######## design 1 ########
Design 1, metal 3:
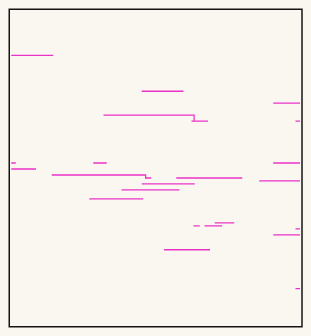

### config.mk
export PLATFORM = sky130hd
export DESIGN_NAME = bisr_fail_fifo
export DESIGN_NICKNAME = d
export VERILOG_FILES = /design/src/rtl/bisr_fail_fifo.sv
export SDC_FILE = /design/constraint.sdc
export NUM_CORES = 1
export LEC_CHECK = 0
export ABC_AREA = 1
export CORE_ASPECT_RATIO = 1.1
export CORE_MARGIN = 5
export CORE_UTILIZATION = 55
export CTS_CLUSTER_SIZE = 20
export DETAILED_ROUTE_END_ITERATION = 8
export MAX_ROUTING_LAYER = met4
export PLACE_DENSITY = 0.84
export SYNTH_ARGS = -nofsm -noshare
export SYNTH_HDL_FRONTEND = slang
export SYNTH_SLANG_ARGS = --single-unit
### constraint.sdc
create_clock -name clk -period 2.9 [get_ports clk]
set_input_delay 0.58 -clock clk [delete_from_list [all_inputs] [get_ports clk]]
set_output_delay 0.58 -clock clk [all_outputs]
set_load 0.005 [all_outputs]
### src/rtl/bisr_fail_fifo.sv
// Small in-order FIFO of failing addresses. A push into a full FIFO is kept
// only when a pop frees a slot in the same cycle; flush wins over both.
module bisr_fail_fifo #(
  parameter int DEPTH = 4,
  parameter int WIDTH = 8
) (
  input  logic             clk,
  input  logic             rstn,
  input  logic             push,
  input  logic             pop,
  input  logic             flush,
  input  logic [WIDTH-1:0] wr_data,
  output logic             full,
  output logic             empty,
  output logic [WIDTH-1:0] head
);

  localparam int PTR_W = $clog2(DEPTH);

  logic [PTR_W-1:0] rd_ptr_q, rd_ptr_d;
  logic [PTR_W-1:0] wr_ptr_q, wr_ptr_d;
  logic [PTR_W:0]   count_q, count_d;
  logic [WIDTH-1:0] mem_q [DEPTH];
  logic [WIDTH-1:0] mem_d [DEPTH];
  logic             do_push;
  logic             do_pop;

  assign full    = (count_q == (PTR_W+1)'(DEPTH));
  assign empty   = (count_q == '0);
  assign head    = mem_q[rd_ptr_q];
  assign do_pop  = pop && !empty;
  assign do_push = push && (!full || do_pop);

  always_comb begin
    rd_ptr_d = rd_ptr_q;
    wr_ptr_d = wr_ptr_q;
    count_d  = count_q;
    mem_d    = mem_q;
    if (flush) begin
      rd_ptr_d = '0;
      wr_ptr_d = '0;
      count_d  = '0;
    end else begin
      if (do_push) begin
        mem_d[wr_ptr_q] = wr_data;
        wr_ptr_d        = wr_ptr_q + PTR_W'(1);
      end
      if (do_pop) begin
        rd_ptr_d = rd_ptr_q + PTR_W'(1);
      end
      count_d = count_q + {{PTR_W{1'b0}}, do_push} - {{PTR_W{1'b0}}, do_pop};
    end
  end

  always_ff @(posedge clk or negedge rstn) begin
    if (!rstn) begin
      rd_ptr_q <= '0;
      wr_ptr_q <= '0;
      count_q  <= '0;
      for (int i = 0; i < DEPTH; i++) begin
        mem_q[i] <= '0;
      end
    end else begin
      rd_ptr_q <= rd_ptr_d;
      wr_ptr_q <= wr_ptr_d;
      count_q  <= count_d;
      mem_q    <= mem_d;
    end
  end

endmodule

######## design 2 ########
===== src/rtl/easyaxi_ar_arb_pkg.sv =====
// Shared EasyAXI width macros and arbiter types.
// Latency: n/a (definitions only).
// Backpressure: n/a.
`ifndef EASYAXI_DEFINE_SVH
`define EASYAXI_DEFINE_SVH
`define AXI_ID_W        4
`define AXI_ADDR_W      32
`define AXI_LEN_W       8
`define AXI_SIZE_W      3
`define AXI_BURST_W     2
`define AXI_DATA_W      32
`define AXI_RESP_W      2
`define AXI_MST_NUM     2
`define AXI_SID_W       (`AXI_ID_W+1)
`define AXI_SIZE_1B     3'b000
`define AXI_SIZE_2B     3'b001
`define AXI_SIZE_4B     3'b010
`define AXI_SIZE_8B     3'b011
`define AXI_BURST_FIXED 2'b00
`define AXI_BURST_INCR  2'b01
`define AXI_BURST_WRAP  2'b10
`endif

package easyaxi_ar_arb_pkg;

    localparam int MST_NUM = `AXI_MST_NUM;
    localparam int SID_W   = `AXI_SID_W;

    // AR payload carried from a master to the slave port.
    typedef struct packed {
        logic [`AXI_ID_W-1:0]    id;
        logic [`AXI_ADDR_W-1:0]  addr;
        logic [`AXI_LEN_W-1:0]   len;
        logic [`AXI_SIZE_W-1:0]  size;
        logic [`AXI_BURST_W-1:0] burst;
    } ar_pl_t;

    // Master index to one-hot grant vector.
    function automatic logic [MST_NUM-1:0] onehot2(input logic idx);
        return idx ? 2'b10 : 2'b01;
    endfunction

endpackage


===== src/rtl/easyaxi_rr_arb.sv =====
// 2-way round-robin arbiter; the grant is locked while the winner stalls.
// Latency: combinational grant, lock/last_gnt update on the clock edge.
// Backpressure: i_hold freezes the grant until i_done.
// Ports: clk, rst_n; i_req[1:0] eligible requests; i_hold = granted but not
//        accepted; i_done = granted and accepted; o_gnt[1:0] one-hot grant.
import easyaxi_ar_arb_pkg::*;

module easyaxi_rr_arb (
    input  logic               clk,
    input  logic               rst_n,
    input  logic [MST_NUM-1:0] i_req,
    input  logic               i_hold,
    input  logic               i_done,
    output logic [MST_NUM-1:0] o_gnt
);

    logic r_lock;
    logic r_lock_own;
    logic r_last_gnt;
    logic w_any;
    logic w_own;

    // While locked the request vector is ignored on purpose: the owner
    // may lose eligibility (counter full) but its AR must stay up.
    always_comb begin
        w_any = 1'b0;
        w_own = 1'b0;
        if (r_lock) begin
            w_any = 1'b1;
            w_own = r_lock_own;
        end else if (&i_req) begin
            w_any = 1'b1;
            w_own = ~r_last_gnt;
        end else if (i_req[1]) begin
            w_any = 1'b1;
            w_own = 1'b1;
        end else if (i_req[0]) begin
            w_any = 1'b1;
            w_own = 1'b0;
        end
        o_gnt = w_any ? onehot2(w_own) : '0;
    end

    always_ff @(posedge clk or negedge rst_n) begin
        if (!rst_n) begin
            r_lock     <= 1'b0;
            r_lock_own <= 1'b0;
            r_last_gnt <= 1'b0;
        end else if (i_done) begin
            r_lock     <= 1'b0;
            r_last_gnt <= w_own;
        end else if (i_hold) begin
            r_lock     <= 1'b1;
            r_lock_own <= w_own;
        end
    end

endmodule


===== src/rtl/easyaxi_ar_arb.sv =====
// Two-master to one-slave EasyAXI read arbiter (AR + R) with outstanding limits.
// Latency: AR and R paths are combinational (zero cycles); counters and ost_err registered.
// Backpressure: a stalled AR grant is locked; R ready follows the RID-selected master.
// Ports: clk/rst_n; m0_ and m1_ AR/R master ports; m_r* shared R payload;
//        s_ AR/R slave port with s_arid = {owner, arid}; ost_err error pulse.
import easyaxi_ar_arb_pkg::*;

module easyaxi_ar_arb #(
    parameter int OST_MAX = 4,
    parameter int CNT_W   = 3
) (
    input  logic                    clk,
    input  logic                    rst_n,
    input  logic                    m0_arvalid,
    input  logic                    m1_arvalid,
    output logic                    m0_arready,
    output logic                    m1_arready,
    input  logic [`AXI_ID_W-1:0]    m0_arid,
    input  logic [`AXI_ID_W-1:0]    m1_arid,
    input  logic [`AXI_ADDR_W-1:0]  m0_araddr,
    input  logic [`AXI_ADDR_W-1:0]  m1_araddr,
    input  logic [`AXI_LEN_W-1:0]   m0_arlen,
    input  logic [`AXI_LEN_W-1:0]   m1_arlen,
    input  logic [`AXI_SIZE_W-1:0]  m0_arsize,
    input  logic [`AXI_SIZE_W-1:0]  m1_arsize,
    input  logic [`AXI_BURST_W-1:0] m0_arburst,
    input  logic [`AXI_BURST_W-1:0] m1_arburst,
    output logic                    m0_rvalid,
    output logic                    m1_rvalid,
    input  logic                    m0_rready,
    input  logic                    m1_rready,
    output logic [`AXI_ID_W-1:0]    m_rid,
    output logic [`AXI_DATA_W-1:0]  m_rdata,
    output logic [`AXI_RESP_W-1:0]  m_rresp,
    output logic                    m_rlast,
    output logic                    s_arvalid,
    input  logic                    s_arready,
    output logic [`AXI_SID_W-1:0]   s_arid,
    output logic [`AXI_ADDR_W-1:0]  s_araddr,
    output logic [`AXI_LEN_W-1:0]   s_arlen,
    output logic [`AXI_SIZE_W-1:0]  s_arsize,
    output logic [`AXI_BURST_W-1:0] s_arburst,
    input  logic                    s_rvalid,
    output logic                    s_rready,
    input  logic [`AXI_SID_W-1:0]   s_rid,
    input  logic [`AXI_DATA_W-1:0]  s_rdata,
    input  logic [`AXI_RESP_W-1:0]  s_rresp,
    input  logic                    s_rlast,
    output logic                    ost_err
);

    localparam logic [CNT_W-1:0] OST_LIM = CNT_W'(OST_MAX);

    logic [CNT_W-1:0]   r_cnt0;
    logic [CNT_W-1:0]   r_cnt1;
    logic               r_ost_err;

    logic [MST_NUM-1:0] w_elig;
    logic [MST_NUM-1:0] w_gnt;
    logic               w_own;
    ar_pl_t             w_pl0;
    ar_pl_t             w_pl1;
    ar_pl_t             w_pl;
    logic               w_sel;
    logic               w_r_end;
    logic               w_inc0;
    logic               w_inc1;
    logic               w_dec0;
    logic               w_dec1;

    // ---------------- AR path ----------------
    assign w_elig = {m1_arvalid & (r_cnt1 < OST_LIM),
                     m0_arvalid & (r_cnt0 < OST_LIM)};

    // hold/done only feed registers, so s_arready never reaches s_arvalid.
    easyaxi_rr_arb u_rr_arb (
        .clk    (clk),
        .rst_n  (rst_n),
        .i_req  (w_elig),
        .i_hold (s_arvalid & ~s_arready),
        .i_done (s_arvalid & s_arready),
        .o_gnt  (w_gnt)
    );

    assign w_own     = w_gnt[1];
    assign s_arvalid = |w_gnt;

    assign w_pl0 = '{id: m0_arid, addr: m0_araddr, len: m0_arlen,
                     size: m0_arsize, burst: m0_arburst};
    assign w_pl1 = '{id: m1_arid, addr: m1_araddr, len: m1_arlen,
                     size: m1_arsize, burst: m1_arburst};
    assign w_pl  = w_own ? w_pl1 : w_pl0;

    assign s_arid    = {w_own, w_pl.id};
    assign s_araddr  = w_pl.addr;
    assign s_arlen   = w_pl.len;
    assign s_arsize  = w_pl.size;
    assign s_arburst = w_pl.burst;

    assign m0_arready = s_arready & s_arvalid & ~w_own;
    assign m1_arready = s_arready & s_arvalid &  w_own;

    // ---------------- R path ----------------
    assign w_sel     = s_rid[`AXI_SID_W-1];
    assign m0_rvalid = s_rvalid & ~w_sel;
    assign m1_rvalid = s_rvalid &  w_sel;
    assign s_rready  = w_sel ? m1_rready : m0_rready;
    assign m_rid     = s_rid[`AXI_ID_W-1:0];
    assign m_rdata   = s_rdata;
    assign m_rresp   = s_rresp;
    assign m_rlast   = s_rlast;

    // ---------------- outstanding counters ----------------
    assign w_r_end = s_rvalid & s_rready & s_rlast;
    assign w_inc0  = m0_arvalid & m0_arready;
    assign w_inc1  = m1_arvalid & m1_arready;
    assign w_dec0  = w_r_end & ~w_sel;
    assign w_dec1  = w_r_end &  w_sel;

    // A burst end with nothing outstanding is flagged and the counter
    // saturates at 0; a concurrent AR leaves the count where it was.
    always_ff @(posedge clk or negedge rst_n) begin
        if (!rst_n) begin
            r_cnt0    <= '0;
            r_cnt1    <= '0;
            r_ost_err <= 1'b0;
        end else begin
            r_ost_err <= (w_dec0 & (r_cnt0 == '0)) | (w_dec1 & (r_cnt1 == '0));
            if (w_inc0 & ~w_dec0)
                r_cnt0 <= r_cnt0 + 1'b1;
            else if (w_dec0 & ~w_inc0 & (r_cnt0 != '0))
                r_cnt0 <= r_cnt0 - 1'b1;
            if (w_inc1 & ~w_dec1)
                r_cnt1 <= r_cnt1 + 1'b1;
            else if (w_dec1 & ~w_inc1 & (r_cnt1 != '0))
                r_cnt1 <= r_cnt1 - 1'b1;
        end
    end

    assign ost_err = r_ost_err;

endmodule

===== config.mk =====
export PLATFORM = sky130hd
export DESIGN_NAME = easyaxi_ar_arb
export DESIGN_NICKNAME = d
export VERILOG_FILES = /design/src/rtl/easyaxi_ar_arb_pkg.sv /design/src/rtl/easyaxi_rr_arb.sv /design/src/rtl/easyaxi_ar_arb.sv
export SDC_FILE = /design/constraint.sdc
export NUM_CORES = 1
export LEC_CHECK = 0
export ABC_CLOCK_PERIOD_IN_PS = 3640
export CORE_AREA = 2 2 93 95
export DETAILED_ROUTE_END_ITERATION = 10
export DIE_AREA = 0 0 95 97
export DONT_BUFFER_PORTS = 1
export PLACE_DENSITY_LB_ADDON = 0.3
export REMOVE_ABC_BUFFERS = 1
export SYNTH_ARGS = -nofsm -noshare
export SYNTH_HDL_FRONTEND = slang
export SYNTH_HIERARCHICAL = 1
export SYNTH_SLANG_ARGS = --single-unit

===== constraint.sdc =====
create_clock -name clk -period 3.64 [get_ports clk]
set_input_delay 0.364 -clock clk [delete_from_list [all_inputs] [get_ports clk]]
set_output_delay 0.364 -clock clk [all_outputs]
set_load 0.005 [all_outputs]

######## design 3 ########
--- src/rtl/fmap_ram_arbiter.sv ---
// ---------------------------------------------------------------------------
// fmap_ram_arbiter
//
// Shares one single-port feature-map RAM between three requesters:
//   - a conv/ReLU write port (highest priority),
//   - a max-pooling read port (rd0),
//   - a host readback port (rd1).
// The two readers share the RAM round-robin. To stop a continuous write stream
// from starving a waiting reader, the writer may take at most WR_BURST_MAX
// consecutive grants while a reader is requesting. After that, one reader
// grant is forced in.
//
// Grants are combinational: a request is transferred in the cycle where
// req & gnt are both high. The RAM read data arrives one cycle after the read
// grant. It is returned on the matching rdX_data with a one-cycle rdX_valid.
//
// Ports
//   clk, rst_n                    single rising-edge clock, synchronous
//                                 active-low reset
//   wr_req/wr_addr/wr_data        write request, held until wr_gnt
//   wr_gnt                        write performed this cycle
//   rd0_req/rd0_addr, rd0_gnt     max-pooling read request / grant
//   rd0_valid/rd0_data            read return, one cycle after rd0_gnt
//   rd1_*                         host readback port, same shape as rd0
//   ram_we/ram_addr/ram_din       single-port RAM command
//   ram_dout                      RAM read data, one cycle after the address
//   wr_stall_cnt                  saturating count of stalled write cycles
// ---------------------------------------------------------------------------
module fmap_ram_arbiter #(
    parameter int ADDR_WIDTH   = 32,
    parameter int DATA_WIDTH   = 32,
    parameter int WR_BURST_MAX = 16
) (
    input  logic                  clk,
    input  logic                  rst_n,

    input  logic                  wr_req,
    input  logic [ADDR_WIDTH-1:0] wr_addr,
    input  logic [DATA_WIDTH-1:0] wr_data,
    output logic                  wr_gnt,

    input  logic                  rd0_req,
    input  logic [ADDR_WIDTH-1:0] rd0_addr,
    output logic                  rd0_gnt,
    output logic                  rd0_valid,
    output logic [DATA_WIDTH-1:0] rd0_data,

    input  logic                  rd1_req,
    input  logic [ADDR_WIDTH-1:0] rd1_addr,
    output logic                  rd1_gnt,
    output logic                  rd1_valid,
    output logic [DATA_WIDTH-1:0] rd1_data,

    output logic                  ram_we,
    output logic [ADDR_WIDTH-1:0] ram_addr,
    output logic [DATA_WIDTH-1:0] ram_din,
    input  logic [DATA_WIDTH-1:0] ram_dout,

    output logic [15:0]           wr_stall_cnt
);

    // The burst counter must be able to hold WR_BURST_MAX itself. A value of
    // 0 is legal and means a waiting reader always beats the writer.
    localparam int BW = (WR_BURST_MAX < 1) ? 1 : $clog2(WR_BURST_MAX + 1);
    localparam logic [BW-1:0] BURST_MAX = BW'(WR_BURST_MAX);

    typedef enum logic [1:0] {
        SEL_NONE,
        SEL_WR,
        SEL_RD0,
        SEL_RD1
    } sel_e;

    sel_e          sel;
    logic          any_rd;
    logic          burst_hold;
    logic [BW-1:0] burst_cnt;
    logic          rr_rd1;      // 1: rd1 wins the next read tie, 0: rd0 wins

    // -----------------------------------------------------------------------
    // Grant selection
    // -----------------------------------------------------------------------
    assign any_rd     = rd0_req | rd1_req;
    assign burst_hold = (burst_cnt == BURST_MAX) && any_rd;

    // NOTE: every variable assigned in a combinational block gets a default
    // first. Otherwise a path that skips the assignment infers a latch.
    always_comb begin
        sel = SEL_NONE;
        if (!rst_n) begin
            sel = SEL_NONE;
        end else if (wr_req && !burst_hold) begin
            sel = SEL_WR;
        end else if (rd0_req && rd1_req) begin
            sel = rr_rd1 ? SEL_RD1 : SEL_RD0;
        end else if (rd0_req) begin
            sel = SEL_RD0;
        end else if (rd1_req) begin
            sel = SEL_RD1;
        end
    end

    assign wr_gnt  = (sel == SEL_WR);
    assign rd0_gnt = (sel == SEL_RD0);
    assign rd1_gnt = (sel == SEL_RD1);

    // -----------------------------------------------------------------------
    // RAM command mux. Idle cycles drive zeros, not the last address.
    // -----------------------------------------------------------------------
    always_comb begin
        ram_we   = 1'b0;
        ram_addr = '0;
        ram_din  = '0;
        case (sel)
            SEL_WR: begin
                ram_we   = 1'b1;
                ram_addr = wr_addr;
                ram_din  = wr_data;
            end
            SEL_RD0:  ram_addr = rd0_addr;
            SEL_RD1:  ram_addr = rd1_addr;
            default: ;
        endcase
    end

    // Read data is only presented during its valid cycle.
    assign rd0_data = rd0_valid ? ram_dout : '0;
    assign rd1_data = rd1_valid ? ram_dout : '0;

    // -----------------------------------------------------------------------
    // State: read-return tags, round-robin pointer, burst and stall counters
    // -----------------------------------------------------------------------
    // NOTE: sequential state uses non-blocking assignments. All registers then
    // update together at the edge, independent of statement order.
    always_ff @(posedge clk) begin
        if (!rst_n) begin
            rd0_valid    <= 1'b0;
            rd1_valid    <= 1'b0;
            rr_rd1       <= 1'b0;
            burst_cnt    <= '0;
            wr_stall_cnt <= '0;
        end else begin
            // The RAM read latency is one cycle, so the valid is the grant
            // delayed by one cycle. Back-to-back grants give back-to-back
            // valids.
            rd0_valid <= (sel == SEL_RD0);
            rd1_valid <= (sel == SEL_RD1);

            // The pointer moves only on a read grant. It always favours the
            // reader that was not served last.
            if (sel == SEL_RD0) begin
                rr_rd1 <= 1'b1;
            end else if (sel == SEL_RD1) begin
                rr_rd1 <= 1'b0;
            end

            // Count consecutive write grants. The count saturates at the
            // limit, so a reader that arrives during a long write stream is
            // served on its first request cycle. Any cycle without a write
            // grant, including a forced reader cycle, clears the count.
            if (sel == SEL_WR) begin
                if (burst_cnt != BURST_MAX) begin
                    burst_cnt <= burst_cnt + BW'(1);
                end
            end else begin
                burst_cnt <= '0;
            end

            if (wr_req && (sel != SEL_WR) && (wr_stall_cnt != 16'hFFFF)) begin
                wr_stall_cnt <= wr_stall_cnt + 16'd1;
            end
        end
    end

endmodule
--- config.mk ---
export PLATFORM = sky130hd
export DESIGN_NAME = fmap_ram_arbiter
export DESIGN_NICKNAME = d
export VERILOG_FILES = /design/src/rtl/fmap_ram_arbiter.sv
export SDC_FILE = /design/constraint.sdc
export NUM_CORES = 1
export LEC_CHECK = 0
export CORE_AREA = 2 2 124 126
export CTS_CLUSTER_DIAMETER = 150
export DETAILED_ROUTE_END_ITERATION = 12
export DIE_AREA = 0 0 126 128
export PLACE_DENSITY = 0.53
export SLEW_MARGIN = 20
export SYNTH_ARGS = -nofsm -noshare
export SYNTH_HDL_FRONTEND = slang
export SYNTH_SLANG_ARGS = --single-unit
--- constraint.sdc ---
create_clock -name clk -period 6.73 [get_ports clk]
set_clock_uncertainty 0.2 [all_clocks]
set_input_delay 1.6825 -clock clk [delete_from_list [all_inputs] [get_ports clk]]
set_output_delay 1.6825 -clock clk [all_outputs]
set_load 0.1 [all_outputs]
Design 2, metal 3:
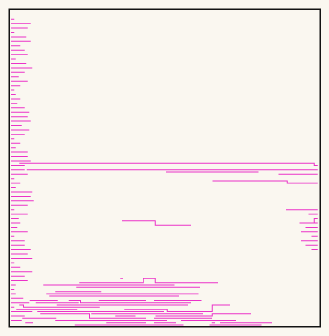
- main direction: horizontal
- longest straight run: 90.4 µm
- wire length on this layer: 1290 µm
- share of all routed wire: 21%
routed vias: 1183
met3 Usage GRT: 12.2%
Post-Route WL: 6250 µm

Design 2, clock network drawn from the DEF:
The bar under the picture is 20 µm long.
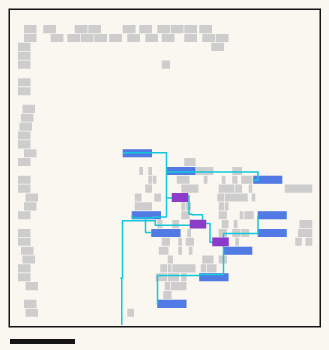
- cyan: clock wires (length 229 µm)
- blue: flip-flops (count 10)
- purple: clock-net drivers (count 3)
- routed clock nets: 4
power of the clock network: 121 µW
clock power share: 11.2%
clock latency on the worst-skew pair: 0.24 ns
largest clock skew in the final design: 0.00764 ns

==> datasheet_impl.txt, design 2 <==
Implementation parameters

Parameter                              Value

Synthesis
  Post-synthesis adder-cell area fraction .................. 2.48%
  Share of synthesized area occupied by flip-flops and latches .................. 15.5%
  Mux cell area share .................. 39.3%
  Top post-synthesis cells by count .................. 50 x sky130_fd_sc_hd__mux2_2, 39 x sky130_fd_sc_hd__buf_4, 12 x sky130_fd_sc_hd__nor2_1
  Cell accounting for the most synthesized area .................. sky130_fd_sc_hd__mux2_2
  Main combinational cell family by area after synthesis .................. multiplexers
  Simple logic cell fraction of the synthesized area .................. 15.6%

CTS
  CTS Buf Count .................. 3
  Post-cts hold buffer count .................. 1
  Count of buffers added by post-CTS timing repair for setup .................. 0
  Maximum root-to-sink buffer count .................. 2

Worst setup path
  Critical path peak fanout .................. 11
  Arrival time of the worst setup path .................. 3.04 ns

Die
  Core ar. .................. 8130 µm²

Global route
  Pin count of the biggest net entering global routing .................. 48
  Antenna violations before repair .................. 0

Route
  Post-DR vias/cell .................. 5.06

Placement
  # placed instances .................. 230
  Detailed placer's ending HPWL .................. 5220 µm

STA
  FMAX .................. 348 MHz
  Final hold vios .................. 0

Layout
  Post-layout instance area .................. 1480 µm²

Run status
  Status .................. finished clean
==> design 2: tightest hold or removal path: stages <==
cell                      delay, ns
sky130_fd_sc_hd__nor2b_1       0.03
sky130_fd_sc_hd__nor2_1        0.08
sky130_fd_sc_hd__nor2_1        0.05
==> design 2: per-layer routing <==
metal | wire (µm) | vias up
met1 | 2310 | 549
li1 | - | 482
met5 | 54 | -
met3 | 1290 | 4
met2 | 2560 | 146
met4 | 33 | 2
==> design 2: power breakdown <==
group	leakage (µW)	switching [µW]	internal [µW]
Clock	0.0000216	48.5	72.8
Sequential	0.000124	73.6	161
Combinational	0.000419	355	371
==> design 2: area by class of cell <==
| class | count | area, µm² | share of cell area (%) |
|---|---|---|---|
| inverter | 2 | 7.51 | 0.506 |
| sequential | 10 | 250 | 16.9 |
| multi-input combinational | 112 | 1030 | 69.8 |
| clock buffer | 3 | 41.3 | 2.78 |
| tap | 105 | 131 | 8.86 |
| timing repair buffer | 2 | 17.5 | 1.18 |
==> design 2: sequential cells by signal, summed over array words and instances (netlist names) <==
signal,count
u_rr_arb/r_lock,1
r_cnt0,3
u_rr_arb/r_lock_own,1
ost_err,1
u_rr_arb/r_last_gnt,1
r_cnt1,3
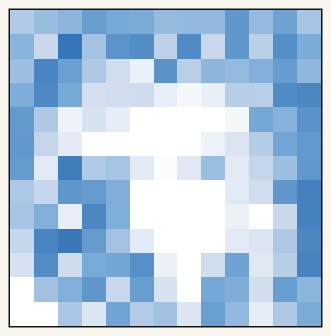
Design 3: cell area per tile
13 x 13 tiles, from white (low) to dark blue (high), 0 to 100% covered.
- emptiest ninth of the die: middle
- mean over tiles: 33%
- fullest tile: 72%
- nearly empty tiles: 16%
Core Util at FP: 15.5%
fraction of the core area covered by cells at the end of the flow: 36.9%

==> datasheet_impl.txt, design 3 <==
Implementation parameters

Parameter                              Value

Run status
  Status .................. finished clean

Worst hold path
  Hold Path End .................. burst_cnt[1]$_SDFFE_PN0N_
  HP Class .................. reg -> reg

Worst setup path
  Launch point of the critical path .................. rd1_req
  Critical path depth .................. 8
  Class of the most critical setup path .................. in -> out
  Worst setup endpoint .................. ram_addr[9]
  Depth of the most critical reg-to-reg path .................. 5
  Critical path peak fanout .................. 66

CTS
  Count of buffers added by post-CTS timing repair for setup .................. 0
  Clock latency on the worst-skew pair .................. 0.25 ns
  Master cell of the clock root buffer .................. sky130_fd_sc_hd__clkbuf_16
  Post-cts hold buffer count .................. 0
  Maximum root-to-sink buffer count .................. 2
  CTS-repair resized insts .................. 0

Layout
  Area of all sequential standard cells .................. 480 µm²
  Clock network contribution to total cell area .................. 1.37%
  Tally of clock buffers in the finished layout .................. 3
  Area of the multi-input gates .................. 1580 µm²
  Non-clock inverter total of the final layout .................. 42
  Antenna Diode Count .................. 0

Die
  Die Ht .................. 128 µm
  Inserted tap cell count .................. 188

Power
  Reported leakage power .................. 0.00235 µW
  Post-layout total power .................. 738 µW
  Max VDD drop .................. 0.124 mV

Global route
  Antenna violations before repair .................. 0
  First-pass GRT wire length .................. 18900 µm

Synthesis
  Most common reg cell .................. sky130_fd_sc_hd__dfxtp_1
  Post-synth ARST share .................. 0%
  Post-synthesis cell type with the largest instance count .................. sky130_fd_sc_hd__and2_1
  Synthesized flop and latch total .................. 24
  Yosys synthesis warning count .................. 0

STA
  FMAX .................. 169 MHz
  Fin. max-slew vios .................. 0
  Final cycle utilization of the critical path .................. 88.1%

Route
  Tally of nets with antenna violations remaining after routing .................. 0
  Post-DR vias/cell .................. 4.41

Placement
  Detailed placer's ending HPWL .................. 11100 µm
  Placement-stage worst setup slack .................. 0.825 ns
design 3: per-layer routing:
layer	track usage, %	wire (µm)
met3	6.09	1530
met2	24.9	6380
met4	2.26	160
met1	17.5	5250
met5	0	0
design 3: logic make-up after synthesis:
| logic type | Yosys count | share of synthesized area (%) |
|---|---|---|
| and+or+nand+nor | 158 | 40.1 |
| buffers and inverters | 63 | 10.8 |
| AOI/OAI and AO/OA | 57 | 21.4 |
| DFF | 24 | 20.9 |
| xor gates and xnor gates | 9 | 3.43 |
| muxes | 4 | 1.74 |
| adders and majority gates | 3 | 1.63 |
design 3: tightest hold or removal path, delay by kind of cell, from the launching register on:
kind	cells	cell delay [ns]
AND-OR/OR-AND	1	0.05
flip-flops	1	0.34
AND/OR/NAND/NOR	1	0.07
design 3: power breakdown:
part | internal, µW | leakage (µW) | switching [µW]
sequential | 144 | 0.000194 | 5.92
combinational | 151 | 0.00212 | 311
clock | 78.5 | 0.0000370 | 47.3
design 3: flip-flops by register name, summed over array words and instances (netlist names):
name / count
rr_rd1: 1
rd0_valid: 1
burst_cnt: 5
rd1_valid: 1
wr_stall_cnt: 16
Design 1, cell outlines without signal wires:
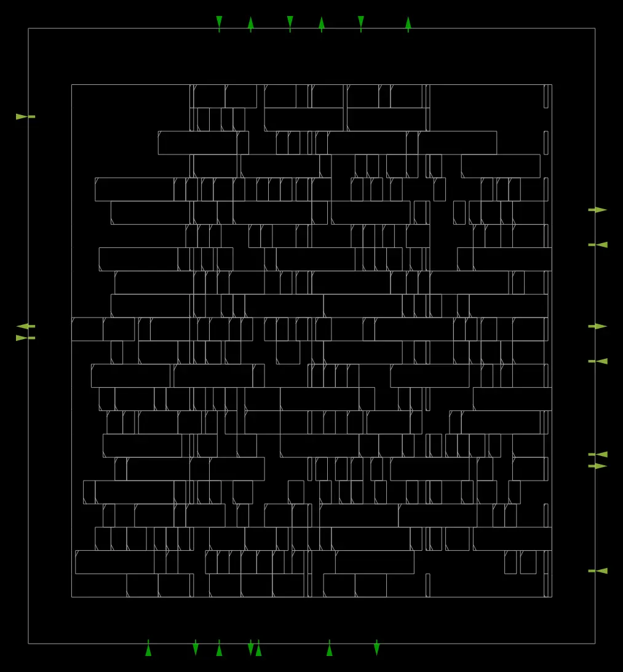
sequential portion of the cell area: 43.4%
registers: 39
Final Instance Count excl. Fillers: 312
Core ar.: 3360 µm²
fill cell instance count of the final layout: 299

## Picture notes: 'metal 3' of design 1
- longest straight run: 21.2 µm
- main direction: horizontal
- nets with wire on the layer: 17
routed vias: 1622
met3 Usage GRT: 4.23%
Post-Route WL: 4310 µm

==> datasheet_impl.txt, design 1 <==
Implementation parameters

Parameter                              Value

Layout
  Most frequent cells in the layout .................. 103 x sky130_fd_sc_hd__nand2_1, 39 x sky130_fd_sc_hd__dfrtp_1, 22 x sky130_fd_sc_hd__nor2_1
  Final nets .................. 283
  Max FFs per register .................. 32
  Clock network contribution to total cell area .................. 3.23%
  Share of post-route cells with drive strength above 1 .................. 6.44%
  Combinational share of cell area .................. 37.9%
  Buffers outside the clock class .................. 23

STA
  Final hold vios .................. 0
  Final sum of negative setup slack .................. 0 ns
  Fin. max-slew vios .................. 0
  Finish-stage setup viols .................. 0

Synthesis
  Yosys-reported design area after synthesis .................. 1910 µm²
  Post-synth ARST share .................. 100%
  Simple logic cell fraction of the synthesized area .................. 31.0%
  Largest cells by area after synthesis .................. sky130_fd_sc_hd__dfrtp_1 51%, sky130_fd_sc_hd__nand2_1 20%, sky130_fd_sc_hd__o21ai_0 5.2%, sky130_fd_sc_hd__nor2_1 4.3%, sky130_fd_sc_hd__ha_1 3.9%
  Largest type area fraction .................. 51.0%
  Yosys synthesis warning count .................. 0
  Count of flip-flops with a built-in enable after synthesis .................. 0

Power
  Biggest consumer .................. registers
  Int Power .................. 1240 µW
  Max VDD drop .................. 0.412 mV
  Comb power frac .................. 38.0%
  Switch Pwr .................. 674 µW
  Power of the clock network .................. 322 µW

Worst setup path
  Worst setup SP type .................. register
  Reg-to-reg setup timing slack .................. 0.60 ns
  Cell type group with the largest total delay on the critical path .................. buffers and inverters
  Class of the most critical setup path .................. reg -> out

Route
  Tally of nets with antenna violations remaining after routing .................. 0

Placement
  Detailed placer's ending HPWL .................. 2900 µm

Die
  Core Util at FP .................. 57.0%
  Core Rows .................. 22
  Inserted tap cell count .................. 48

Worst hold path
  HP Class .................. in -> async

CTS
  Clock latency on the worst-skew pair .................. 0.35 ns

Run status
  Status .................. finished clean
## design 1: routing by layer
metal	share of wire, %	wire length [µm]	track usage, %
met1	46	1970	25.4
met5	0	0	-
met2	49	2120	31.1
met4	1.2	51	9.03
met3	4.0	173	4.23
## design 1: per-stage QoR
step / hold WS, ns / cells / setup slack [ns] / util [%] / total power [µW]
2_1_floorplan: 0.284 / 237 / 0.819 / - / 1280
3_3_place_gp: 0.457 / 304 / 0.366 / 64.8 / 1580
3_5_place_dp: 0.461 / 304 / 0.317 / 64.8 / 1610
4_1_cts: 0.341 / 312 / 0.299 / 66.9 / 1930
5_1_grt: 0.377 / 312 / 0.145 / 66.9 / 2060
6_report: 0.316 / 312 / 0.294 / 66.9 / 1920
## design 1: how the worst max path moves through the flow
stage | end | slack [ns] | depth (start not counted)
2_1_floorplan | count_q[2]$_DFF_PN0_ | 0.82 | 11
3_3_place_gp | count_q[2]$_DFF_PN0_ | 0.37 | 11
3_5_place_dp | count_q[2]$_DFF_PN0_ | 0.32 | 11
4_1_cts | head[4] | 0.30 | 4
5_1_grt | head[4] | 0.14 | 4
6_report | head[4] | 0.29 | 4

######## design 4 ########
Design 4, metal 3:
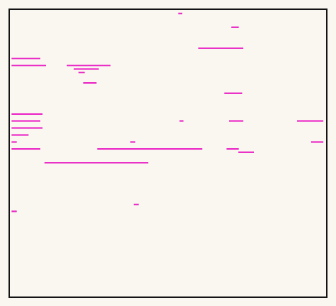

<file path="src/rtl/alu_arbiter.sv">
// alu_arbiter
//   Shares one 4-bit ALU between two requesters. Operations are accepted with
//   per-port valid/ready handshakes and round-robin arbitration. The operands
//   are held on the ALU for EXEC_CYCLES cycles before the result is captured.
//   The result is returned on one tagged response channel.
//
// Ports
//   clk, rst                  clock, asynchronous active-high reset
//   req{0,1}_valid/ready      request handshake per port
//   req{0,1}_a/_b/_sel        operands and ALU select per port
//   alu_a, alu_b, alu_sel     registered drive into the shared ALU
//   alu_out, alu_carry        ALU result path
//   rsp_valid/ready           response handshake
//   rsp_id/result/carry       issuing port, captured result, captured carry
//   busy                      FSM is not IDLE
module alu_arbiter #(
    parameter int EXEC_CYCLES = 1
) (
    input  logic       clk,
    input  logic       rst,
    input  logic       req0_valid,
    output logic       req0_ready,
    input  logic [3:0] req0_a,
    input  logic [3:0] req0_b,
    input  logic [2:0] req0_sel,
    input  logic       req1_valid,
    output logic       req1_ready,
    input  logic [3:0] req1_a,
    input  logic [3:0] req1_b,
    input  logic [2:0] req1_sel,
    output logic [3:0] alu_a,
    output logic [3:0] alu_b,
    output logic [2:0] alu_sel,
    input  logic [3:0] alu_out,
    input  logic       alu_carry,
    output logic       rsp_valid,
    input  logic       rsp_ready,
    output logic       rsp_id,
    output logic [3:0] rsp_result,
    output logic       rsp_carry,
    output logic       busy
);

    typedef enum logic [1:0] {IDLE, EXEC, RESP} state_t;

    state_t     state;
    logic       last_grant;
    logic       op_id;
    logic [3:0] exec_cnt;

    // On a tie the port that did not win last time gets the grant.
    assign req0_ready = (state == IDLE) && req0_valid && (!req1_valid || last_grant);
    assign req1_ready = (state == IDLE) && req1_valid && (!req0_valid || !last_grant);
    assign busy       = (state != IDLE);

    always_ff @(posedge clk or posedge rst) begin
        if (rst) begin
            state      <= IDLE;
            last_grant <= 1'b1;
            op_id      <= 1'b0;
            exec_cnt   <= 4'd0;
            alu_a      <= 4'd0;
            alu_b      <= 4'd0;
            alu_sel    <= 3'd0;
            rsp_valid  <= 1'b0;
            rsp_id     <= 1'b0;
            rsp_result <= 4'd0;
            rsp_carry  <= 1'b0;
        end else begin
            case (state)
                IDLE: begin
                    if (req0_ready || req1_ready) begin
                        alu_a      <= req1_ready ? req1_a   : req0_a;
                        alu_b      <= req1_ready ? req1_b   : req0_b;
                        alu_sel    <= req1_ready ? req1_sel : req0_sel;
                        op_id      <= req1_ready;
                        last_grant <= req1_ready;
                        exec_cnt   <= 4'(EXEC_CYCLES - 1);
                        state      <= EXEC;
                    end
                end
                EXEC: begin
                    if (exec_cnt == 4'd0) begin
                        rsp_result <= alu_out;
                        rsp_carry  <= alu_carry;
                        rsp_id     <= op_id;
                        rsp_valid  <= 1'b1;
                        state      <= RESP;
                    end else begin
                        exec_cnt <= exec_cnt - 4'd1;
                    end
                end
                RESP: begin
                    // Return to IDLE only; a new accept needs a full IDLE cycle.
                    if (rsp_ready) begin
                        rsp_valid <= 1'b0;
                        state     <= IDLE;
                    end
                end
                default: state <= IDLE;
            endcase
        end
    end

endmodule

</file>
<file path="config.mk">
export PLATFORM = sky130hd
export DESIGN_NAME = alu_arbiter
export DESIGN_NICKNAME = d
export VERILOG_FILES = /design/src/rtl/alu_arbiter.sv
export SDC_FILE = /design/constraint.sdc
export NUM_CORES = 1
export LEC_CHECK = 0
export CAP_MARGIN = 20
export CORE_ASPECT_RATIO = 0.9
export CORE_MARGIN = 2
export CORE_UTILIZATION = 42
export CTS_BUF_LIST = sky130_fd_sc_hd__clkbuf_4 sky130_fd_sc_hd__clkbuf_8 sky130_fd_sc_hd__clkbuf_16
export DETAILED_ROUTE_END_ITERATION = 16
export HOLD_SLACK_MARGIN = 0.03
export PLACE_DENSITY_LB_ADDON = 0.25
export SLEW_MARGIN = 0
export SYNTH_ARGS = -nofsm -noshare
export SYNTH_HDL_FRONTEND = slang
export SYNTH_SLANG_ARGS = --single-unit
</file>
<file path="constraint.sdc">
create_clock -name clk -period 1.6 [get_ports clk]
set_input_delay 0.32 -clock clk [delete_from_list [all_inputs] [get_ports clk]]
set_output_delay 0.32 -clock clk [all_outputs]
set_load 0.02 [all_outputs]
</file>
######## design 5 ########
**config.mk**
```make
export PLATFORM = sky130hd
export DESIGN_NAME = rs_dec_syndrome_calc
export DESIGN_NICKNAME = d
export VERILOG_FILES = /design/src/rtl/rs_dec_syndrome_calc.sv
export SDC_FILE = /design/constraint.sdc
export NUM_CORES = 1
export LEC_CHECK = 0
export CAP_MARGIN = 0
export CORE_MARGIN = 4
export CORE_UTILIZATION = 56
export DETAILED_ROUTE_END_ITERATION = 12
export PLACE_DENSITY = 0.8
export SETUP_SLACK_MARGIN = 0.2
export SLEW_MARGIN = 5
export SYNTH_ARGS = -nofsm -noshare
export SYNTH_HDL_FRONTEND = slang
export SYNTH_SLANG_ARGS = --single-unit
```
**constraint.sdc**
```tcl
create_clock -name i_clk -period 2.4 [get_ports i_clk]
set_clock_uncertainty 0.1 [all_clocks]
set_input_delay 0.24 -clock i_clk [delete_from_list [all_inputs] [get_ports i_clk]]
set_output_delay 0.24 -clock i_clk [all_outputs]
set_load 0.01 [all_outputs]
```
**src/rtl/rs_dec_syndrome_calc.sv**
```systemverilog
// rs_dec_syndrome_calc
// Byte-serial syndrome calculator for the RS(32,28) CIRC decoder.
// Absorbs one 32-symbol codeword, highest-degree symbol first, and Horner-
// evaluates r(x) at alpha^0..alpha^3 over GF(256) (poly 0x11D, alpha = 0x02).
// Syndromes are presented on held registers with a one-cycle sync pulse.
// Optional feature macro: RS_SYND_ZERO_FLAG_EN adds o_no_err, a held flag
// that is set when all four syndromes of the last codeword are zero.
module rs_dec_syndrome_calc (
    input  logic       i_clk,
    input  logic       i_res,
    input  logic       i_valid,
    input  logic       i_sof,
    input  logic [7:0] i_data,
    output logic [7:0] o_s0,
    output logic [7:0] o_s1,
    output logic [7:0] o_s2,
    output logic [7:0] o_s3,
    output logic       o_synd_sync,
`ifdef RS_SYND_ZERO_FLAG_EN
    output logic       o_no_err,
`endif
    output logic       o_abort
);

    typedef enum logic {
        ST_IDLE = 1'b0,
        ST_ACC  = 1'b1
    } state_t;

    // GF(256) multiply by alpha: shift left, reduce by 0x11D on carry-out
    function automatic logic [7:0] gf_mul_a1(input logic [7:0] x);
        gf_mul_a1 = {x[6:0], 1'b0} ^ (x[7] ? 8'h1D : 8'h00);
    endfunction

    function automatic logic [7:0] gf_mul_a2(input logic [7:0] x);
        gf_mul_a2 = gf_mul_a1(gf_mul_a1(x));
    endfunction

    function automatic logic [7:0] gf_mul_a3(input logic [7:0] x);
        gf_mul_a3 = gf_mul_a1(gf_mul_a2(x));
    endfunction

    state_t     state_q, state_d;
    logic [4:0] cnt_q, cnt_d;
    logic [7:0] acc0_q, acc0_d;
    logic [7:0] acc1_q, acc1_d;
    logic [7:0] acc2_q, acc2_d;
    logic [7:0] acc3_q, acc3_d;
    logic [7:0] s0_q, s0_d;
    logic [7:0] s1_q, s1_d;
    logic [7:0] s2_q, s2_d;
    logic [7:0] s3_q, s3_d;
    logic       sync_q, sync_d;
    logic       abort_q, abort_d;
    logic [7:0] nxt0, nxt1, nxt2, nxt3;
`ifdef RS_SYND_ZERO_FLAG_EN
    logic       no_err_q, no_err_d;
`endif

    // Horner step for each syndrome: acc_j * alpha^j + incoming symbol
    always_comb begin
        nxt0 = acc0_q ^ i_data;
        nxt1 = gf_mul_a1(acc1_q) ^ i_data;
        nxt2 = gf_mul_a2(acc2_q) ^ i_data;
        nxt3 = gf_mul_a3(acc3_q) ^ i_data;
    end

    // Next-state logic: start / accumulate / complete / abort decisions
    always_comb begin
        state_d  = state_q;
        cnt_d    = cnt_q;
        acc0_d   = acc0_q;
        acc1_d   = acc1_q;
        acc2_d   = acc2_q;
        acc3_d   = acc3_q;
        s0_d     = s0_q;
        s1_d     = s1_q;
        s2_d     = s2_q;
        s3_d     = s3_q;
        sync_d   = 1'b0;
        abort_d  = 1'b0;
`ifdef RS_SYND_ZERO_FLAG_EN
        no_err_d = no_err_q;
`endif
        if (i_valid) begin
            if (i_sof) begin
                // A start-of-frame always (re)starts; an open codeword is dropped
                abort_d = (state_q == ST_ACC);
                acc0_d  = i_data;
                acc1_d  = i_data;
                acc2_d  = i_data;
                acc3_d  = i_data;
                cnt_d   = 5'd1;
                state_d = ST_ACC;
            end else if (state_q == ST_ACC) begin
                if (cnt_q == 5'd31) begin
                    // 32nd symbol: publish syndromes and close the codeword
                    s0_d    = nxt0;
                    s1_d    = nxt1;
                    s2_d    = nxt2;
                    s3_d    = nxt3;
                    sync_d  = 1'b1;
                    cnt_d   = 5'd0;
                    acc0_d  = 8'h00;
                    acc1_d  = 8'h00;
                    acc2_d  = 8'h00;
                    acc3_d  = 8'h00;
                    state_d = ST_IDLE;
`ifdef RS_SYND_ZERO_FLAG_EN
                    no_err_d = (nxt0 == 8'h00) && (nxt1 == 8'h00) &&
                               (nxt2 == 8'h00) && (nxt3 == 8'h00);
`endif
                end else begin
                    acc0_d = nxt0;
                    acc1_d = nxt1;
                    acc2_d = nxt2;
                    acc3_d = nxt3;
                    cnt_d  = cnt_q + 5'd1;
                end
            end
        end
    end

    // State and output registers; reset clears everything including held syndromes
    always_ff @(posedge i_clk) begin
        if (i_res) begin
            state_q  <= ST_IDLE;
            cnt_q    <= 5'd0;
            acc0_q   <= 8'h00;
            acc1_q   <= 8'h00;
            acc2_q   <= 8'h00;
            acc3_q   <= 8'h00;
            s0_q     <= 8'h00;
            s1_q     <= 8'h00;
            s2_q     <= 8'h00;
            s3_q     <= 8'h00;
            sync_q   <= 1'b0;
            abort_q  <= 1'b0;
`ifdef RS_SYND_ZERO_FLAG_EN
            no_err_q <= 1'b0;
`endif
        end else begin
            state_q  <= state_d;
            cnt_q    <= cnt_d;
            acc0_q   <= acc0_d;
            acc1_q   <= acc1_d;
            acc2_q   <= acc2_d;
            acc3_q   <= acc3_d;
            s0_q     <= s0_d;
            s1_q     <= s1_d;
            s2_q     <= s2_d;
            s3_q     <= s3_d;
            sync_q   <= sync_d;
            abort_q  <= abort_d;
`ifdef RS_SYND_ZERO_FLAG_EN
            no_err_q <= no_err_d;
`endif
        end
    end

    assign o_s0        = s0_q;
    assign o_s1        = s1_q;
    assign o_s2        = s2_q;
    assign o_s3        = s3_q;
    assign o_synd_sync = sync_q;
    assign o_abort     = abort_q;
`ifdef RS_SYND_ZERO_FLAG_EN
    assign o_no_err    = no_err_q;
`endif

endmodule

```
######## design 6 ########
**config.mk**
```make
export PLATFORM = sky130hd
export DESIGN_NAME = store_packer
export DESIGN_NICKNAME = d
export VERILOG_FILES = /design/src/rtl/store_packer.sv
export SDC_FILE = /design/constraint.sdc
export NUM_CORES = 1
export LEC_CHECK = 0
export ABC_CLOCK_PERIOD_IN_PS = 3730
export CAP_MARGIN = 20
export CORE_MARGIN = 10
export CORE_UTILIZATION = 54
export DETAILED_ROUTE_END_ITERATION = 8
export PLACE_DENSITY_LB_ADDON = 0.15
export SYNTH_ARGS = -nofsm -noshare
export SYNTH_HDL_FRONTEND = slang
export SYNTH_SLANG_ARGS = --single-unit
```
**constraint.sdc**
```tcl
create_clock -name clk -period 3.73 [get_ports clk]
set_input_delay 0.746 -clock clk [delete_from_list [all_inputs] [get_ports clk]]
set_output_delay 0.746 -clock clk [all_outputs]
set_load 0.05 [all_outputs]
```
**src/rtl/store_packer.sv**
```systemverilog
// Store packer: narrows sb/sh/sw data onto the 32-bit memory bus with byte enables and queues it.
// Optional STORE_PACKER_MERGE_EN merges aligned stores into the newest non-head entry of the same word.
module store_packer #(
  parameter int DEPTH = 4
) (
  input  logic                     clk,
  input  logic                     reset,
  input  logic                     st_valid,
  output logic                     st_ready,
  input  logic [31:0]              st_addr,
  input  logic [1:0]               st_op,
  input  logic [31:0]              st_data,
  output logic                     mem_valid,
  input  logic                     mem_ready,
  output logic [31:0]              mem_addr,
  output logic [31:0]              mem_wdata,
  output logic [3:0]               mem_be,
  output logic                     misalign,
  output logic [31:0]              misalign_addr,
  output logic [$clog2(DEPTH):0]   count
);

  localparam int AW = $clog2(DEPTH);
  localparam logic [AW:0] CAP = (AW+1)'(DEPTH);

  logic [29:0]   addr_q [DEPTH];
  logic [31:0]   data_q [DEPTH];
  logic [3:0]    be_q   [DEPTH];
  logic [AW-1:0] wptr;
  logic [AW-1:0] rptr;

  logic [3:0]    req_be;
  logic [31:0]   req_data;
  logic          bad;
  logic          merge;
  logic          accept;
  logic          do_alloc;
  logic          do_merge;
  logic          pop;
  logic          has_room;

  // Lane placement and alignment check for the incoming request
  always_comb begin
    req_be   = 4'b0000;
    req_data = 32'h0;
    bad      = 1'b0;
    unique case (st_op)
      2'd0: begin
        req_be   = 4'b1111;
        req_data = st_data;
        bad      = |st_addr[1:0];
      end
      2'd1: begin
        req_be   = 4'b0011 << st_addr[1:0];
        req_data = {2{st_data[15:0]}};
        bad      = st_addr[0];
      end
      2'd2: begin
        req_be   = 4'b0001 << st_addr[1:0];
        req_data = {4{st_data[7:0]}};
      end
      default: bad = 1'b1;
    endcase
  end

`ifdef STORE_PACKER_MERGE_EN
  logic [AW-1:0] newest;
  logic [31:0]   merged;

  // Merge hit against the newest entry, only when it is not the head
  always_comb begin
    newest = wptr - 1'b1;
    merge  = !bad && (count >= (AW+1)'(2))
             && (addr_q[newest] == st_addr[31:2]);
    for (int i = 0; i < 4; i++)
      merged[8*i +: 8] = req_be[i] ? req_data[8*i +: 8]
                                   : data_q[newest][8*i +: 8];
  end
`else
  assign merge = 1'b0;
`endif

  assign has_room  = (count < CAP);
  assign st_ready  = has_room || merge;
  assign accept    = st_valid && st_ready;
  assign do_merge  = accept && merge;
  assign do_alloc  = accept && !bad && !merge;
  assign mem_valid = (count != '0);
  assign pop       = mem_valid && mem_ready;
  assign mem_addr  = mem_valid ? {addr_q[rptr], 2'b00} : 32'h0;
  assign mem_wdata = mem_valid ? data_q[rptr] : 32'h0;
  assign mem_be    = mem_valid ? be_q[rptr] : 4'b0000;

  // Occupancy and ring pointers
  always_ff @(posedge clk or posedge reset) begin
    if (reset) begin
      count <= '0;
      wptr  <= '0;
      rptr  <= '0;
    end else begin
      if (do_alloc) wptr <= wptr + 1'b1;
      if (pop)      rptr <= rptr + 1'b1;
      unique case ({do_alloc, pop})
        2'b10:   count <= count + 1'b1;
        2'b01:   count <= count - 1'b1;
        default: count <= count;
      endcase
    end
  end

  // Entry storage; contents are masked by count so no reset is needed
  always_ff @(posedge clk) begin
    if (do_alloc) begin
      addr_q[wptr] <= st_addr[31:2];
      data_q[wptr] <= req_data;
      be_q[wptr]   <= req_be;
    end
`ifdef STORE_PACKER_MERGE_EN
    if (do_merge) begin
      data_q[newest] <= merged;
      be_q[newest]   <= be_q[newest] | req_be;
    end
`endif
  end

  // One-cycle misalign pulse with the offending address captured
  always_ff @(posedge clk or posedge reset) begin
    if (reset) begin
      misalign      <= 1'b0;
      misalign_addr <= 32'h0;
    end else begin
      misalign <= accept && bad;
      if (accept && bad) misalign_addr <= st_addr;
    end
  end

endmodule

```
######## design 7 ########
--- config.mk ---
export PLATFORM = sky130hd
export DESIGN_NAME = instruction_fetch
export DESIGN_NICKNAME = d
export VERILOG_FILES = /design/src/rtl/fetch_pkg.sv /design/src/rtl/pc_next_calc.sv /design/src/rtl/instruction_fetch.sv
export SDC_FILE = /design/constraint.sdc
export NUM_CORES = 1
export LEC_CHECK = 0
export CAP_MARGIN = 0
export CORE_UTILIZATION = 45
export DETAILED_ROUTE_END_ITERATION = 8
export GPL_ROUTABILITY_DRIVEN = 0
export PLACE_DENSITY = 0.88
export SLEW_MARGIN = 20
export SYNTH_ARGS = -nofsm -noshare
export SYNTH_HDL_FRONTEND = slang
export SYNTH_SLANG_ARGS = --single-unit
--- constraint.sdc ---
create_clock -name clk -period 5.9 [get_ports clk]
set_input_delay 1.18 -clock clk [delete_from_list [all_inputs] [get_ports clk]]
set_output_delay 1.18 -clock clk [all_outputs]
set_load 0.1 [all_outputs]
--- src/rtl/fetch_pkg.sv ---
// Shared definitions for the instruction fetch unit: state encodings and
// default widths / reset address.
package fetch_pkg;

    localparam int ADDR_W_DEF   = 10;
    localparam int DATA_W_DEF   = 16;
    localparam int RESET_PC_DEF = 0;

    typedef enum logic [1:0] {
        FETCH = 2'd0,
        WAIT  = 2'd1,
        HOLD  = 2'd2
    } fetch_state_t;

endpackage

--- src/rtl/pc_next_calc.sv ---
// Next-PC selection for the fetch unit: absolute jump beats relative branch,
// which beats sequential advance. All arithmetic wraps at 2^ADDR_W.
module pc_next_calc
    import fetch_pkg::*;
#(
    parameter int ADDR_W = ADDR_W_DEF
) (
    input  logic [ADDR_W-1:0] instr_pc,
    input  logic              jump_en,
    input  logic [ADDR_W-1:0] jump_target,
    input  logic              branch_taken,
    input  logic [ADDR_W-1:0] pc_change,
    output logic [ADDR_W-1:0] pc_next
);

    // Priority mux; the displacement is two's complement, so a plain add
    // truncated to ADDR_W gives the right result for negative offsets.
    always_comb begin
        pc_next = instr_pc + ADDR_W'(1);
        if (jump_en) begin
            pc_next = jump_target;
        end else if (branch_taken) begin
            pc_next = instr_pc + pc_change;
        end
    end

endmodule

--- src/rtl/instruction_fetch.sv ---
// Instruction fetch unit: issues one read to external instruction memory,
// captures the returned word one cycle later and presents it to the decoder
// until it is accepted, then computes the next fetch address.
//
//   state | meaning
//   ------+---------------------------------------------------------------
//   FETCH | mem_rd asserted with mem_addr = pc
//   WAIT  | memory data arrives; latch it with its pc
//   HOLD  | instruction presented (instr_valid); leave on handshake
module instruction_fetch
    import fetch_pkg::*;
#(
    parameter int ADDR_W   = ADDR_W_DEF,
    parameter int DATA_W   = DATA_W_DEF,
    parameter int RESET_PC = RESET_PC_DEF
) (
    input  logic              clk,
    input  logic              reset_n,
    output logic [ADDR_W-1:0] mem_addr,
    output logic              mem_rd,
    input  logic [DATA_W-1:0] mem_data,
    output logic [DATA_W-1:0] instruction,
    output logic              instr_valid,
    input  logic              instr_ready,
    output logic [ADDR_W-1:0] instr_pc,
    input  logic              branch_taken,
    input  logic [ADDR_W-1:0] PC_change,
    input  logic              jump_en,
    input  logic [ADDR_W-1:0] jump_target
);

    fetch_state_t      state;
    logic [ADDR_W-1:0] pc;
    logic [ADDR_W-1:0] pc_next;

    // Strobes are gated by reset_n so nothing escapes while reset is held,
    // even before the first reset edge has loaded the state register.
    assign mem_rd      = reset_n & (state == FETCH);
    assign instr_valid = reset_n & (state == HOLD);
    assign mem_addr    = pc;

    pc_next_calc #(
        .ADDR_W (ADDR_W)
    ) u_pc_next_calc (
        .instr_pc     (instr_pc),
        .jump_en      (jump_en),
        .jump_target  (jump_target),
        .branch_taken (branch_taken),
        .pc_change    (PC_change),
        .pc_next      (pc_next)
    );

    // Fetch FSM; redirect inputs only matter on the HOLD handshake edge,
    // and only one read is ever in flight because FETCH lasts one cycle.
    always_ff @(posedge clk) begin
        if (!reset_n) begin
            state       <= FETCH;
            pc          <= ADDR_W'(RESET_PC);
            instruction <= '0;
            instr_pc    <= '0;
        end else begin
            case (state)
                FETCH: begin
                    state <= WAIT;
                end
                WAIT: begin
                    instruction <= mem_data;
                    instr_pc    <= pc;
                    state       <= HOLD;
                end
                HOLD: begin
                    if (instr_ready) begin
                        pc    <= pc_next;
                        state <= FETCH;
                    end
                end
                default: begin
                    state <= FETCH;
                end
            endcase
        end
    end

endmodule
######## design 8 ########
[src/rtl/fl_release_walker.sv]
// Release walker: pops frame-release commands and walks each block chain through the link table,
// issuing one free per block. Optional macro FL_REL_CHECK_EN enables null-link chain checking.
module fl_release_walker #(
  parameter int NUM_BLOCKS = 4096,
  parameter int MAX_BLKS   = 32,
  parameter int CMD_DEPTH  = 4,
  localparam int IDX_W     = $clog2(NUM_BLOCKS),
  localparam int CNT_W     = $clog2(MAX_BLKS + 1)
) (
  input  logic             clk,
  input  logic             rst,
  input  logic             rel_valid_i,
  output logic             rel_ready_o,
  input  logic [IDX_W-1:0] rel_head_idx_i,
  input  logic [CNT_W-1:0] rel_nblks_i,
  output logic             link_rd_en_o,
  output logic [IDX_W-1:0] link_rd_idx_o,
  input  logic [IDX_W-1:0] link_rd_data_i,
  output logic             free_req_o,
  output logic [IDX_W-1:0] free_block_idx_o,
  output logic             busy_o,
  output logic             err_o,
  output logic [15:0]      err_cnt_o
);

  localparam int PTR_W = $clog2(CMD_DEPTH);
  localparam int FP_W  = PTR_W + 1;

  typedef enum logic [1:0] {S_IDLE, S_FREE, S_WAIT} state_t;

  state_t           r_state;
  logic [FP_W-1:0]  r_wptr, r_rptr;
  logic             r_ready;
  logic [IDX_W-1:0] r_headMem  [CMD_DEPTH];
  logic [CNT_W-1:0] r_nblksMem [CMD_DEPTH];
  logic [IDX_W-1:0] r_cur;
  logic [CNT_W-1:0] r_rem;
  logic             r_freeReq;
  logic [IDX_W-1:0] r_freeIdx;
  logic             r_linkRdEn;
  logic [IDX_W-1:0] r_linkRdIdx;
  logic             r_busy;

  logic             w_push, w_pop, w_empty;
  logic [FP_W-1:0]  w_wptrNext, w_rptrNext, w_cntNext;
  logic [CNT_W-1:0] w_nblksClamp;
  logic [IDX_W-1:0] w_popHead;
  logic [CNT_W-1:0] w_popNblks;
  logic             w_headErr, w_linkErr;
  logic             w_popStart, w_walkNext;

  assign w_push     = rel_valid_i & r_ready;
  assign w_empty    = (r_wptr == r_rptr);
  assign w_pop      = (r_state == S_IDLE) & ~w_empty;
  assign w_wptrNext = r_wptr + {{PTR_W{1'b0}}, w_push};
  assign w_rptrNext = r_rptr + {{PTR_W{1'b0}}, w_pop};
  assign w_cntNext  = w_wptrNext - w_rptrNext;

  assign w_nblksClamp = (rel_nblks_i > CNT_W'(MAX_BLKS)) ? CNT_W'(MAX_BLKS) : rel_nblks_i;
  assign w_popHead    = r_headMem[r_rptr[PTR_W-1:0]];
  assign w_popNblks   = r_nblksMem[r_rptr[PTR_W-1:0]];

`ifdef FL_REL_CHECK_EN
  assign w_headErr = (w_popHead == '0);
  assign w_linkErr = (link_rd_data_i == '0);
`else
  assign w_headErr = 1'b0;
  assign w_linkErr = 1'b0;
`endif

  // A zero-length or rejected command is dropped at pop without leaving IDLE.
  assign w_popStart = w_pop & (w_popNblks != '0) & ~w_headErr;
  assign w_walkNext = w_popStart
                    | ((r_state == S_FREE) & (r_rem > CNT_W'(1)))
                    | ((r_state == S_WAIT) & ~w_linkErr);

  always_ff @(posedge clk or posedge rst) begin
    if (rst) begin
      r_wptr  <= '0;
      r_rptr  <= '0;
      r_ready <= 1'b1;
    end else begin
      r_wptr  <= w_wptrNext;
      r_rptr  <= w_rptrNext;
      r_ready <= (w_cntNext != FP_W'(CMD_DEPTH));
    end
  end

  always_ff @(posedge clk) begin
    if (w_push) begin
      r_headMem[r_wptr[PTR_W-1:0]]  <= rel_head_idx_i;
      r_nblksMem[r_wptr[PTR_W-1:0]] <= w_nblksClamp;
    end
  end

  always_ff @(posedge clk or posedge rst) begin
    if (rst) begin
      r_state     <= S_IDLE;
      r_cur       <= '0;
      r_rem       <= '0;
      r_freeReq   <= 1'b0;
      r_freeIdx   <= '0;
      r_linkRdEn  <= 1'b0;
      r_linkRdIdx <= '0;
      r_busy      <= 1'b0;
    end else begin
      r_freeReq  <= 1'b0;
      r_linkRdEn <= 1'b0;
      r_busy     <= (w_cntNext != '0) | w_walkNext;
      case (r_state)
        S_IDLE: begin
          if (w_popStart) begin
            r_cur   <= w_popHead;
            r_rem   <= w_popNblks;
            r_state <= S_FREE;
          end
        end
        S_FREE: begin
          r_freeReq <= 1'b1;
          r_freeIdx <= r_cur;
          r_rem     <= r_rem - CNT_W'(1);
          if (r_rem > CNT_W'(1)) begin
            r_linkRdEn  <= 1'b1;
            r_linkRdIdx <= r_cur;
            r_state     <= S_WAIT;
          end else begin
            r_state <= S_IDLE;
          end
        end
        S_WAIT: begin
          if (w_linkErr) begin
            r_state <= S_IDLE;
          end else begin
            r_cur   <= link_rd_data_i;
            r_state <= S_FREE;
          end
        end
        default: r_state <= S_IDLE;
      endcase
    end
  end

`ifdef FL_REL_CHECK_EN
  logic        r_err;
  logic [15:0] r_errCnt;
  logic        w_errPulse;

  assign w_errPulse = (w_pop & (w_popNblks != '0) & w_headErr)
                    | ((r_state == S_WAIT) & w_linkErr);

  always_ff @(posedge clk or posedge rst) begin
    if (rst) begin
      r_err    <= 1'b0;
      r_errCnt <= '0;
    end else begin
      r_err <= w_errPulse;
      if (w_errPulse && (r_errCnt != 16'hFFFF)) r_errCnt <= r_errCnt + 16'd1;
    end
  end

  assign err_o     = r_err;
  assign err_cnt_o = r_errCnt;
`else
  assign err_o     = 1'b0;
  assign err_cnt_o = 16'h0000;
`endif

  assign rel_ready_o      = r_ready;
  assign link_rd_en_o     = r_linkRdEn;
  assign link_rd_idx_o    = r_linkRdIdx;
  assign free_req_o       = r_freeReq;
  assign free_block_idx_o = r_freeIdx;
  assign busy_o           = r_busy;

endmodule

[config.mk]
export PLATFORM = sky130hd
export DESIGN_NAME = fl_release_walker
export DESIGN_NICKNAME = d
export VERILOG_FILES = /design/src/rtl/fl_release_walker.sv
export SDC_FILE = /design/constraint.sdc
export NUM_CORES = 1
export LEC_CHECK = 0
export CAP_MARGIN = 20
export CELL_PAD_IN_SITES_DETAIL_PLACEMENT = 1
export CELL_PAD_IN_SITES_GLOBAL_PLACEMENT = 2
export CORE_ASPECT_RATIO = 1.4
export CORE_MARGIN = 10
export CORE_UTILIZATION = 38
export CTS_CLUSTER_DIAMETER = 30
export DETAILED_ROUTE_END_ITERATION = 16
export MAX_ROUTING_LAYER = met4
export PLACE_DENSITY = 0.82
export SLEW_MARGIN = 5
export SYNTH_ARGS = -nofsm -noshare
export SYNTH_HDL_FRONTEND = slang
export SYNTH_SLANG_ARGS = --single-unit
[constraint.sdc]
create_clock -name clk -period 4.1 [get_ports clk]
set_clock_uncertainty 0.05 [all_clocks]
set_input_delay 0.615 -clock clk [delete_from_list [all_inputs] [get_ports clk]]
set_output_delay 0.615 -clock clk [all_outputs]
set_load 0.01 [all_outputs]
Design 6, cell outlines without signal wires:
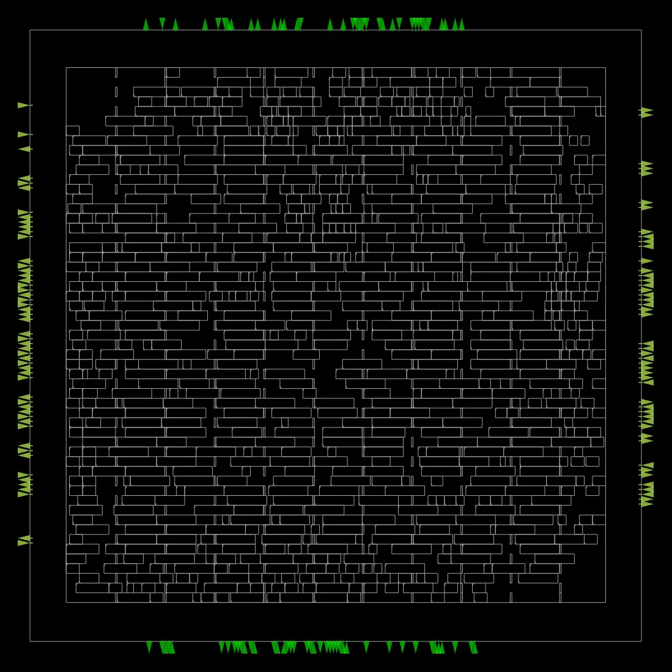
fill cell instance count of the final layout: 1453
registers: 304
fraction of the core area covered by cells at the end of the flow: 68.5%

Design 6, cell area per tile:
17 x 17 tiles, from white (low) to dark blue (high), 0 to 100% covered.
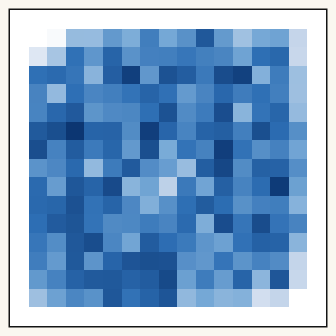
- densest ninth of the die: middle
- mean over tiles: 52%
- fullest tile: 98%
Core Util at FP: 54.6%
Core ar.: 22600 µm²

==> datasheet_impl.txt, design 6 <==
Implementation parameters

Parameter                              Value

Placement
  Instance area after placement .................. 14600 µm²
  Placement-stage worst setup slack .................. 0.542 ns
  Detailed placer's ending HPWL .................. 17400 µm

Global route
  Vias in the first global route .................. 6989

Route
  Top routing layer in use .................. met4
  Violation count after the first detailed-routing iteration .................. 429
  Met1 wire length .................. 10500 µm
  Remaining design rule violation count .................. 0

Synthesis
  Top post-synthesis cells by count .................. 264 x sky130_fd_sc_hd__edfxtp_1, 79 x sky130_fd_sc_hd__and2_1, 66 x sky130_fd_sc_hd__mux4_2
  Post-synthesis cell type with the largest instance count .................. sky130_fd_sc_hd__edfxtp_1

Layout
  Final nets .................. 900
  Share of post-route cells with drive strength above 1 .................. 20.8%

Run status
  Status .................. finished clean

Worst hold path
  Hold Path End .................. misalign_addr[10]$_DFFE_PP0P_

Worst setup path
  Depth of the most critical reg-to-reg path .................. 8
  Launching point of the worst reg2reg path .................. count[0]$_DFFE_PP0P_
  Crit path cell chain .................. or3_2 -> buf_12 -> and2_1 -> clkdlybuf4s50_1

CTS
  Clock tree from TritonCTS .................. yes
  Clock latency on the worst-skew pair .................. 0.53 ns
  H-Tree Depth .................. 1

STA
  Pin slew with the least headroom to its limit .................. 0.897 ns
  Largest clock skew in the final design .................. 0.00579 ns
  Smallest setup slack after layout .................. 0.114 ns
==> design 6: power breakdown <==
part / total (µW) / internal (µW) / switching, µW
clock network: 2730 / 1560 / 1170
registers: 4380 / 4200 / 187
logic: 6640 / 2570 / 4070
==> design 6: kinds of logic (layout without fill, tap and decap cells) <==
group,Yosys count,in the layout,share of synthesized area [%]
buf+inv,48,265,2.27
xor+xnor,6,6,0.427
compound gates,43,43,2.36
simple gates,113,113,5.37
fa+ha+maj,10,10,1.08
other cells,1,2,0.0305
flops,304,304,72.5
mux,99,99,16.0
==> design 6: area by class of cell <==
class / count / area [µm²] / area share (%)
multi-input cells: 273 / 3120 / 20.2
repair buffers: 198 / 2110 / 13.6
inverters: 14 / 52.6 / 0.340
flip-flops and latches: 304 / 8940 / 57.8
clock buffers: 43 / 808 / 5.23
clock inverters: 10 / 76.3 / 0.494
well taps: 285 / 357 / 2.31
==> design 6: registers in the layout (all words and copies together) (netlist names) <==
name and cells:
be_q 16, wptr 2, rptr 2, misalign 1
addr_q 120, data_q 128, misalign_addr 32, count 3
Design 8, cell outlines without signal wires:
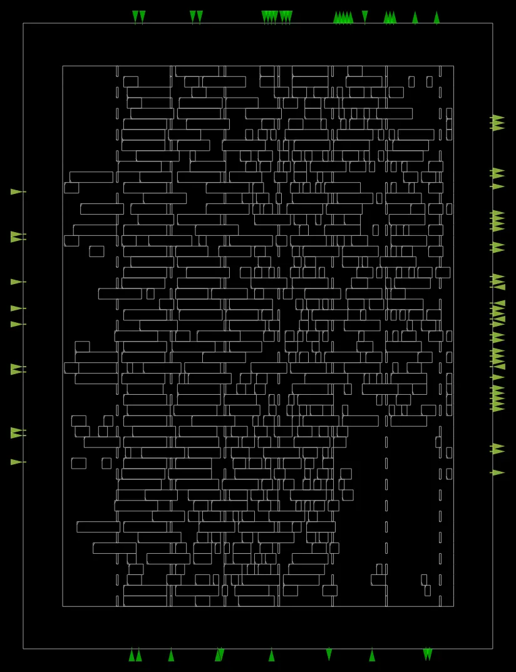
Final Instance Count excl. Fillers: 636
inserted tap cell count: 185
registers: 126
Core Rows: 51
fraction of the core area covered by cells at the end of the flow: 48.5%

==> datasheet_impl.txt, design 8 <==
Implementation parameters

Parameter                              Value

Route
  Post-Route WL .................. 11600 µm
  Post-DR vias/cell .................. 4.98
  Violation count after the first detailed-routing iteration .................. 152
  Met1 wire length .................. 4810 µm
  Average wire length per cell after detail routing .................. 18.3 µm

Synthesis
  Share of synthesized area occupied by flip-flops and latches .................. 65.5%
  Main combinational cell family by area after synthesis .................. multiplexers
  Largest cells by area after synthesis .................. sky130_fd_sc_hd__edfxtp_1 40%, sky130_fd_sc_hd__dfrtp_1 25%, sky130_fd_sc_hd__mux4_2 6.3%, sky130_fd_sc_hd__nand2_1 3.5%, sky130_fd_sc_hd__mux2_2 2.5%
  Area share of xor/xnor cells in the synthesized design .................. 1.42%
  Number of library cell types mapped by synthesis .................. 43
  Yosys synthesis warning count .................. 0
  Simple logic cell fraction of the synthesized area .................. 10.0%
  Count of flip-flops with a built-in enable after synthesis .................. 72

Global route
  First-pass GRT wire length .................. 19000 µm
  Antenna violations before repair .................. 0
  Overflow after GRT .................. 0

Worst hold path
  HP Class .................. in -> async

STA
  Fin. max-slew vios .................. 0
  Shortest period the worst path allows .................. 3.41 ns
  Final sum of negative setup slack .................. 0 ns
  Final cycle utilization of the critical path .................. 83.2%

Worst setup path
  Arrival time of the worst setup path .................. 3.63 ns
  FF-to-FF End .................. busy_o$_DFF_PP0_
  Depth of the most critical reg-to-reg path .................. 11
  Number of buffers and inverters on the critical path .................. 3
  Class of the most critical setup path .................. reg -> reg
  Critical path depth .................. 11
  Cell with the most instances on the worst path .................. sky130_fd_sc_hd__ha_1
  Worst setup SP type .................. register

Die
  Core ar. .................. 13900 µm²
  Die Ht .................. 161 µm

CTS
  Number of clock sinks seen by CTS .................. 126
  Post-cts hold buffer count .................. 0
  Clock latency on the worst-skew pair .................. 0.41 ns
  H-Tree Depth .................. 4

Layout
  Final nets .................. 479
  Fill cell instance count of the final layout .................. 1454
  Synthesis-to-layout area growth .................. 25.7%

Run status
  Status .................. finished clean

Power
  Power density of the placed cells .................. 837 nW/µm²

Placement
  Detailed placer's ending HPWL .................. 8270 µm
[design 8: report_power, final]
group          total (µW)  internal [µW]  switching [µW]
registers            2000           1780             228
clock network        1470            948             518
logic                2170           1050            1120
[design 8: routing by layer]
metal | vias up | track usage [%]
li1 | 1476 | -
met1 | 1585 | 13.7
met2 | 83 | 21.0
met3 | 22 | 3.82
met4 | 0 | 5.67
met5 | - | -
[design 8: area by class of cell]
type | instances | area (µm²) | share of cell area, %
clock buffers | 20 | 437 | 6.48
clock inverters | 12 | 145 | 2.15
inverters | 11 | 41.3 | 0.613
multi-input cells | 211 | 1680 | 24.9
flip-flops and latches | 126 | 3510 | 52.1
well taps | 185 | 231 | 3.43
repair buffers | 71 | 696 | 10.3
[design 8: stage by stage]
stage,instances,total power (µW)
after floorplan,382,3470
after global placement,603,4120
after detailed placement,603,4230
after CTS,635,5710
after global routing,636,6020
final,636,5640
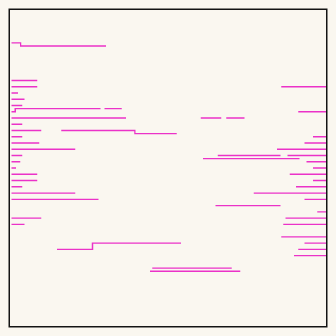
Design 7: metal 3
- wire length on this layer: 447 µm
- nets with wire on the layer: 50
- longest straight run: 24.6 µm
- main direction: horizontal
- share of all routed wire: 9.2%
Post-Route WL: 4870 µm
met3 Usage GRT: 7.40%

==> datasheet_impl.txt, design 7 <==
Implementation parameters

Parameter                              Value

Run status
  Status .................. finished clean

Layout
  Most frequent cells in the layout .................. 76 x sky130_fd_sc_hd__clkdlybuf4s50_1, 64 x sky130_fd_sc_hd__nand2_1, 38 x sky130_fd_sc_hd__dfxtp_1
  Share of post-route cells with drive strength above 1 .................. 4.56%
  Most common cell after layout, fill and taps aside .................. sky130_fd_sc_hd__clkdlybuf4s50_1
  Fraction of the core area covered by cells at the end of the flow .................. 69.1%
  Synthesis-to-layout area growth .................. 43.0%
  Post-layout instance area .................. 2860 µm²

Synthesis
  Average instance area after synthesis .................. 8.52 µm²
  Yosys-reported design area after synthesis .................. 2000 µm²
  Mux cell area share .................. 3.50%
  Post-synthesis adder-cell area fraction .................. 6.63%
  Most common reg cell .................. sky130_fd_sc_hd__dfxtp_1
  Number of standard cells reported by yosys .................. 235

Global route
  First-pass GRT wire length .................. 7740 µm

Worst setup path
  Worst stage delay on the critical path .................. 0.45 ns
  Arrival time of the worst setup path .................. 2.53 ns
  Cell type group with the largest total delay on the critical path .................. buffers and inverters
  CP max-delay cell .................. sky130_fd_sc_hd__clkdlybuf4s50_1

Placement
  Instance area after placement .................. 2780 µm²
  IO Port Bufs .................. 78

Power
  Comb power frac .................. 31.1%
  Register share of total power .................. 43.4%
  Post-layout total power .................. 642 µW
  Switch Pwr .................. 229 µW

Route
  Routed vias .................. 1893
  Remaining design rule violation count .................. 0

CTS
  Number of clock sinks seen by CTS .................. 38
  Master cell of the clock root buffer .................. sky130_fd_sc_hd__clkbuf_8
  Maximum root-to-sink buffer count .................. 2
  CTS-repair resized insts .................. 0
  Count of buffers added by post-CTS timing repair for setup .................. 0

Die
  Die extent in x .................. 68.7 µm
  Inserted tap cell count .................. 50

Job
  Tally of OpenROAD warnings .................. 26
==> design 7: tightest hold or removal path: cells and delay by family, from the launching register on <==
family           cells  cell delay [ns]
AND-OR/OR-AND        1             0.06
flip-flops           1             0.31
AND/OR/NAND/NOR      1             0.05
==> design 7: registers in the layout, indices dropped and copies added (netlist names) <==
signal       flops
instruction     16
instr_pc        10
mem_addr        10
state            2
==> design 7: worst max-delay path by stage <==
stage,startpoint,to,slack [ns],cells after the start
finish,reset_n,mem_rd,2.19,4
global route,reset_n,mem_rd,2.11,4
CTS,reset_n,mem_rd,2.19,4
detailed placement,reset_n,mem_rd,2.19,4
global placement,reset_n,mem_rd,2.21,4
floorplan,reset_n,mem_rd,1.09,2
==> design 7: metal layers <==
metal,GRT usage [%],up-vias,share of wire [%]
met1,29.0,873,45
met5,0,-,0
met4,4.59,0,0.80
li1,-,950,-
met2,35.0,66,45
met3,7.40,4,9.2
==> design 7: per-stage QoR <==
stage / hold WS, ns / setup WS (ns)
after CTS: 0.467 / 2.19
after global routing: 0.489 / 2.11
after detailed placement: 0.457 / 2.19
after global placement: 0.448 / 2.21
after floorplan: 0.505 / 1.09
final: 0.465 / 2.19
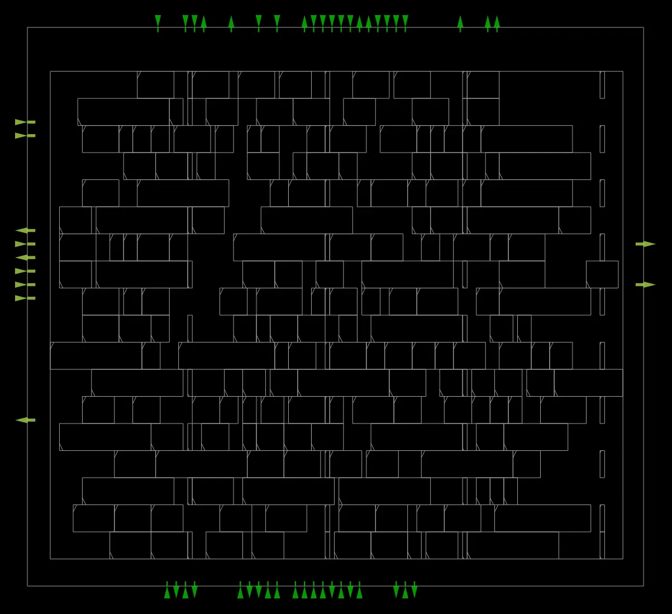
Design 4: cell outlines without signal wires
Core Rows: 18
inserted tap cell count: 40
registers: 26
Core ar.: 2820 µm²

Notes on 'metal 3' of design 4 above:
- nets with wire on the layer: 21
- main direction: horizontal
- share of all routed wire: 3.8%
Post-Route WL: 3260 µm
routed vias: 1169
met3 Usage GRT: 5.58%

==> datasheet_impl.txt, design 4 <==
Implementation parameters

Parameter                              Value

Job
  Max_cap viols .................. 0

STA
  Final hold vios .................. 0
  Finish-stage setup viols .................. 1
  FMAX .................. 622 MHz
  Smallest setup slack after layout .................. -0.00842 ns

Layout
  Fill cell instance count of the final layout .................. 240
  Share of post-route cells with drive strength above 1 .................. 21.4%
  Sequential portion of the cell area .................. 33.8%

Route
  Post-DR vias/cell .................. 5.15
  Average wire length per cell after detail routing .................. 14.4 µm

CTS
  Master cell of the clock root buffer .................. sky130_fd_sc_hd__clkbuf_4
  Maximum root-to-sink buffer count .................. 2
  CTS Buf Count .................. 3
  Clock tree from TritonCTS .................. yes

Power
  Reported leakage power .................. 0.000882 µW
  Post-layout total power .................. 3530 µW
  Power density of the placed cells .................. 1830 nW/µm²

Synthesis
  Most common reg cell .................. sky130_fd_sc_hd__dfrtp_1
  Top post-synthesis cells by count .................. 25 x sky130_fd_sc_hd__dfrtp_1, 17 x sky130_fd_sc_hd__inv_1, 13 x sky130_fd_sc_hd__o21ai_0
  Area share of xor/xnor cells in the synthesized design .................. 0%
  Post-synth design cell area .................. 1270 µm²
  Cell accounting for the most synthesized area .................. sky130_fd_sc_hd__dfrtp_1
  Number of standard cells reported by yosys .................. 122

Run status
  Status .................. finished, violations left
  Violations in the final reports .................. negative setup slack

Worst setup path
  Launching point of the worst reg2reg path .................. exec_cnt[1]$_DFFE_PP0P_
  Worst setup SP type .................. register
  Critical path peak fanout .................. 3
  Launch point of the critical path .................. state[1]$_DFFE_PP0P_

Die
  Die extent in x .................. 61.9 µm

Global route
  First-pass GRT wire length .................. 5620 µm
## design 4: registers in the layout, summed over array words and instances, names as in the netlist
signal / count
rsp_carry: 1
op_id: 1
last_grant: 1
alu_b: 4
state: 2
rsp_valid: 1
alu_sel: 3
exec_cnt: 4
rsp_id: 1
rsp_result: 4
alu_a: 4
## design 4: cells by family after synthesis
| group | count (synthesis) |
|---|---|
| simple gates | 29 |
| mux | 8 |
| compound gates | 34 |
| fa+ha+maj | 2 |
| flops | 26 |
| buf+inv | 23 |
## design 4: timing repair
| action | in CTS | in global routing |
|---|---|---|
| resized | 35 | 6 |
| setup buffers | 1 | 0 |
| pin swaps | 1 | 1 |
| hold buffers | 0 | 0 |
| setup endpoints to repair | 24 | 9 |
## design 4: power breakdown
| part | total, µW | switching [µW] | leakage (µW) | internal (µW) |
|---|---|---|---|---|
| clock | 297 | 182 | 0.0000184 | 114 |
| combinational | 2030 | 1080 | 0.000552 | 950 |
| sequential | 1200 | 209 | 0.000312 | 994 |
## design 4: worst max-delay path, stage by stage (launching register included)
cell and delay, ns:
sky130_fd_sc_hd__dfrtp_2 0.47, sky130_fd_sc_hd__nor3b_2 0.21, sky130_fd_sc_hd__and2_4 0.18, sky130_fd_sc_hd__buf_6 0.11
Design 5, metal 3:
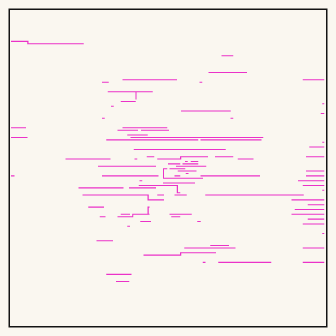
- longest straight run: 37.3 µm
- nets with wire on the layer: 62
- share of all routed wire: 7.1%
- main direction: horizontal
met3 Usage GRT: 5.25%
routed vias: 3169
Post-Route WL: 9150 µm

==> datasheet_impl.txt, design 5 <==
Implementation parameters

Parameter                              Value

Placement
  # placed instances .................. 526

Layout
  Non-clock inverter total of the final layout .................. 0
  Synthesis-to-layout area growth .................. 18.8%
  Fill cell instance count of the final layout .................. 515
  Number of multi-input combinational cells in the layout .................. 314
  Most frequent cells in the layout .................. 72 x sky130_fd_sc_hd__dfxtp_1, 63 x sky130_fd_sc_hd__nor2_1, 48 x sky130_fd_sc_hd__nand2_1
  Tally of clock buffers in the finished layout .................. 11
  Registers .................. 72

Die
  Total die area .................. 8000 µm²
  IO Count .................. 46
  Die Ht .................. 89.5 µm

Job
  Tally of OpenROAD warnings .................. 27

Power
  Switch Pwr .................. 753 µW
  Reported leakage power .................. 0.00152 µW
  Max VDD drop .................. 0.475 mV
  Comb power frac .................. 14.3%

Route
  Remaining design rule violation count .................. 0

Synthesis
  Post-synth design cell area .................. 3720 µm²
  Count of flip-flops with a built-in enable after synthesis .................. 0
  Most common reg cell .................. sky130_fd_sc_hd__dfxtp_1

Worst setup path
  Critical path depth .................. 7
  Launching point of the worst reg2reg path .................. cnt_q[0]$_SDFFE_PP0P_
  FF-to-FF End .................. acc0_q[6]$_SDFFE_PP0P_

STA
  Relative max-transition margin .................. 61.7%
  Pin slew with the least headroom to its limit .................. 0.575 ns

Worst hold path
  Hold Path End .................. state_q$_SDFFE_PP0P_

CTS
  Count of buffers added by post-CTS timing repair for setup .................. 0
  Master cell of the clock root buffer .................. sky130_fd_sc_hd__clkbuf_8

Run status
  Status .................. finished clean
[design 5: state kept, by name, summed over array words and instances, names as in the netlist]
register	flops
acc0_q	8
acc1_q	8
acc2_q	8
acc3_q	8
cnt_q	5
o_abort	1
o_s0	8
o_s1	8
o_s2	8
o_s3	8
o_synd_sync	1
state_q	1
[design 5: layer usage]
metal	global-route usage, %	up-vias	part of all wire (%)
met2	38.2	144	48
li1	-	1517	-
met4	13.4	0	3.1
met5	0	-	0
met1	29.7	1482	42
met3	5.25	26	7.1
[design 5: stage by stage]
stage          util [%]  power [µW]  worst slack (ns)
2_1_floorplan         -        1630             0.543
3_3_place_gp       65.1        1710             0.332
3_5_place_dp       65.1        1730             0.247
4_1_cts            68.9        2890             0.231
5_1_grt            69.1        2990             0.226
6_report           69.1        2890             0.346
[design 5: logic make-up after synthesis]
logic type | count (synthesis) | share of synthesized area (%)
AND-OR/OR-AND | 110 | 22.2
XOR/XNOR | 47 | 12.0
adder cells (fa/ha/maj) | 3 | 1.01
buffers and inverters | 47 | 7.95
flip-flops | 72 | 38.8
AND/OR/NAND/NOR | 153 | 18.1

==> screenshots <==
Pin placement.
Pins as bars across the die edge, other pins in gray.
shot_01.png
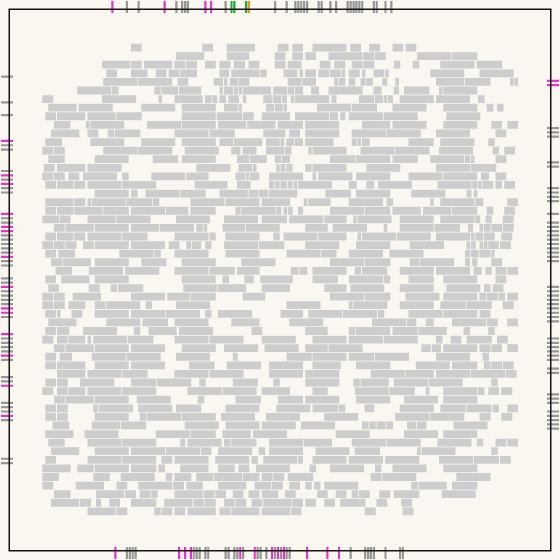
shot_02.png
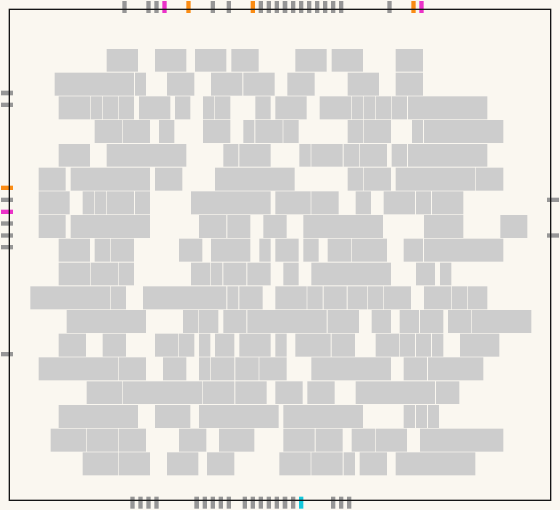
shot_03.png
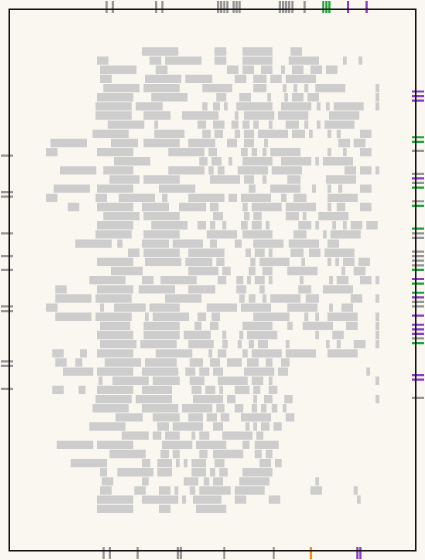
shot_04.png
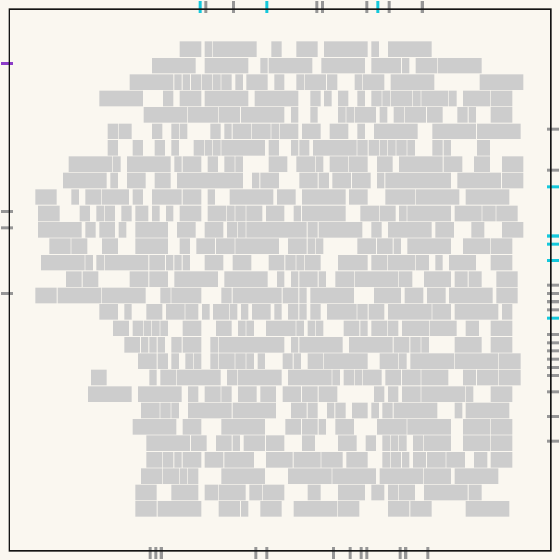
shot_05.png
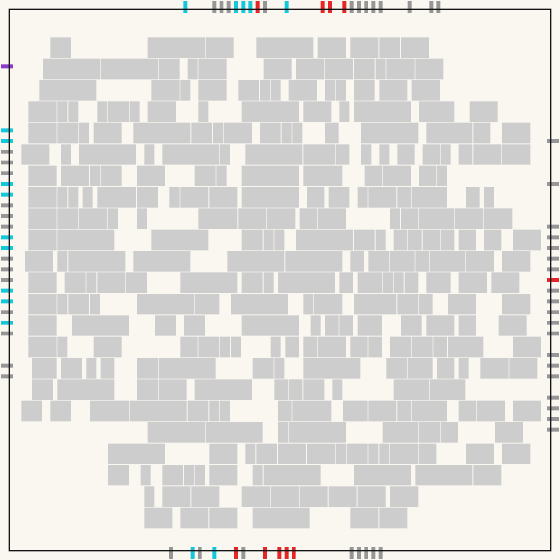
shot_01.png is design 6.
shot_03.png is design 8.
shot_02.png is design 4.
shot_04.png is design 5.
shot_05.png is design 7.
- most pins: shot_01.png


######## design 9 ########
Design 9, cell outlines without signal wires:
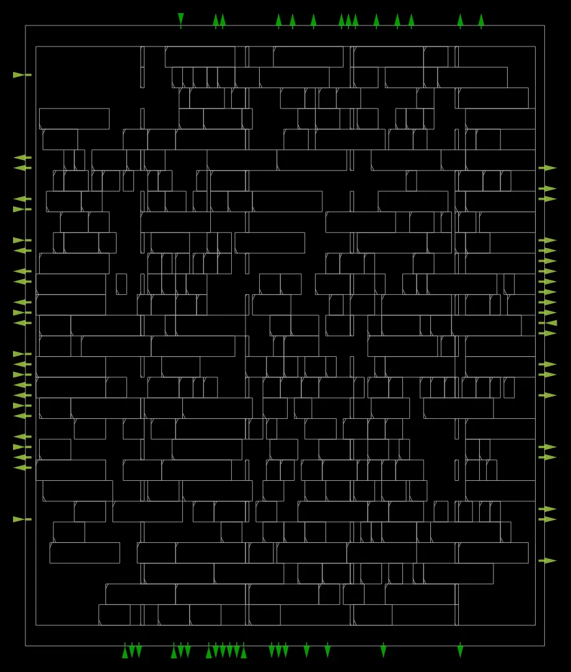

--- src/rtl/env_step.sv ---
`default_nettype none
// ============================================================================
// env_step : grid-world stepper, action -> reward ROM read -> transition tuple
// Rev 1.0  : initial release
// ============================================================================
module env_step #(
   parameter int ROW_BITS    = 3,
   parameter int COL_BITS    = 3,
   parameter int ACT_BITS    = 2,
   parameter int RWD_WIDTH   = 8,
   parameter int START_STATE = 0,
   parameter int MAX_STEPS   = 64
) (
   input  logic                                  i_clk,
   input  logic                                  i_rst,
   input  logic                                  i_start,
   input  logic                                  i_act_valid,
   input  logic [ACT_BITS-1:0]                   i_action,
   output logic                                  o_act_ready,
   output logic [ROW_BITS+COL_BITS+ACT_BITS-1:0] o_rt_addr,
   output logic                                  o_rt_read,
   input  logic [RWD_WIDTH-1:0]                  i_rt_data,
   output logic                                  o_tr_valid,
   input  logic                                  i_tr_ready,
   output logic [ROW_BITS+COL_BITS-1:0]          o_tr_state,
   output logic [ACT_BITS-1:0]                   o_tr_action,
   output logic [RWD_WIDTH-1:0]                  o_tr_reward,
   output logic [ROW_BITS+COL_BITS-1:0]          o_tr_next,
   output logic                                  o_tr_done,
   output logic                                  o_tr_timeout,
   output logic [ROW_BITS+COL_BITS-1:0]          o_cur_state,
   output logic [$clog2(MAX_STEPS)-1:0]          o_step_cnt,
   output logic [15:0]                           o_ep_cnt
);

   localparam int S    = ROW_BITS + COL_BITS;
   localparam int SC_W = $clog2(MAX_STEPS);
   localparam logic [S-1:0]    c_START = S'(START_STATE);
   localparam logic [SC_W-1:0] c_LAST  = SC_W'(MAX_STEPS - 1);

   typedef enum logic [1:0] {
      ST_IDLE = 2'd0,
      ST_RD   = 2'd1,
      ST_WT   = 2'd2,
      ST_OUT  = 2'd3
   } state_t;

   state_t r_state, w_state_nxt;

   logic [S-1:0]          r_cur;
   logic [SC_W-1:0]       r_step;
   logic [15:0]           r_ep;
   logic [ACT_BITS-1:0]   r_act;
   logic [S+ACT_BITS-1:0] r_rt_addr;
   logic                  r_tr_valid;
   logic [S-1:0]          r_tr_state;
   logic [ACT_BITS-1:0]   r_tr_action;
   logic [RWD_WIDTH-1:0]  r_tr_reward;
   logic [S-1:0]          r_tr_next;
   logic                  r_tr_done;
   logic                  r_tr_timeout;

   logic                  w_accept;
   logic                  w_handshake;
   logic [ROW_BITS-1:0]   w_row, w_row_n;
   logic [COL_BITS-1:0]   w_col, w_col_n;
   logic [S-1:0]          w_next;
   logic                  w_goal;
   logic                  w_limit;

   // i_start wins over both handshakes in the same cycle
   assign w_accept    = (r_state == ST_IDLE) && i_act_valid && !i_start;
   assign w_handshake = (r_state == ST_OUT) && i_tr_ready && !i_start;

   always_ff @(posedge i_clk or posedge i_rst) begin
      if (i_rst) r_state <= ST_IDLE;
      else       r_state <= w_state_nxt;
   end

   always_comb begin
      w_state_nxt = r_state;
      case (r_state)
         ST_IDLE: if (i_act_valid) w_state_nxt = ST_RD;
         ST_RD:   w_state_nxt = ST_WT;
         ST_WT:   w_state_nxt = ST_OUT;
         ST_OUT:  if (i_tr_ready) w_state_nxt = ST_IDLE;
         default: w_state_nxt = ST_IDLE;
      endcase
      if (i_start) w_state_nxt = ST_IDLE;
   end

   // Successor state: moves off the grid clamp to the current cell
   assign w_row = r_cur[S-1:COL_BITS];
   assign w_col = r_cur[COL_BITS-1:0];

   always_comb begin
      w_row_n = w_row;
      w_col_n = w_col;
      case (r_act[1:0])
         2'b00:   if (w_col != '0) w_col_n = w_col - COL_BITS'(1);
         2'b01:   if (w_row != '0) w_row_n = w_row - ROW_BITS'(1);
         2'b10:   if (w_col != '1) w_col_n = w_col + COL_BITS'(1);
         default: if (w_row != '1) w_row_n = w_row + ROW_BITS'(1);
      endcase
   end

   assign w_next  = {w_row_n, w_col_n};
   assign w_goal  = (w_next == {S{1'b1}});
   assign w_limit = (r_step == c_LAST);

   always_ff @(posedge i_clk or posedge i_rst) begin
      if (i_rst) begin
         r_cur        <= c_START;
         r_step       <= '0;
         r_ep         <= '0;
         r_act        <= '0;
         r_rt_addr    <= '0;
         r_tr_valid   <= 1'b0;
         r_tr_state   <= '0;
         r_tr_action  <= '0;
         r_tr_reward  <= '0;
         r_tr_next    <= '0;
         r_tr_done    <= 1'b0;
         r_tr_timeout <= 1'b0;
      end else if (i_start) begin
         r_cur      <= c_START;
         r_step     <= '0;
         r_tr_valid <= 1'b0;
      end else begin
         if (w_accept) begin
            r_act     <= i_action;
            r_rt_addr <= {r_cur, i_action};
         end
         if (r_state == ST_WT) begin
            r_tr_valid   <= 1'b1;
            r_tr_state   <= r_cur;
            r_tr_action  <= r_act;
            r_tr_reward  <= i_rt_data;
            r_tr_next    <= w_next;
            r_tr_done    <= w_goal || w_limit;
            r_tr_timeout <= w_limit && !w_goal;
         end
         if (w_handshake) begin
            r_tr_valid <= 1'b0;
            if (r_tr_done) begin
               r_cur  <= c_START;
               r_step <= '0;
               r_ep   <= r_ep + 16'd1;
            end else begin
               r_cur  <= r_tr_next;
               r_step <= r_step + SC_W'(1);
            end
         end
      end
   end

   assign o_act_ready  = (r_state == ST_IDLE);
   assign o_rt_read    = (r_state == ST_RD);
   assign o_rt_addr    = r_rt_addr;
   assign o_tr_valid   = r_tr_valid;
   assign o_tr_state   = r_tr_state;
   assign o_tr_action  = r_tr_action;
   assign o_tr_reward  = r_tr_reward;
   assign o_tr_next    = r_tr_next;
   assign o_tr_done    = r_tr_done;
   assign o_tr_timeout = r_tr_timeout;
   assign o_cur_state  = r_cur;
   assign o_step_cnt   = r_step;
   assign o_ep_cnt     = r_ep;

endmodule
`default_nettype wire
--- config.mk ---
export PLATFORM = sky130hd
export DESIGN_NAME = env_step
export DESIGN_NICKNAME = d
export VERILOG_FILES = /design/src/rtl/env_step.sv
export SDC_FILE = /design/constraint.sdc
export NUM_CORES = 1
export LEC_CHECK = 0
export CAP_MARGIN = 40
export CORE_ASPECT_RATIO = 1.2
export CORE_UTILIZATION = 55
export DETAILED_ROUTE_END_ITERATION = 16
export DONT_BUFFER_PORTS = 1
export PLACE_DENSITY = 0.7
export SLEW_MARGIN = 20
export SYNTH_ARGS = -nofsm -noshare
export SYNTH_HDL_FRONTEND = slang
export SYNTH_SLANG_ARGS = --single-unit
--- constraint.sdc ---
create_clock -name i_clk -period 2.3 [get_ports i_clk]
set_input_delay 0.46 -clock i_clk [delete_from_list [all_inputs] [get_ports i_clk]]
set_output_delay 0.46 -clock i_clk [all_outputs]
set_load 0.02 [all_outputs]
######## design 10 ########
## config.mk

```make
export PLATFORM = sky130hd
export DESIGN_NAME = board_io
export DESIGN_NICKNAME = d
export VERILOG_FILES = /design/src/rtl/board_io_pkg.sv /design/src/rtl/board_io_debounce.sv /design/src/rtl/board_io.sv
export SDC_FILE = /design/constraint.sdc
export NUM_CORES = 1
export LEC_CHECK = 0
export CAP_MARGIN = 40
export CORE_UTILIZATION = 50
export CTS_CLUSTER_SIZE = 10
export DETAILED_ROUTE_END_ITERATION = 8
export HOLD_SLACK_MARGIN = 0.1
export PLACE_DENSITY = 0.86
export SYNTH_ARGS = -nofsm -noshare
export SYNTH_HDL_FRONTEND = slang
export SYNTH_SLANG_ARGS = --single-unit
```

## constraint.sdc

```tcl
create_clock -name i_clk -period 3.95 [get_ports i_clk]
set_input_delay 1.185 -clock i_clk [delete_from_list [all_inputs] [get_ports i_clk]]
set_output_delay 1.185 -clock i_clk [all_outputs]
set_load 0.03 [all_outputs]
```

## src/rtl/board_io_pkg.sv

```systemverilog
// Shared definitions for the board I/O controller: register offsets (word index
// within the 32-byte window), CTRL bit positions and the CTRL register layout.
package board_io_pkg;

  localparam logic [2:0] REG_LED  = 3'd0;
  localparam logic [2:0] REG_SW   = 3'd1;
  localparam logic [2:0] REG_KEY  = 3'd2;
  localparam logic [2:0] REG_EVT  = 3'd3;
  localparam logic [2:0] REG_CTRL = 3'd4;
  localparam logic [2:0] REG_DIM  = 3'd5;

  localparam int CTRL_IRQ_EN = 0;
  localparam int CTRL_STEP   = 1;

  typedef struct packed {
    logic step_mode;
    logic irq_en;
  } ctrl_t;

endpackage

```

## src/rtl/board_io_debounce.sv

```systemverilog
// Two-flop synchroniser followed by a per-bit debouncer: a bit's stable value
// flips only after the synchronised input has differed from it for CYCLES cycles.
module debounce
  import board_io_pkg::*;
#(
  parameter int               WIDTH   = 1,
  parameter int               CYCLES  = 1,
  parameter logic [WIDTH-1:0] RST_VAL = '0
) (
  input  logic             i_clk,
  input  logic             i_rst_n,
  input  logic [WIDTH-1:0] i_raw,
  output logic [WIDTH-1:0] o_stable,
  output logic [WIDTH-1:0] o_next
);

  localparam int               CNT_W    = $clog2(CYCLES + 1);
  localparam logic [CNT_W-1:0] CNT_LAST = CNT_W'(CYCLES - 1);

  logic [WIDTH-1:0] sync1_q;
  logic [WIDTH-1:0] sync2_q;
  logic [WIDTH-1:0] stable_q;
  logic [WIDTH-1:0] stable_d;
  logic [CNT_W-1:0] cnt_q [WIDTH];
  logic [CNT_W-1:0] cnt_d [WIDTH];

  // The count tracks how long the input has disagreed; agreement restarts it.
  always_comb begin
    stable_d = stable_q;
    for (int i = 0; i < WIDTH; i++) begin
      cnt_d[i] = '0;
      if (sync2_q[i] != stable_q[i]) begin
        if (cnt_q[i] == CNT_LAST) begin
          stable_d[i] = sync2_q[i];
        end else begin
          cnt_d[i] = cnt_q[i] + CNT_W'(1);
        end
      end
    end
  end

  always_ff @(posedge i_clk or negedge i_rst_n) begin
    if (!i_rst_n) begin
      sync1_q  <= RST_VAL;
      sync2_q  <= RST_VAL;
      stable_q <= RST_VAL;
      for (int i = 0; i < WIDTH; i++) begin
        cnt_q[i] <= '0;
      end
    end else begin
      sync1_q  <= i_raw;
      sync2_q  <= sync1_q;
      stable_q <= stable_d;
      for (int i = 0; i < WIDTH; i++) begin
        cnt_q[i] <= cnt_d[i];
      end
    end
  end

  assign o_stable = stable_q;
  assign o_next   = stable_d;

endmodule

```

## src/rtl/board_io.sv

```systemverilog
// board_io: memory-mapped LEDs, debounced switches/keys, sticky key events with IRQ
// and a run/single-step CPU clock enable. Define BOARD_IO_LED_PWM_EN for LED dimming.
module board_io
  import board_io_pkg::*;
#(
  parameter int                    DATA_WIDTH      = 32,
  parameter int                    ADDR_WIDTH      = 32,
  parameter logic [ADDR_WIDTH-1:0] BASE_ADDR       = ADDR_WIDTH'(32'hFFFF_0000),
  parameter int                    LED_COUNT       = 8,
  parameter int                    SW_COUNT        = 4,
  parameter int                    KEY_COUNT       = 2,
  parameter int                    STEP_KEY        = 0,
  parameter int                    DEBOUNCE_CYCLES = 50000
) (
  input  logic                  i_clk,
  input  logic                  i_rst_n,
  input  logic [ADDR_WIDTH-1:0] i_addr,
  input  logic [DATA_WIDTH-1:0] i_wdata,
  input  logic                  i_we,
  output logic [DATA_WIDTH-1:0] o_rdata,
  output logic                  o_sel,
  input  logic [SW_COUNT-1:0]   i_sw,
  input  logic [KEY_COUNT-1:0]  i_key,
  output logic [LED_COUNT-1:0]  o_led,
  output logic                  o_irq,
  output logic                  o_cpu_ce
);

  logic                  sel;
  logic [2:0]            offset;
  logic                  wr_en;
  logic                  unused_bits;

  logic [SW_COUNT-1:0]   sw_level;
  logic [SW_COUNT-1:0]   sw_next_unused;
  logic [KEY_COUNT-1:0]  key_raw_stable;
  logic [KEY_COUNT-1:0]  key_raw_next;
  logic [KEY_COUNT-1:0]  key_level;
  logic [KEY_COUNT-1:0]  key_rise;

  logic [LED_COUNT-1:0]  led_q, led_d;
  logic [KEY_COUNT-1:0]  evt_q, evt_d, evt_clr;
  ctrl_t                 ctrl_q, ctrl_d;
  logic                  irq_q, irq_d;
  logic                  cpu_ce_q, cpu_ce_d;
  logic [DATA_WIDTH-1:0] rdata;

  assign sel         = (i_addr[ADDR_WIDTH-1:5] == BASE_ADDR[ADDR_WIDTH-1:5]);
  assign offset      = i_addr[4:2];
  assign wr_en       = i_we & sel;
  assign unused_bits = ^{i_addr[1:0], i_wdata};

  debounce #(
    .WIDTH  (SW_COUNT),
    .CYCLES (DEBOUNCE_CYCLES),
    .RST_VAL('0)
  ) u_sw_debounce (
    .i_clk   (i_clk),
    .i_rst_n (i_rst_n),
    .i_raw   (i_sw),
    .o_stable(sw_level),
    .o_next  (sw_next_unused)
  );

  // Keys are active-low, so the debouncer idles at all-ones (released).
  debounce #(
    .WIDTH  (KEY_COUNT),
    .CYCLES (DEBOUNCE_CYCLES),
    .RST_VAL({KEY_COUNT{1'b1}})
  ) u_key_debounce (
    .i_clk   (i_clk),
    .i_rst_n (i_rst_n),
    .i_raw   (i_key),
    .o_stable(key_raw_stable),
    .o_next  (key_raw_next)
  );

  assign key_level = ~key_raw_stable;
  assign key_rise  = key_raw_stable & ~key_raw_next;

  // A press landing on the same edge as its W1C wins, so the event is never lost.
  always_comb begin
    led_d   = led_q;
    ctrl_d  = ctrl_q;
    evt_clr = '0;
    if (wr_en) begin
      case (offset)
        REG_LED: led_d = i_wdata[LED_COUNT-1:0];
        REG_CTRL: begin
          ctrl_d.irq_en    = i_wdata[CTRL_IRQ_EN];
          ctrl_d.step_mode = i_wdata[CTRL_STEP];
        end
        REG_EVT: evt_clr = i_wdata[KEY_COUNT-1:0];
        default: ;
      endcase
    end
    evt_d    = (evt_q & ~evt_clr) | key_rise;
    irq_d    = ctrl_q.irq_en & (|evt_q);
    cpu_ce_d = ctrl_q.step_mode ? key_rise[STEP_KEY] : 1'b1;
  end

  always_ff @(posedge i_clk or negedge i_rst_n) begin
    if (!i_rst_n) begin
      led_q    <= '0;
      ctrl_q   <= '0;
      evt_q    <= '0;
      irq_q    <= 1'b0;
      cpu_ce_q <= 1'b1;
    end else begin
      led_q    <= led_d;
      ctrl_q   <= ctrl_d;
      evt_q    <= evt_d;
      irq_q    <= irq_d;
      cpu_ce_q <= cpu_ce_d;
    end
  end

`ifdef BOARD_IO_LED_PWM_EN
  logic [7:0]           dim_q, dim_d;
  logic [7:0]           pwm_cnt_q, pwm_cnt_d;
  logic [LED_COUNT-1:0] led_out_q, led_out_d;

  // LEDs are on while the free-running counter is below the duty value.
  always_comb begin
    dim_d = dim_q;
    if (wr_en && offset == REG_DIM) begin
      dim_d = i_wdata[7:0];
    end
    pwm_cnt_d = pwm_cnt_q + 8'd1;
    led_out_d = led_q & {LED_COUNT{pwm_cnt_q < dim_q}};
  end

  always_ff @(posedge i_clk or negedge i_rst_n) begin
    if (!i_rst_n) begin
      dim_q     <= 8'hFF;
      pwm_cnt_q <= 8'd0;
      led_out_q <= '0;
    end else begin
      dim_q     <= dim_d;
      pwm_cnt_q <= pwm_cnt_d;
      led_out_q <= led_out_d;
    end
  end

  assign o_led = led_out_q;
`else
  assign o_led = led_q;
`endif

  always_comb begin
    rdata = '0;
    if (sel) begin
      case (offset)
        REG_LED:  rdata = DATA_WIDTH'(led_q);
        REG_SW:   rdata = DATA_WIDTH'(sw_level);
        REG_KEY:  rdata = DATA_WIDTH'(key_level);
        REG_EVT:  rdata = DATA_WIDTH'(evt_q);
        REG_CTRL: rdata = DATA_WIDTH'(ctrl_q);
`ifdef BOARD_IO_LED_PWM_EN
        REG_DIM:  rdata = DATA_WIDTH'(dim_q);
`else
        REG_DIM:  rdata = '0;
`endif
        default:  rdata = '0;
      endcase
    end
  end

  assign o_rdata  = rdata;
  assign o_sel    = sel;
  assign o_irq    = irq_q;
  assign o_cpu_ce = cpu_ce_q;

endmodule

```

######## design 11 ########
`src/rtl/cmp_pkg.sv`:
```
// Shared types for the serial operand loader and its comparator stage.
// Holds the loader FSM encoding, the result bundle and a width helper.
package cmp_pkg;

    // Loader FSM: shift bits in, let the comparator settle, hold the result.
    typedef enum logic [1:0] {
        ST_SHIFT  = 2'd0,
        ST_SETTLE = 2'd1,
        ST_HOLD   = 2'd2
    } state_t;

    // Captured comparison; exactly one field is set while a result is held.
    typedef struct packed {
        logic eq;
        logic lt;
        logic gt;
    } cmp_res_t;

    // Bits needed to count 0..v-1, never less than one.
    function automatic int clog2(input int v);
        int r;
        r = 1;
        for (int i = 1; i < 31; i++) begin
            if ((32'd1 << i) < v) begin
                r = i + 1;
            end
        end
        return r;
    endfunction

endpackage

```
`src/rtl/shift_capture_reg.sv`:
```
// Per-operand parallel register loaded one bit at a time at a given index.
// Index 0 is the operand MSB; i_clr has priority over i_load.
module shift_capture_reg #(
    parameter int WIDTH = 8,
    parameter int IDX_W = 3
) (
    input  logic             clk,
    input  logic             rst,
    input  logic             i_clr,
    input  logic             i_load,
    input  logic [IDX_W-1:0] i_idx,
    input  logic             i_bit,
    output logic [0:WIDTH-1] o_q
);

    logic [0:WIDTH-1] r_q;

    // Clear the whole operand, or write one serial bit into its slot.
    always_ff @(posedge clk or posedge rst) begin
        if (rst) begin
            r_q <= '0;
        end else if (i_clr) begin
            r_q <= '0;
        end else if (i_load) begin
            r_q[i_idx] <= i_bit;
        end
    end

    assign o_q = r_q;

endmodule

```
`src/rtl/operand_serial_loader.sv`:
```
// Bit-serial front end feeding a magnitude comparator and capturing its result.
// Optional build macro SERIAL_LSB_FIRST_EN: serial line carries the LSB first.
module operand_serial_loader
    import cmp_pkg::*;
#(
    parameter int WIDTH         = 8,
    parameter int SETTLE_CYCLES = 2
) (
    input  logic             clk,
    input  logic             rst,
    input  logic             in_valid,
    output logic             in_ready,
    input  logic             in_a,
    input  logic             in_b,
    output logic [0:WIDTH-1] op_a,
    output logic [0:WIDTH-1] op_b,
    output logic             op_valid,
    input  logic             cmp_eq,
    input  logic             cmp_lt,
    output logic             res_valid,
    input  logic             res_ready,
    output logic             res_eq,
    output logic             res_lt,
    output logic             res_gt
);

    localparam int CNT_W = clog2(WIDTH);
    localparam int SET_W = clog2(SETTLE_CYCLES);
    localparam logic [CNT_W-1:0] LAST_BIT = CNT_W'(WIDTH - 1);
    localparam logic [SET_W-1:0] LAST_SET = SET_W'(SETTLE_CYCLES - 1);

    state_t           r_state;
    state_t           w_next;
    logic [CNT_W-1:0] r_bit_cnt;
    logic [SET_W-1:0] r_set_cnt;
    cmp_res_t         r_res;

    logic             w_accept;
    logic             w_last_beat;
    logic             w_last_set;
    logic             w_capture;
    logic             w_consume;
    logic [CNT_W-1:0] w_idx;

    assign w_last_beat = (r_bit_cnt == LAST_BIT);
    assign w_last_set  = (r_set_cnt == LAST_SET);

    // Serial position to parallel index; the parallel numbering never changes.
`ifdef SERIAL_LSB_FIRST_EN
    assign w_idx = LAST_BIT - r_bit_cnt;
`else
    assign w_idx = r_bit_cnt;
`endif

    // State register.
    always_ff @(posedge clk or posedge rst) begin
        if (rst) begin
            r_state <= ST_SHIFT;
        end else begin
            r_state <= w_next;
        end
    end

    // Next-state decode plus handshake strobes and state-only outputs.
    always_comb begin
        w_next    = r_state;
        w_accept  = 1'b0;
        w_capture = 1'b0;
        w_consume = 1'b0;
        in_ready  = 1'b0;
        op_valid  = 1'b0;
        res_valid = 1'b0;
        unique case (r_state)
            ST_SHIFT: begin
                in_ready = 1'b1;
                w_accept = in_valid;
                if (in_valid && w_last_beat) begin
                    w_next = ST_SETTLE;
                end
            end
            ST_SETTLE: begin
                op_valid = 1'b1;
                if (w_last_set) begin
                    w_capture = 1'b1;
                    w_next    = ST_HOLD;
                end
            end
            ST_HOLD: begin
                op_valid  = 1'b1;
                res_valid = 1'b1;
                if (res_ready) begin
                    w_consume = 1'b1;
                    w_next    = ST_SHIFT;
                end
            end
            default: begin
                w_next = ST_SHIFT;
            end
        endcase
    end

    // Beat counter: advances per accepted bit, wraps after the last one.
    always_ff @(posedge clk or posedge rst) begin
        if (rst) begin
            r_bit_cnt <= '0;
        end else if (w_accept) begin
            r_bit_cnt <= w_last_beat ? '0 : r_bit_cnt + 1'b1;
        end
    end

    // Settle counter: runs only while operands are being held for settling.
    always_ff @(posedge clk or posedge rst) begin
        if (rst) begin
            r_set_cnt <= '0;
        end else if (r_state == ST_SETTLE) begin
            r_set_cnt <= w_last_set ? '0 : r_set_cnt + 1'b1;
        end else begin
            r_set_cnt <= '0;
        end
    end

    // Result capture; an illegal eq+lt from the comparator resolves to eq.
    always_ff @(posedge clk or posedge rst) begin
        if (rst) begin
            r_res <= '0;
        end else if (w_capture) begin
            r_res.eq <= cmp_eq;
            r_res.lt <= cmp_lt & ~cmp_eq;
            r_res.gt <= ~cmp_eq & ~cmp_lt;
        end else if (w_consume) begin
            r_res <= '0;
        end
    end

    assign res_eq = r_res.eq;
    assign res_lt = r_res.lt;
    assign res_gt = r_res.gt;

    shift_capture_reg #(
        .WIDTH (WIDTH),
        .IDX_W (CNT_W)
    ) u_reg_a (
        .clk    (clk),
        .rst    (rst),
        .i_clr  (w_consume),
        .i_load (w_accept),
        .i_idx  (w_idx),
        .i_bit  (in_a),
        .o_q    (op_a)
    );

    shift_capture_reg #(
        .WIDTH (WIDTH),
        .IDX_W (CNT_W)
    ) u_reg_b (
        .clk    (clk),
        .rst    (rst),
        .i_clr  (w_consume),
        .i_load (w_accept),
        .i_idx  (w_idx),
        .i_bit  (in_b),
        .o_q    (op_b)
    );

endmodule

```
`config.mk`:
```
export PLATFORM = sky130hd
export DESIGN_NAME = operand_serial_loader
export DESIGN_NICKNAME = d
export VERILOG_FILES = /design/src/rtl/cmp_pkg.sv /design/src/rtl/shift_capture_reg.sv /design/src/rtl/operand_serial_loader.sv
export SDC_FILE = /design/constraint.sdc
export NUM_CORES = 1
export LEC_CHECK = 0
export CORE_MARGIN = 1
export CORE_UTILIZATION = 40
export CTS_CLUSTER_SIZE = 16
export DETAILED_ROUTE_END_ITERATION = 12
export PLACE_DENSITY = 0.67
export SYNTH_ARGS = -nofsm -noshare
export SYNTH_HDL_FRONTEND = slang
export SYNTH_SLANG_ARGS = --single-unit
```
`constraint.sdc`:
```
create_clock -name clk -period 4.75 [get_ports clk]
set_input_delay 1.1875 -clock clk [delete_from_list [all_inputs] [get_ports clk]]
set_output_delay 1.1875 -clock clk [all_outputs]
set_load 0.05 [all_outputs]
```
Design 9, cell area per tile:
7 x 8 tiles, from white (low) to dark blue (high), 0 to 100% covered.
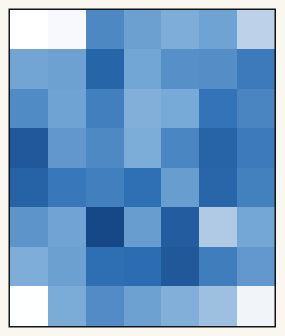
- emptiest ninth of the die: top left
- nearly empty tiles: 3.6%
- fullest tile: 91%
fraction of the core area covered by cells at the end of the flow: 65.3%
Core Util at FP: 58.0%
Core ar.: 5010 µm²

## Picture notes: 'cell outlines without signal wires' of design 9
sequential portion of the cell area: 48.2%
Final Instance Count excl. Fillers: 345
fill cell instance count of the final layout: 386
Core Rows: 28
inserted tap cell count: 60

==> datasheet_impl.txt, design 9 <==
Implementation parameters

Parameter                              Value

Placement
  Placement-stage worst setup slack .................. 0.150 ns
  Detailed placer's ending HPWL .................. 3950 µm
  IO Port Bufs .................. 0

Power
  Power of the clock network .................. 920 µW
  Post-layout total power .................. 2980 µW

STA
  Final sum of negative setup slack .................. 0 ns
  Pin slew with the least headroom to its limit .................. 0.386 ns

Layout
  Combinational share of cell area .................. 37.6%
  Number of multi-input combinational cells in the layout .................. 177
  Antenna Diode Count .................. 0
  Most frequent cells in the layout .................. 63 x sky130_fd_sc_hd__dfrtp_1, 35 x sky130_fd_sc_hd__nand2_1, 18 x sky130_fd_sc_hd__o21ai_0, 18 x sky130_fd_sc_hd__buf_4, 14 x sky130_fd_sc_hd__mux2_2
  Area of all sequential standard cells .................. 1580 µm²
  Share of post-route cells with drive strength above 1 .................. 18.6%

Worst setup path
  Depth of the most critical reg-to-reg path .................. 7
  Type of destination of the critical path .................. register

Run status
  Status .................. finished clean

Route
  Post-DR vias/cell .................. 5.70
  TritonRoute pass-1 iters .................. 4

Synthesis
  Share of synthesized area occupied by flip-flops and latches .................. 54.2%
  Largest cells by area after synthesis .................. sky130_fd_sc_hd__dfrtp_1 54%, sky130_fd_sc_hd__mux2_2 5.4%, sky130_fd_sc_hd__ha_1 5.2%, sky130_fd_sc_hd__nand2_1 4.5%, sky130_fd_sc_hd__xnor2_1 3.9%
  Post-synth ARST share .................. 100%

CTS
  CTS clock-pin slew for the worst setup and hold paths .................. 0.07 ns
  Clock tree from TritonCTS .................. yes

Worst hold path
  HP Class .................. in -> reg
  Startpoint of the tightest hold check path .................. i_start
[design 9: layer usage]
layer  vias up  share of wire, %  global-route usage (%)
li1        948                 -                       -
met1       938                44                    27.1
met2        67                45                    31.4
met3        12               8.3                    7.92
met4         0               2.5                    13.1
met5         -                 0                       0
[design 9: logic make-up (layout without fill, tap and decap cells)]
family                     after synthesis  count (layout)  synth area share [%]
and+or+nand+nor                         77              77                  13.4
xor gates and xnor gates                18              18                  5.42
muxes                                   16              16                  6.11
buffers and inverters                   22              45                  3.49
AOI/OAI and AO/OA                       54              54                  12.2
DFF                                     63              63                  54.2
adders and majority gates               12              12                  5.16
[design 9: through the flow]
stage	cells	hold WS, ns
floorplan	262	0.542
global placement	328	0.343
detailed placement	328	0.346
CTS	343	0.163
global route	345	0.162
finish	345	0.174
[design 9: sequential cells by signal, indices dropped and copies added, names as in the netlist, 2 cells and up]
register / flops
o_rt_addr: 7
o_tr_state: 6
r_state: 2
o_tr_action: 2
o_cur_state: 6
o_step_cnt: 6
o_ep_cnt: 16
o_tr_next: 6
o_tr_reward: 8
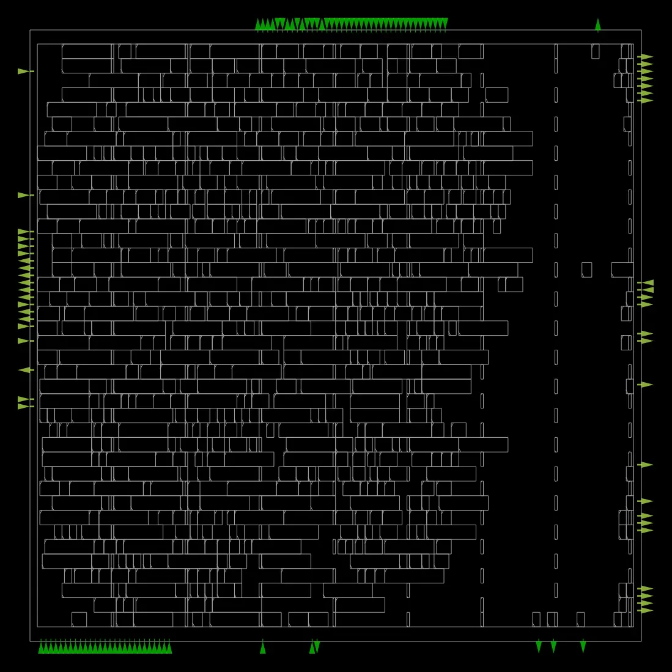
Design 10: cell outlines without signal wires
fill cell instance count of the final layout: 868
registers: 128

==> datasheet_impl.txt, design 10 <==
Implementation parameters

Parameter                              Value

Run status
  Status .................. finished, violations left
  Violations in the final reports .................. negative setup slack

Synthesis
  Main combinational cell family by area after synthesis .................. simple AND/OR/NAND/NOR gates
  Post-synthesis cell type with the largest instance count .................. sky130_fd_sc_hd__dfrtp_1
  Simple logic cell fraction of the synthesized area .................. 25.3%

Layout
  Non-Clock Buffer Area Fraction .................. 9.76%
  Buffers outside the clock class .................. 79

Die
  Die extent in x .................. 114 µm

STA
  Finish-stage setup viols .................. 8
  Smallest setup slack after layout .................. -0.132 ns

CTS
  Maximum root-to-sink buffer count .................. 2

Power
  Switching power share of the total .................. 22.9%
  Reported leakage power .................. 0.00320 µW
  Post-layout total power .................. 3100 µW

Worst setup path
  Reg-to-reg setup timing slack .................. 1.77 ns
  Cell with the most instances on the worst path .................. sky130_fd_sc_hd__buf_6
==> design 10: timing repair <==
item	CTS	global route
buffers inserted	1	0
gates cloned	0	0
endpoints found under the setup margin	9	9
hold buffers	0	0
gates resized	47	15
pin swaps	5	4
==> design 10: sequential cells by signal, indices dropped and copies added, names as in the netlist <==
signal / count
ctrl_q: 2
evt_q: 2
o_cpu_ce: 1
o_irq: 1
o_led: 8
u_key_debounce.cnt_q: 32
u_key_debounce.o_stable: 2
u_key_debounce.sync1_q: 2
u_key_debounce.sync2_q: 2
u_sw_debounce.cnt_q: 64
u_sw_debounce.o_stable: 4
u_sw_debounce.sync1_q: 4
u_sw_debounce.sync2_q: 4
==> design 10: logic make-up after synthesis <==
family,count (synthesis)
buffers and inverters,55
and+or+nand+nor,304
xor gates and xnor gates,85
AOI/OAI and AO/OA,20
muxes,18
adders and majority gates,6
other,1
DFF,128
==> design 10: metal layers <==
metal  vias to the layer above  global-route usage [%]  part of all wire [%]
met5                         -                       0                     0
met4                         0                    10.6                   2.6
met3                        35                    4.24                   4.8
met2                       196                    40.4                    50
met1                      2499                    31.2                    42
li1                       2292                       -                     -
Design 11, cell outlines without signal wires:
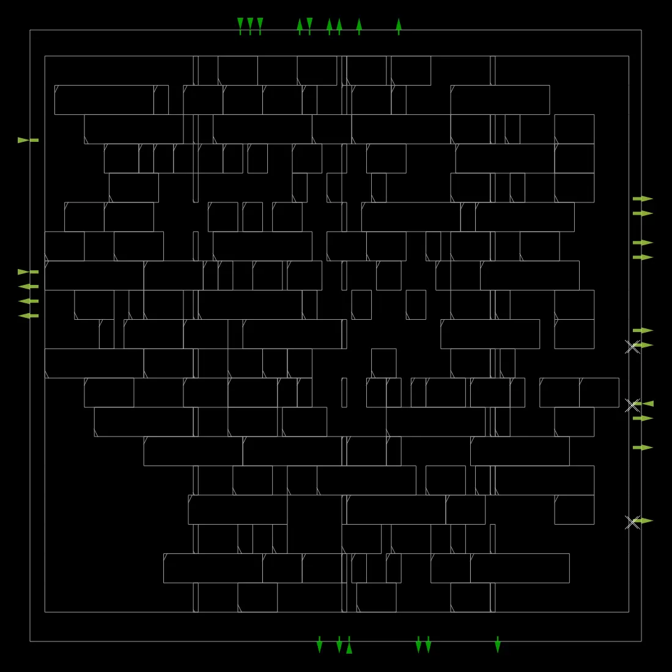
sequential portion of the cell area: 40.4%
registers: 25
inserted tap cell count: 31
fraction of the core area covered by cells at the end of the flow: 55.2%
Final Instance Count excl. Fillers: 167

==> datasheet_impl.txt, design 11 <==
Implementation parameters

Parameter                              Value

Run status
  Status .................. finished, violations left
  Violations in the final reports .................. design-rule violations

Worst setup path
  Number of buffers and inverters on the critical path .................. 2

Route
  Remaining design rule violation count .................. 6
  DR WL met3 .................. 94 µm
  Post-Route WL .................. 2210 µm
  Routed vias .................. 847

Power
  Power density of the placed cells .................. 762 nW/µm²
  Max VDD drop .................. 0.535 mV
  Reported leakage power .................. 0.000785 µW

Synthesis
  Number of standard cells reported by yosys .................. 105
  Number of library cell types mapped by synthesis .................. 22
  Simple logic cell fraction of the synthesized area .................. 16.9%
  Synthesized flop and latch total .................. 25
  Average instance area after synthesis .................. 11.5 µm²

Global route
  Met1 layer usage reported by global route .................. 20.3%
  Met2 track demand over resource .................. 25.7%
  Met3 Usage GRT .................. 3.00%
  Vias in the first global route .................. 892

Worst hold path
  Hold Path End .................. r_set_cnt$_DFF_PP0_

CTS
  Number of clock sinks seen by CTS .................. 25
  Post-cts hold buffer count .................. 0

STA
  Hold WS .................. 0.507 ns

Layout
  Synthesis-to-layout area growth .................. 28.8%

Placement
  # placed instances .................. 163

Die
  Die extent in x .................. 56.8 µm
design 11: cell type report:
type | instances | share of cell area (%)
inverter | 4 | 0.969
timing repair buffer | 29 | 18.7
sequential | 25 | 40.4
multi-input combinational | 74 | 35.7
tap | 31 | 2.50
clock buffer | 4 | 1.70
design 11: synthesized netlist by cell type (all sizes together) (2+ instances only):
library cell	count	share of area (%)
nand3	8	3.3
and3b	2	1.5
mux2i	16	13
nand2	26	8.3
nor2b	2	1.2
dfrtp	25	52
inv	4	1.2
mux2	5	5.3
ha	7	7.3
design 11: through the flow:
stage                     area [µm²]  total power, µW
after detailed placement        1520             1090
after CTS                       1550             1190
final                           1550             1180
after global placement          1520             1080
after global routing            1550             1250
after floorplan                 1200              882
design 11: state kept, by name (all words and copies together) (netlist names):
| register | cells |
|---|---|
| r_bit_cnt | 3 |
| r_set_cnt | 1 |
| r_state | 2 |
| res_eq | 1 |
| res_gt | 1 |
| res_lt | 1 |
| u_reg_a.o_q | 8 |
| u_reg_b.o_q | 8 |
design 11: power by group:
part	switching, µW	internal, µW	leakage (µW)
Clock	61.8	32.8	0.0000150
Combinational	456	267	0.000441
Sequential	61.7	301	0.000330

==> notes/layouts.md <==
Pictures saved along the way, in no particular order.

Pin placement.
Pins as bars across the die edge, other pins in gray.
picture 1
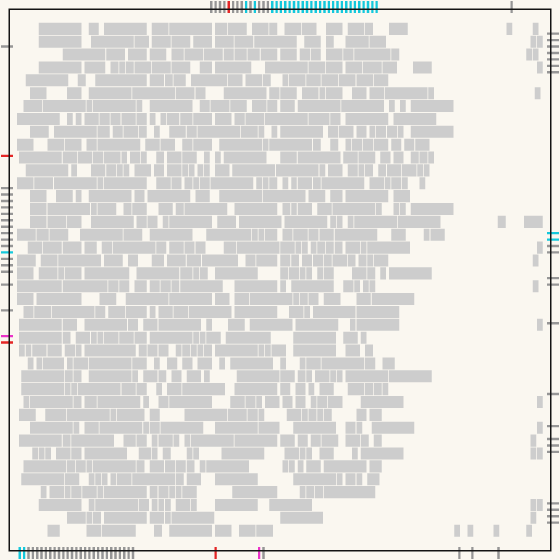
picture 2
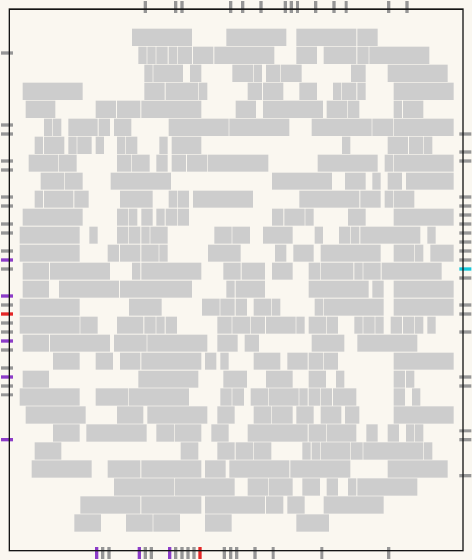
picture 3
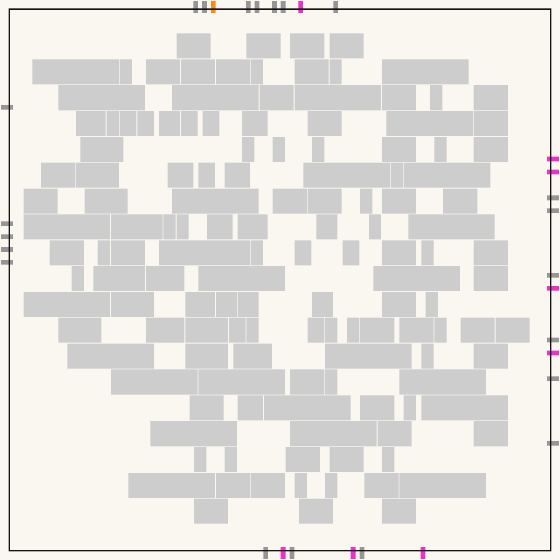
- fewest pins: picture 3
- most pins: picture 1
Picture 1 comes from design 10.
Picture 3 comes from design 11.
Picture 2 comes from design 9.

Key to picture 3:
- magenta: op_a (pins 8; direction output; edge 4 right, 3 bottom, 1 top)
- orange: rst (pins 1; direction input; edge top)
- all pins by edge: 10 right, 9 top, 6 bottom, 5 left



==> notes/layouts.md <==
Pictures saved along the way, in no particular order.

Clock network drawn from the DEF.
image #1
The bar under the picture is 20 µm long.
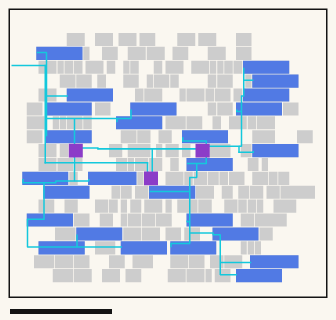
image #2
The bar under the picture is 20 µm long.
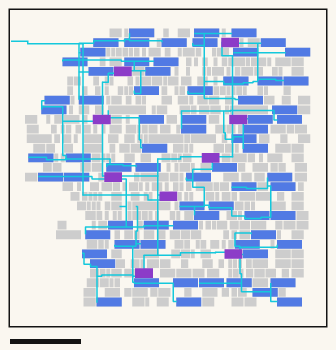
image #3
The bar under the picture is 20 µm long.
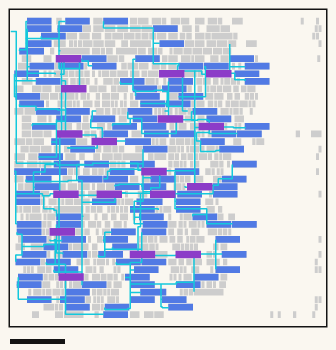
image #4
The bar under the picture is 20 µm long.
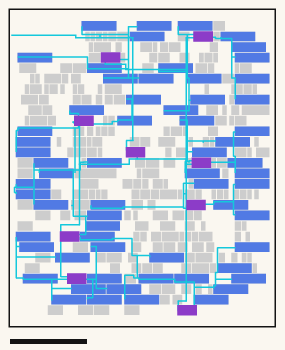
image #5
The bar under the picture is 50 µm long.
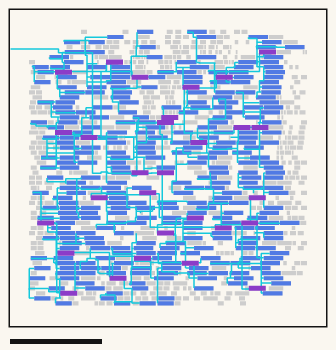
image #6
The bar under the picture is 20 µm long.
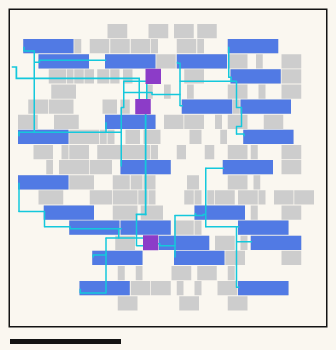
image #2: design 5
image #5: design 6
image #3: design 10
image #1: design 4
image #4: design 9
image #6: design 11
- most sequential cells: image #5

Key to image #1:
- blue: flip-flops (count 26)
- cyan: clock wires (length 282 µm)
- purple: clock-net drivers (count 3)
- routed clock nets: 4


==> notes/layouts.md <==
Pictures saved along the way, in no particular order.

Metal 3.
panel A
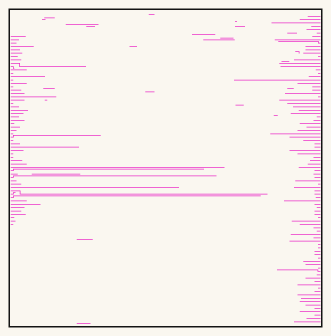
panel B
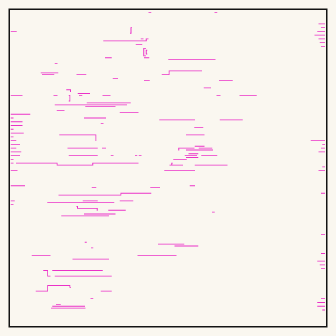
panel C
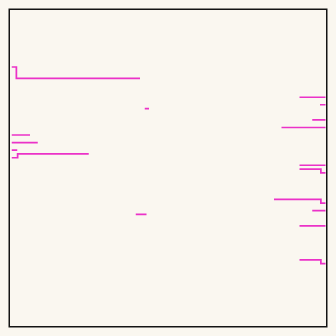
panel D
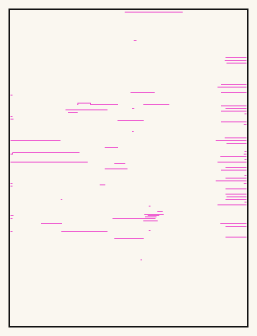
panel E
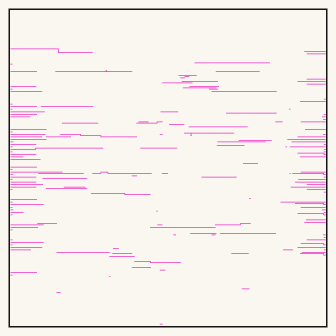
panel F
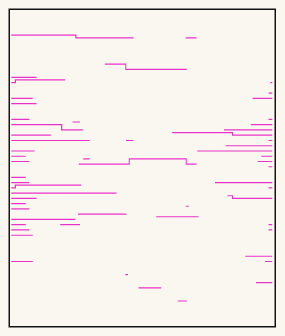
Panel E comes from design 6.
Panel F comes from design 9.
Panel C comes from design 11.
Panel A comes from design 3.
Panel D comes from design 8.
Panel B comes from design 10.

No activity file was given, so power comes from the tool's default toggle rates.
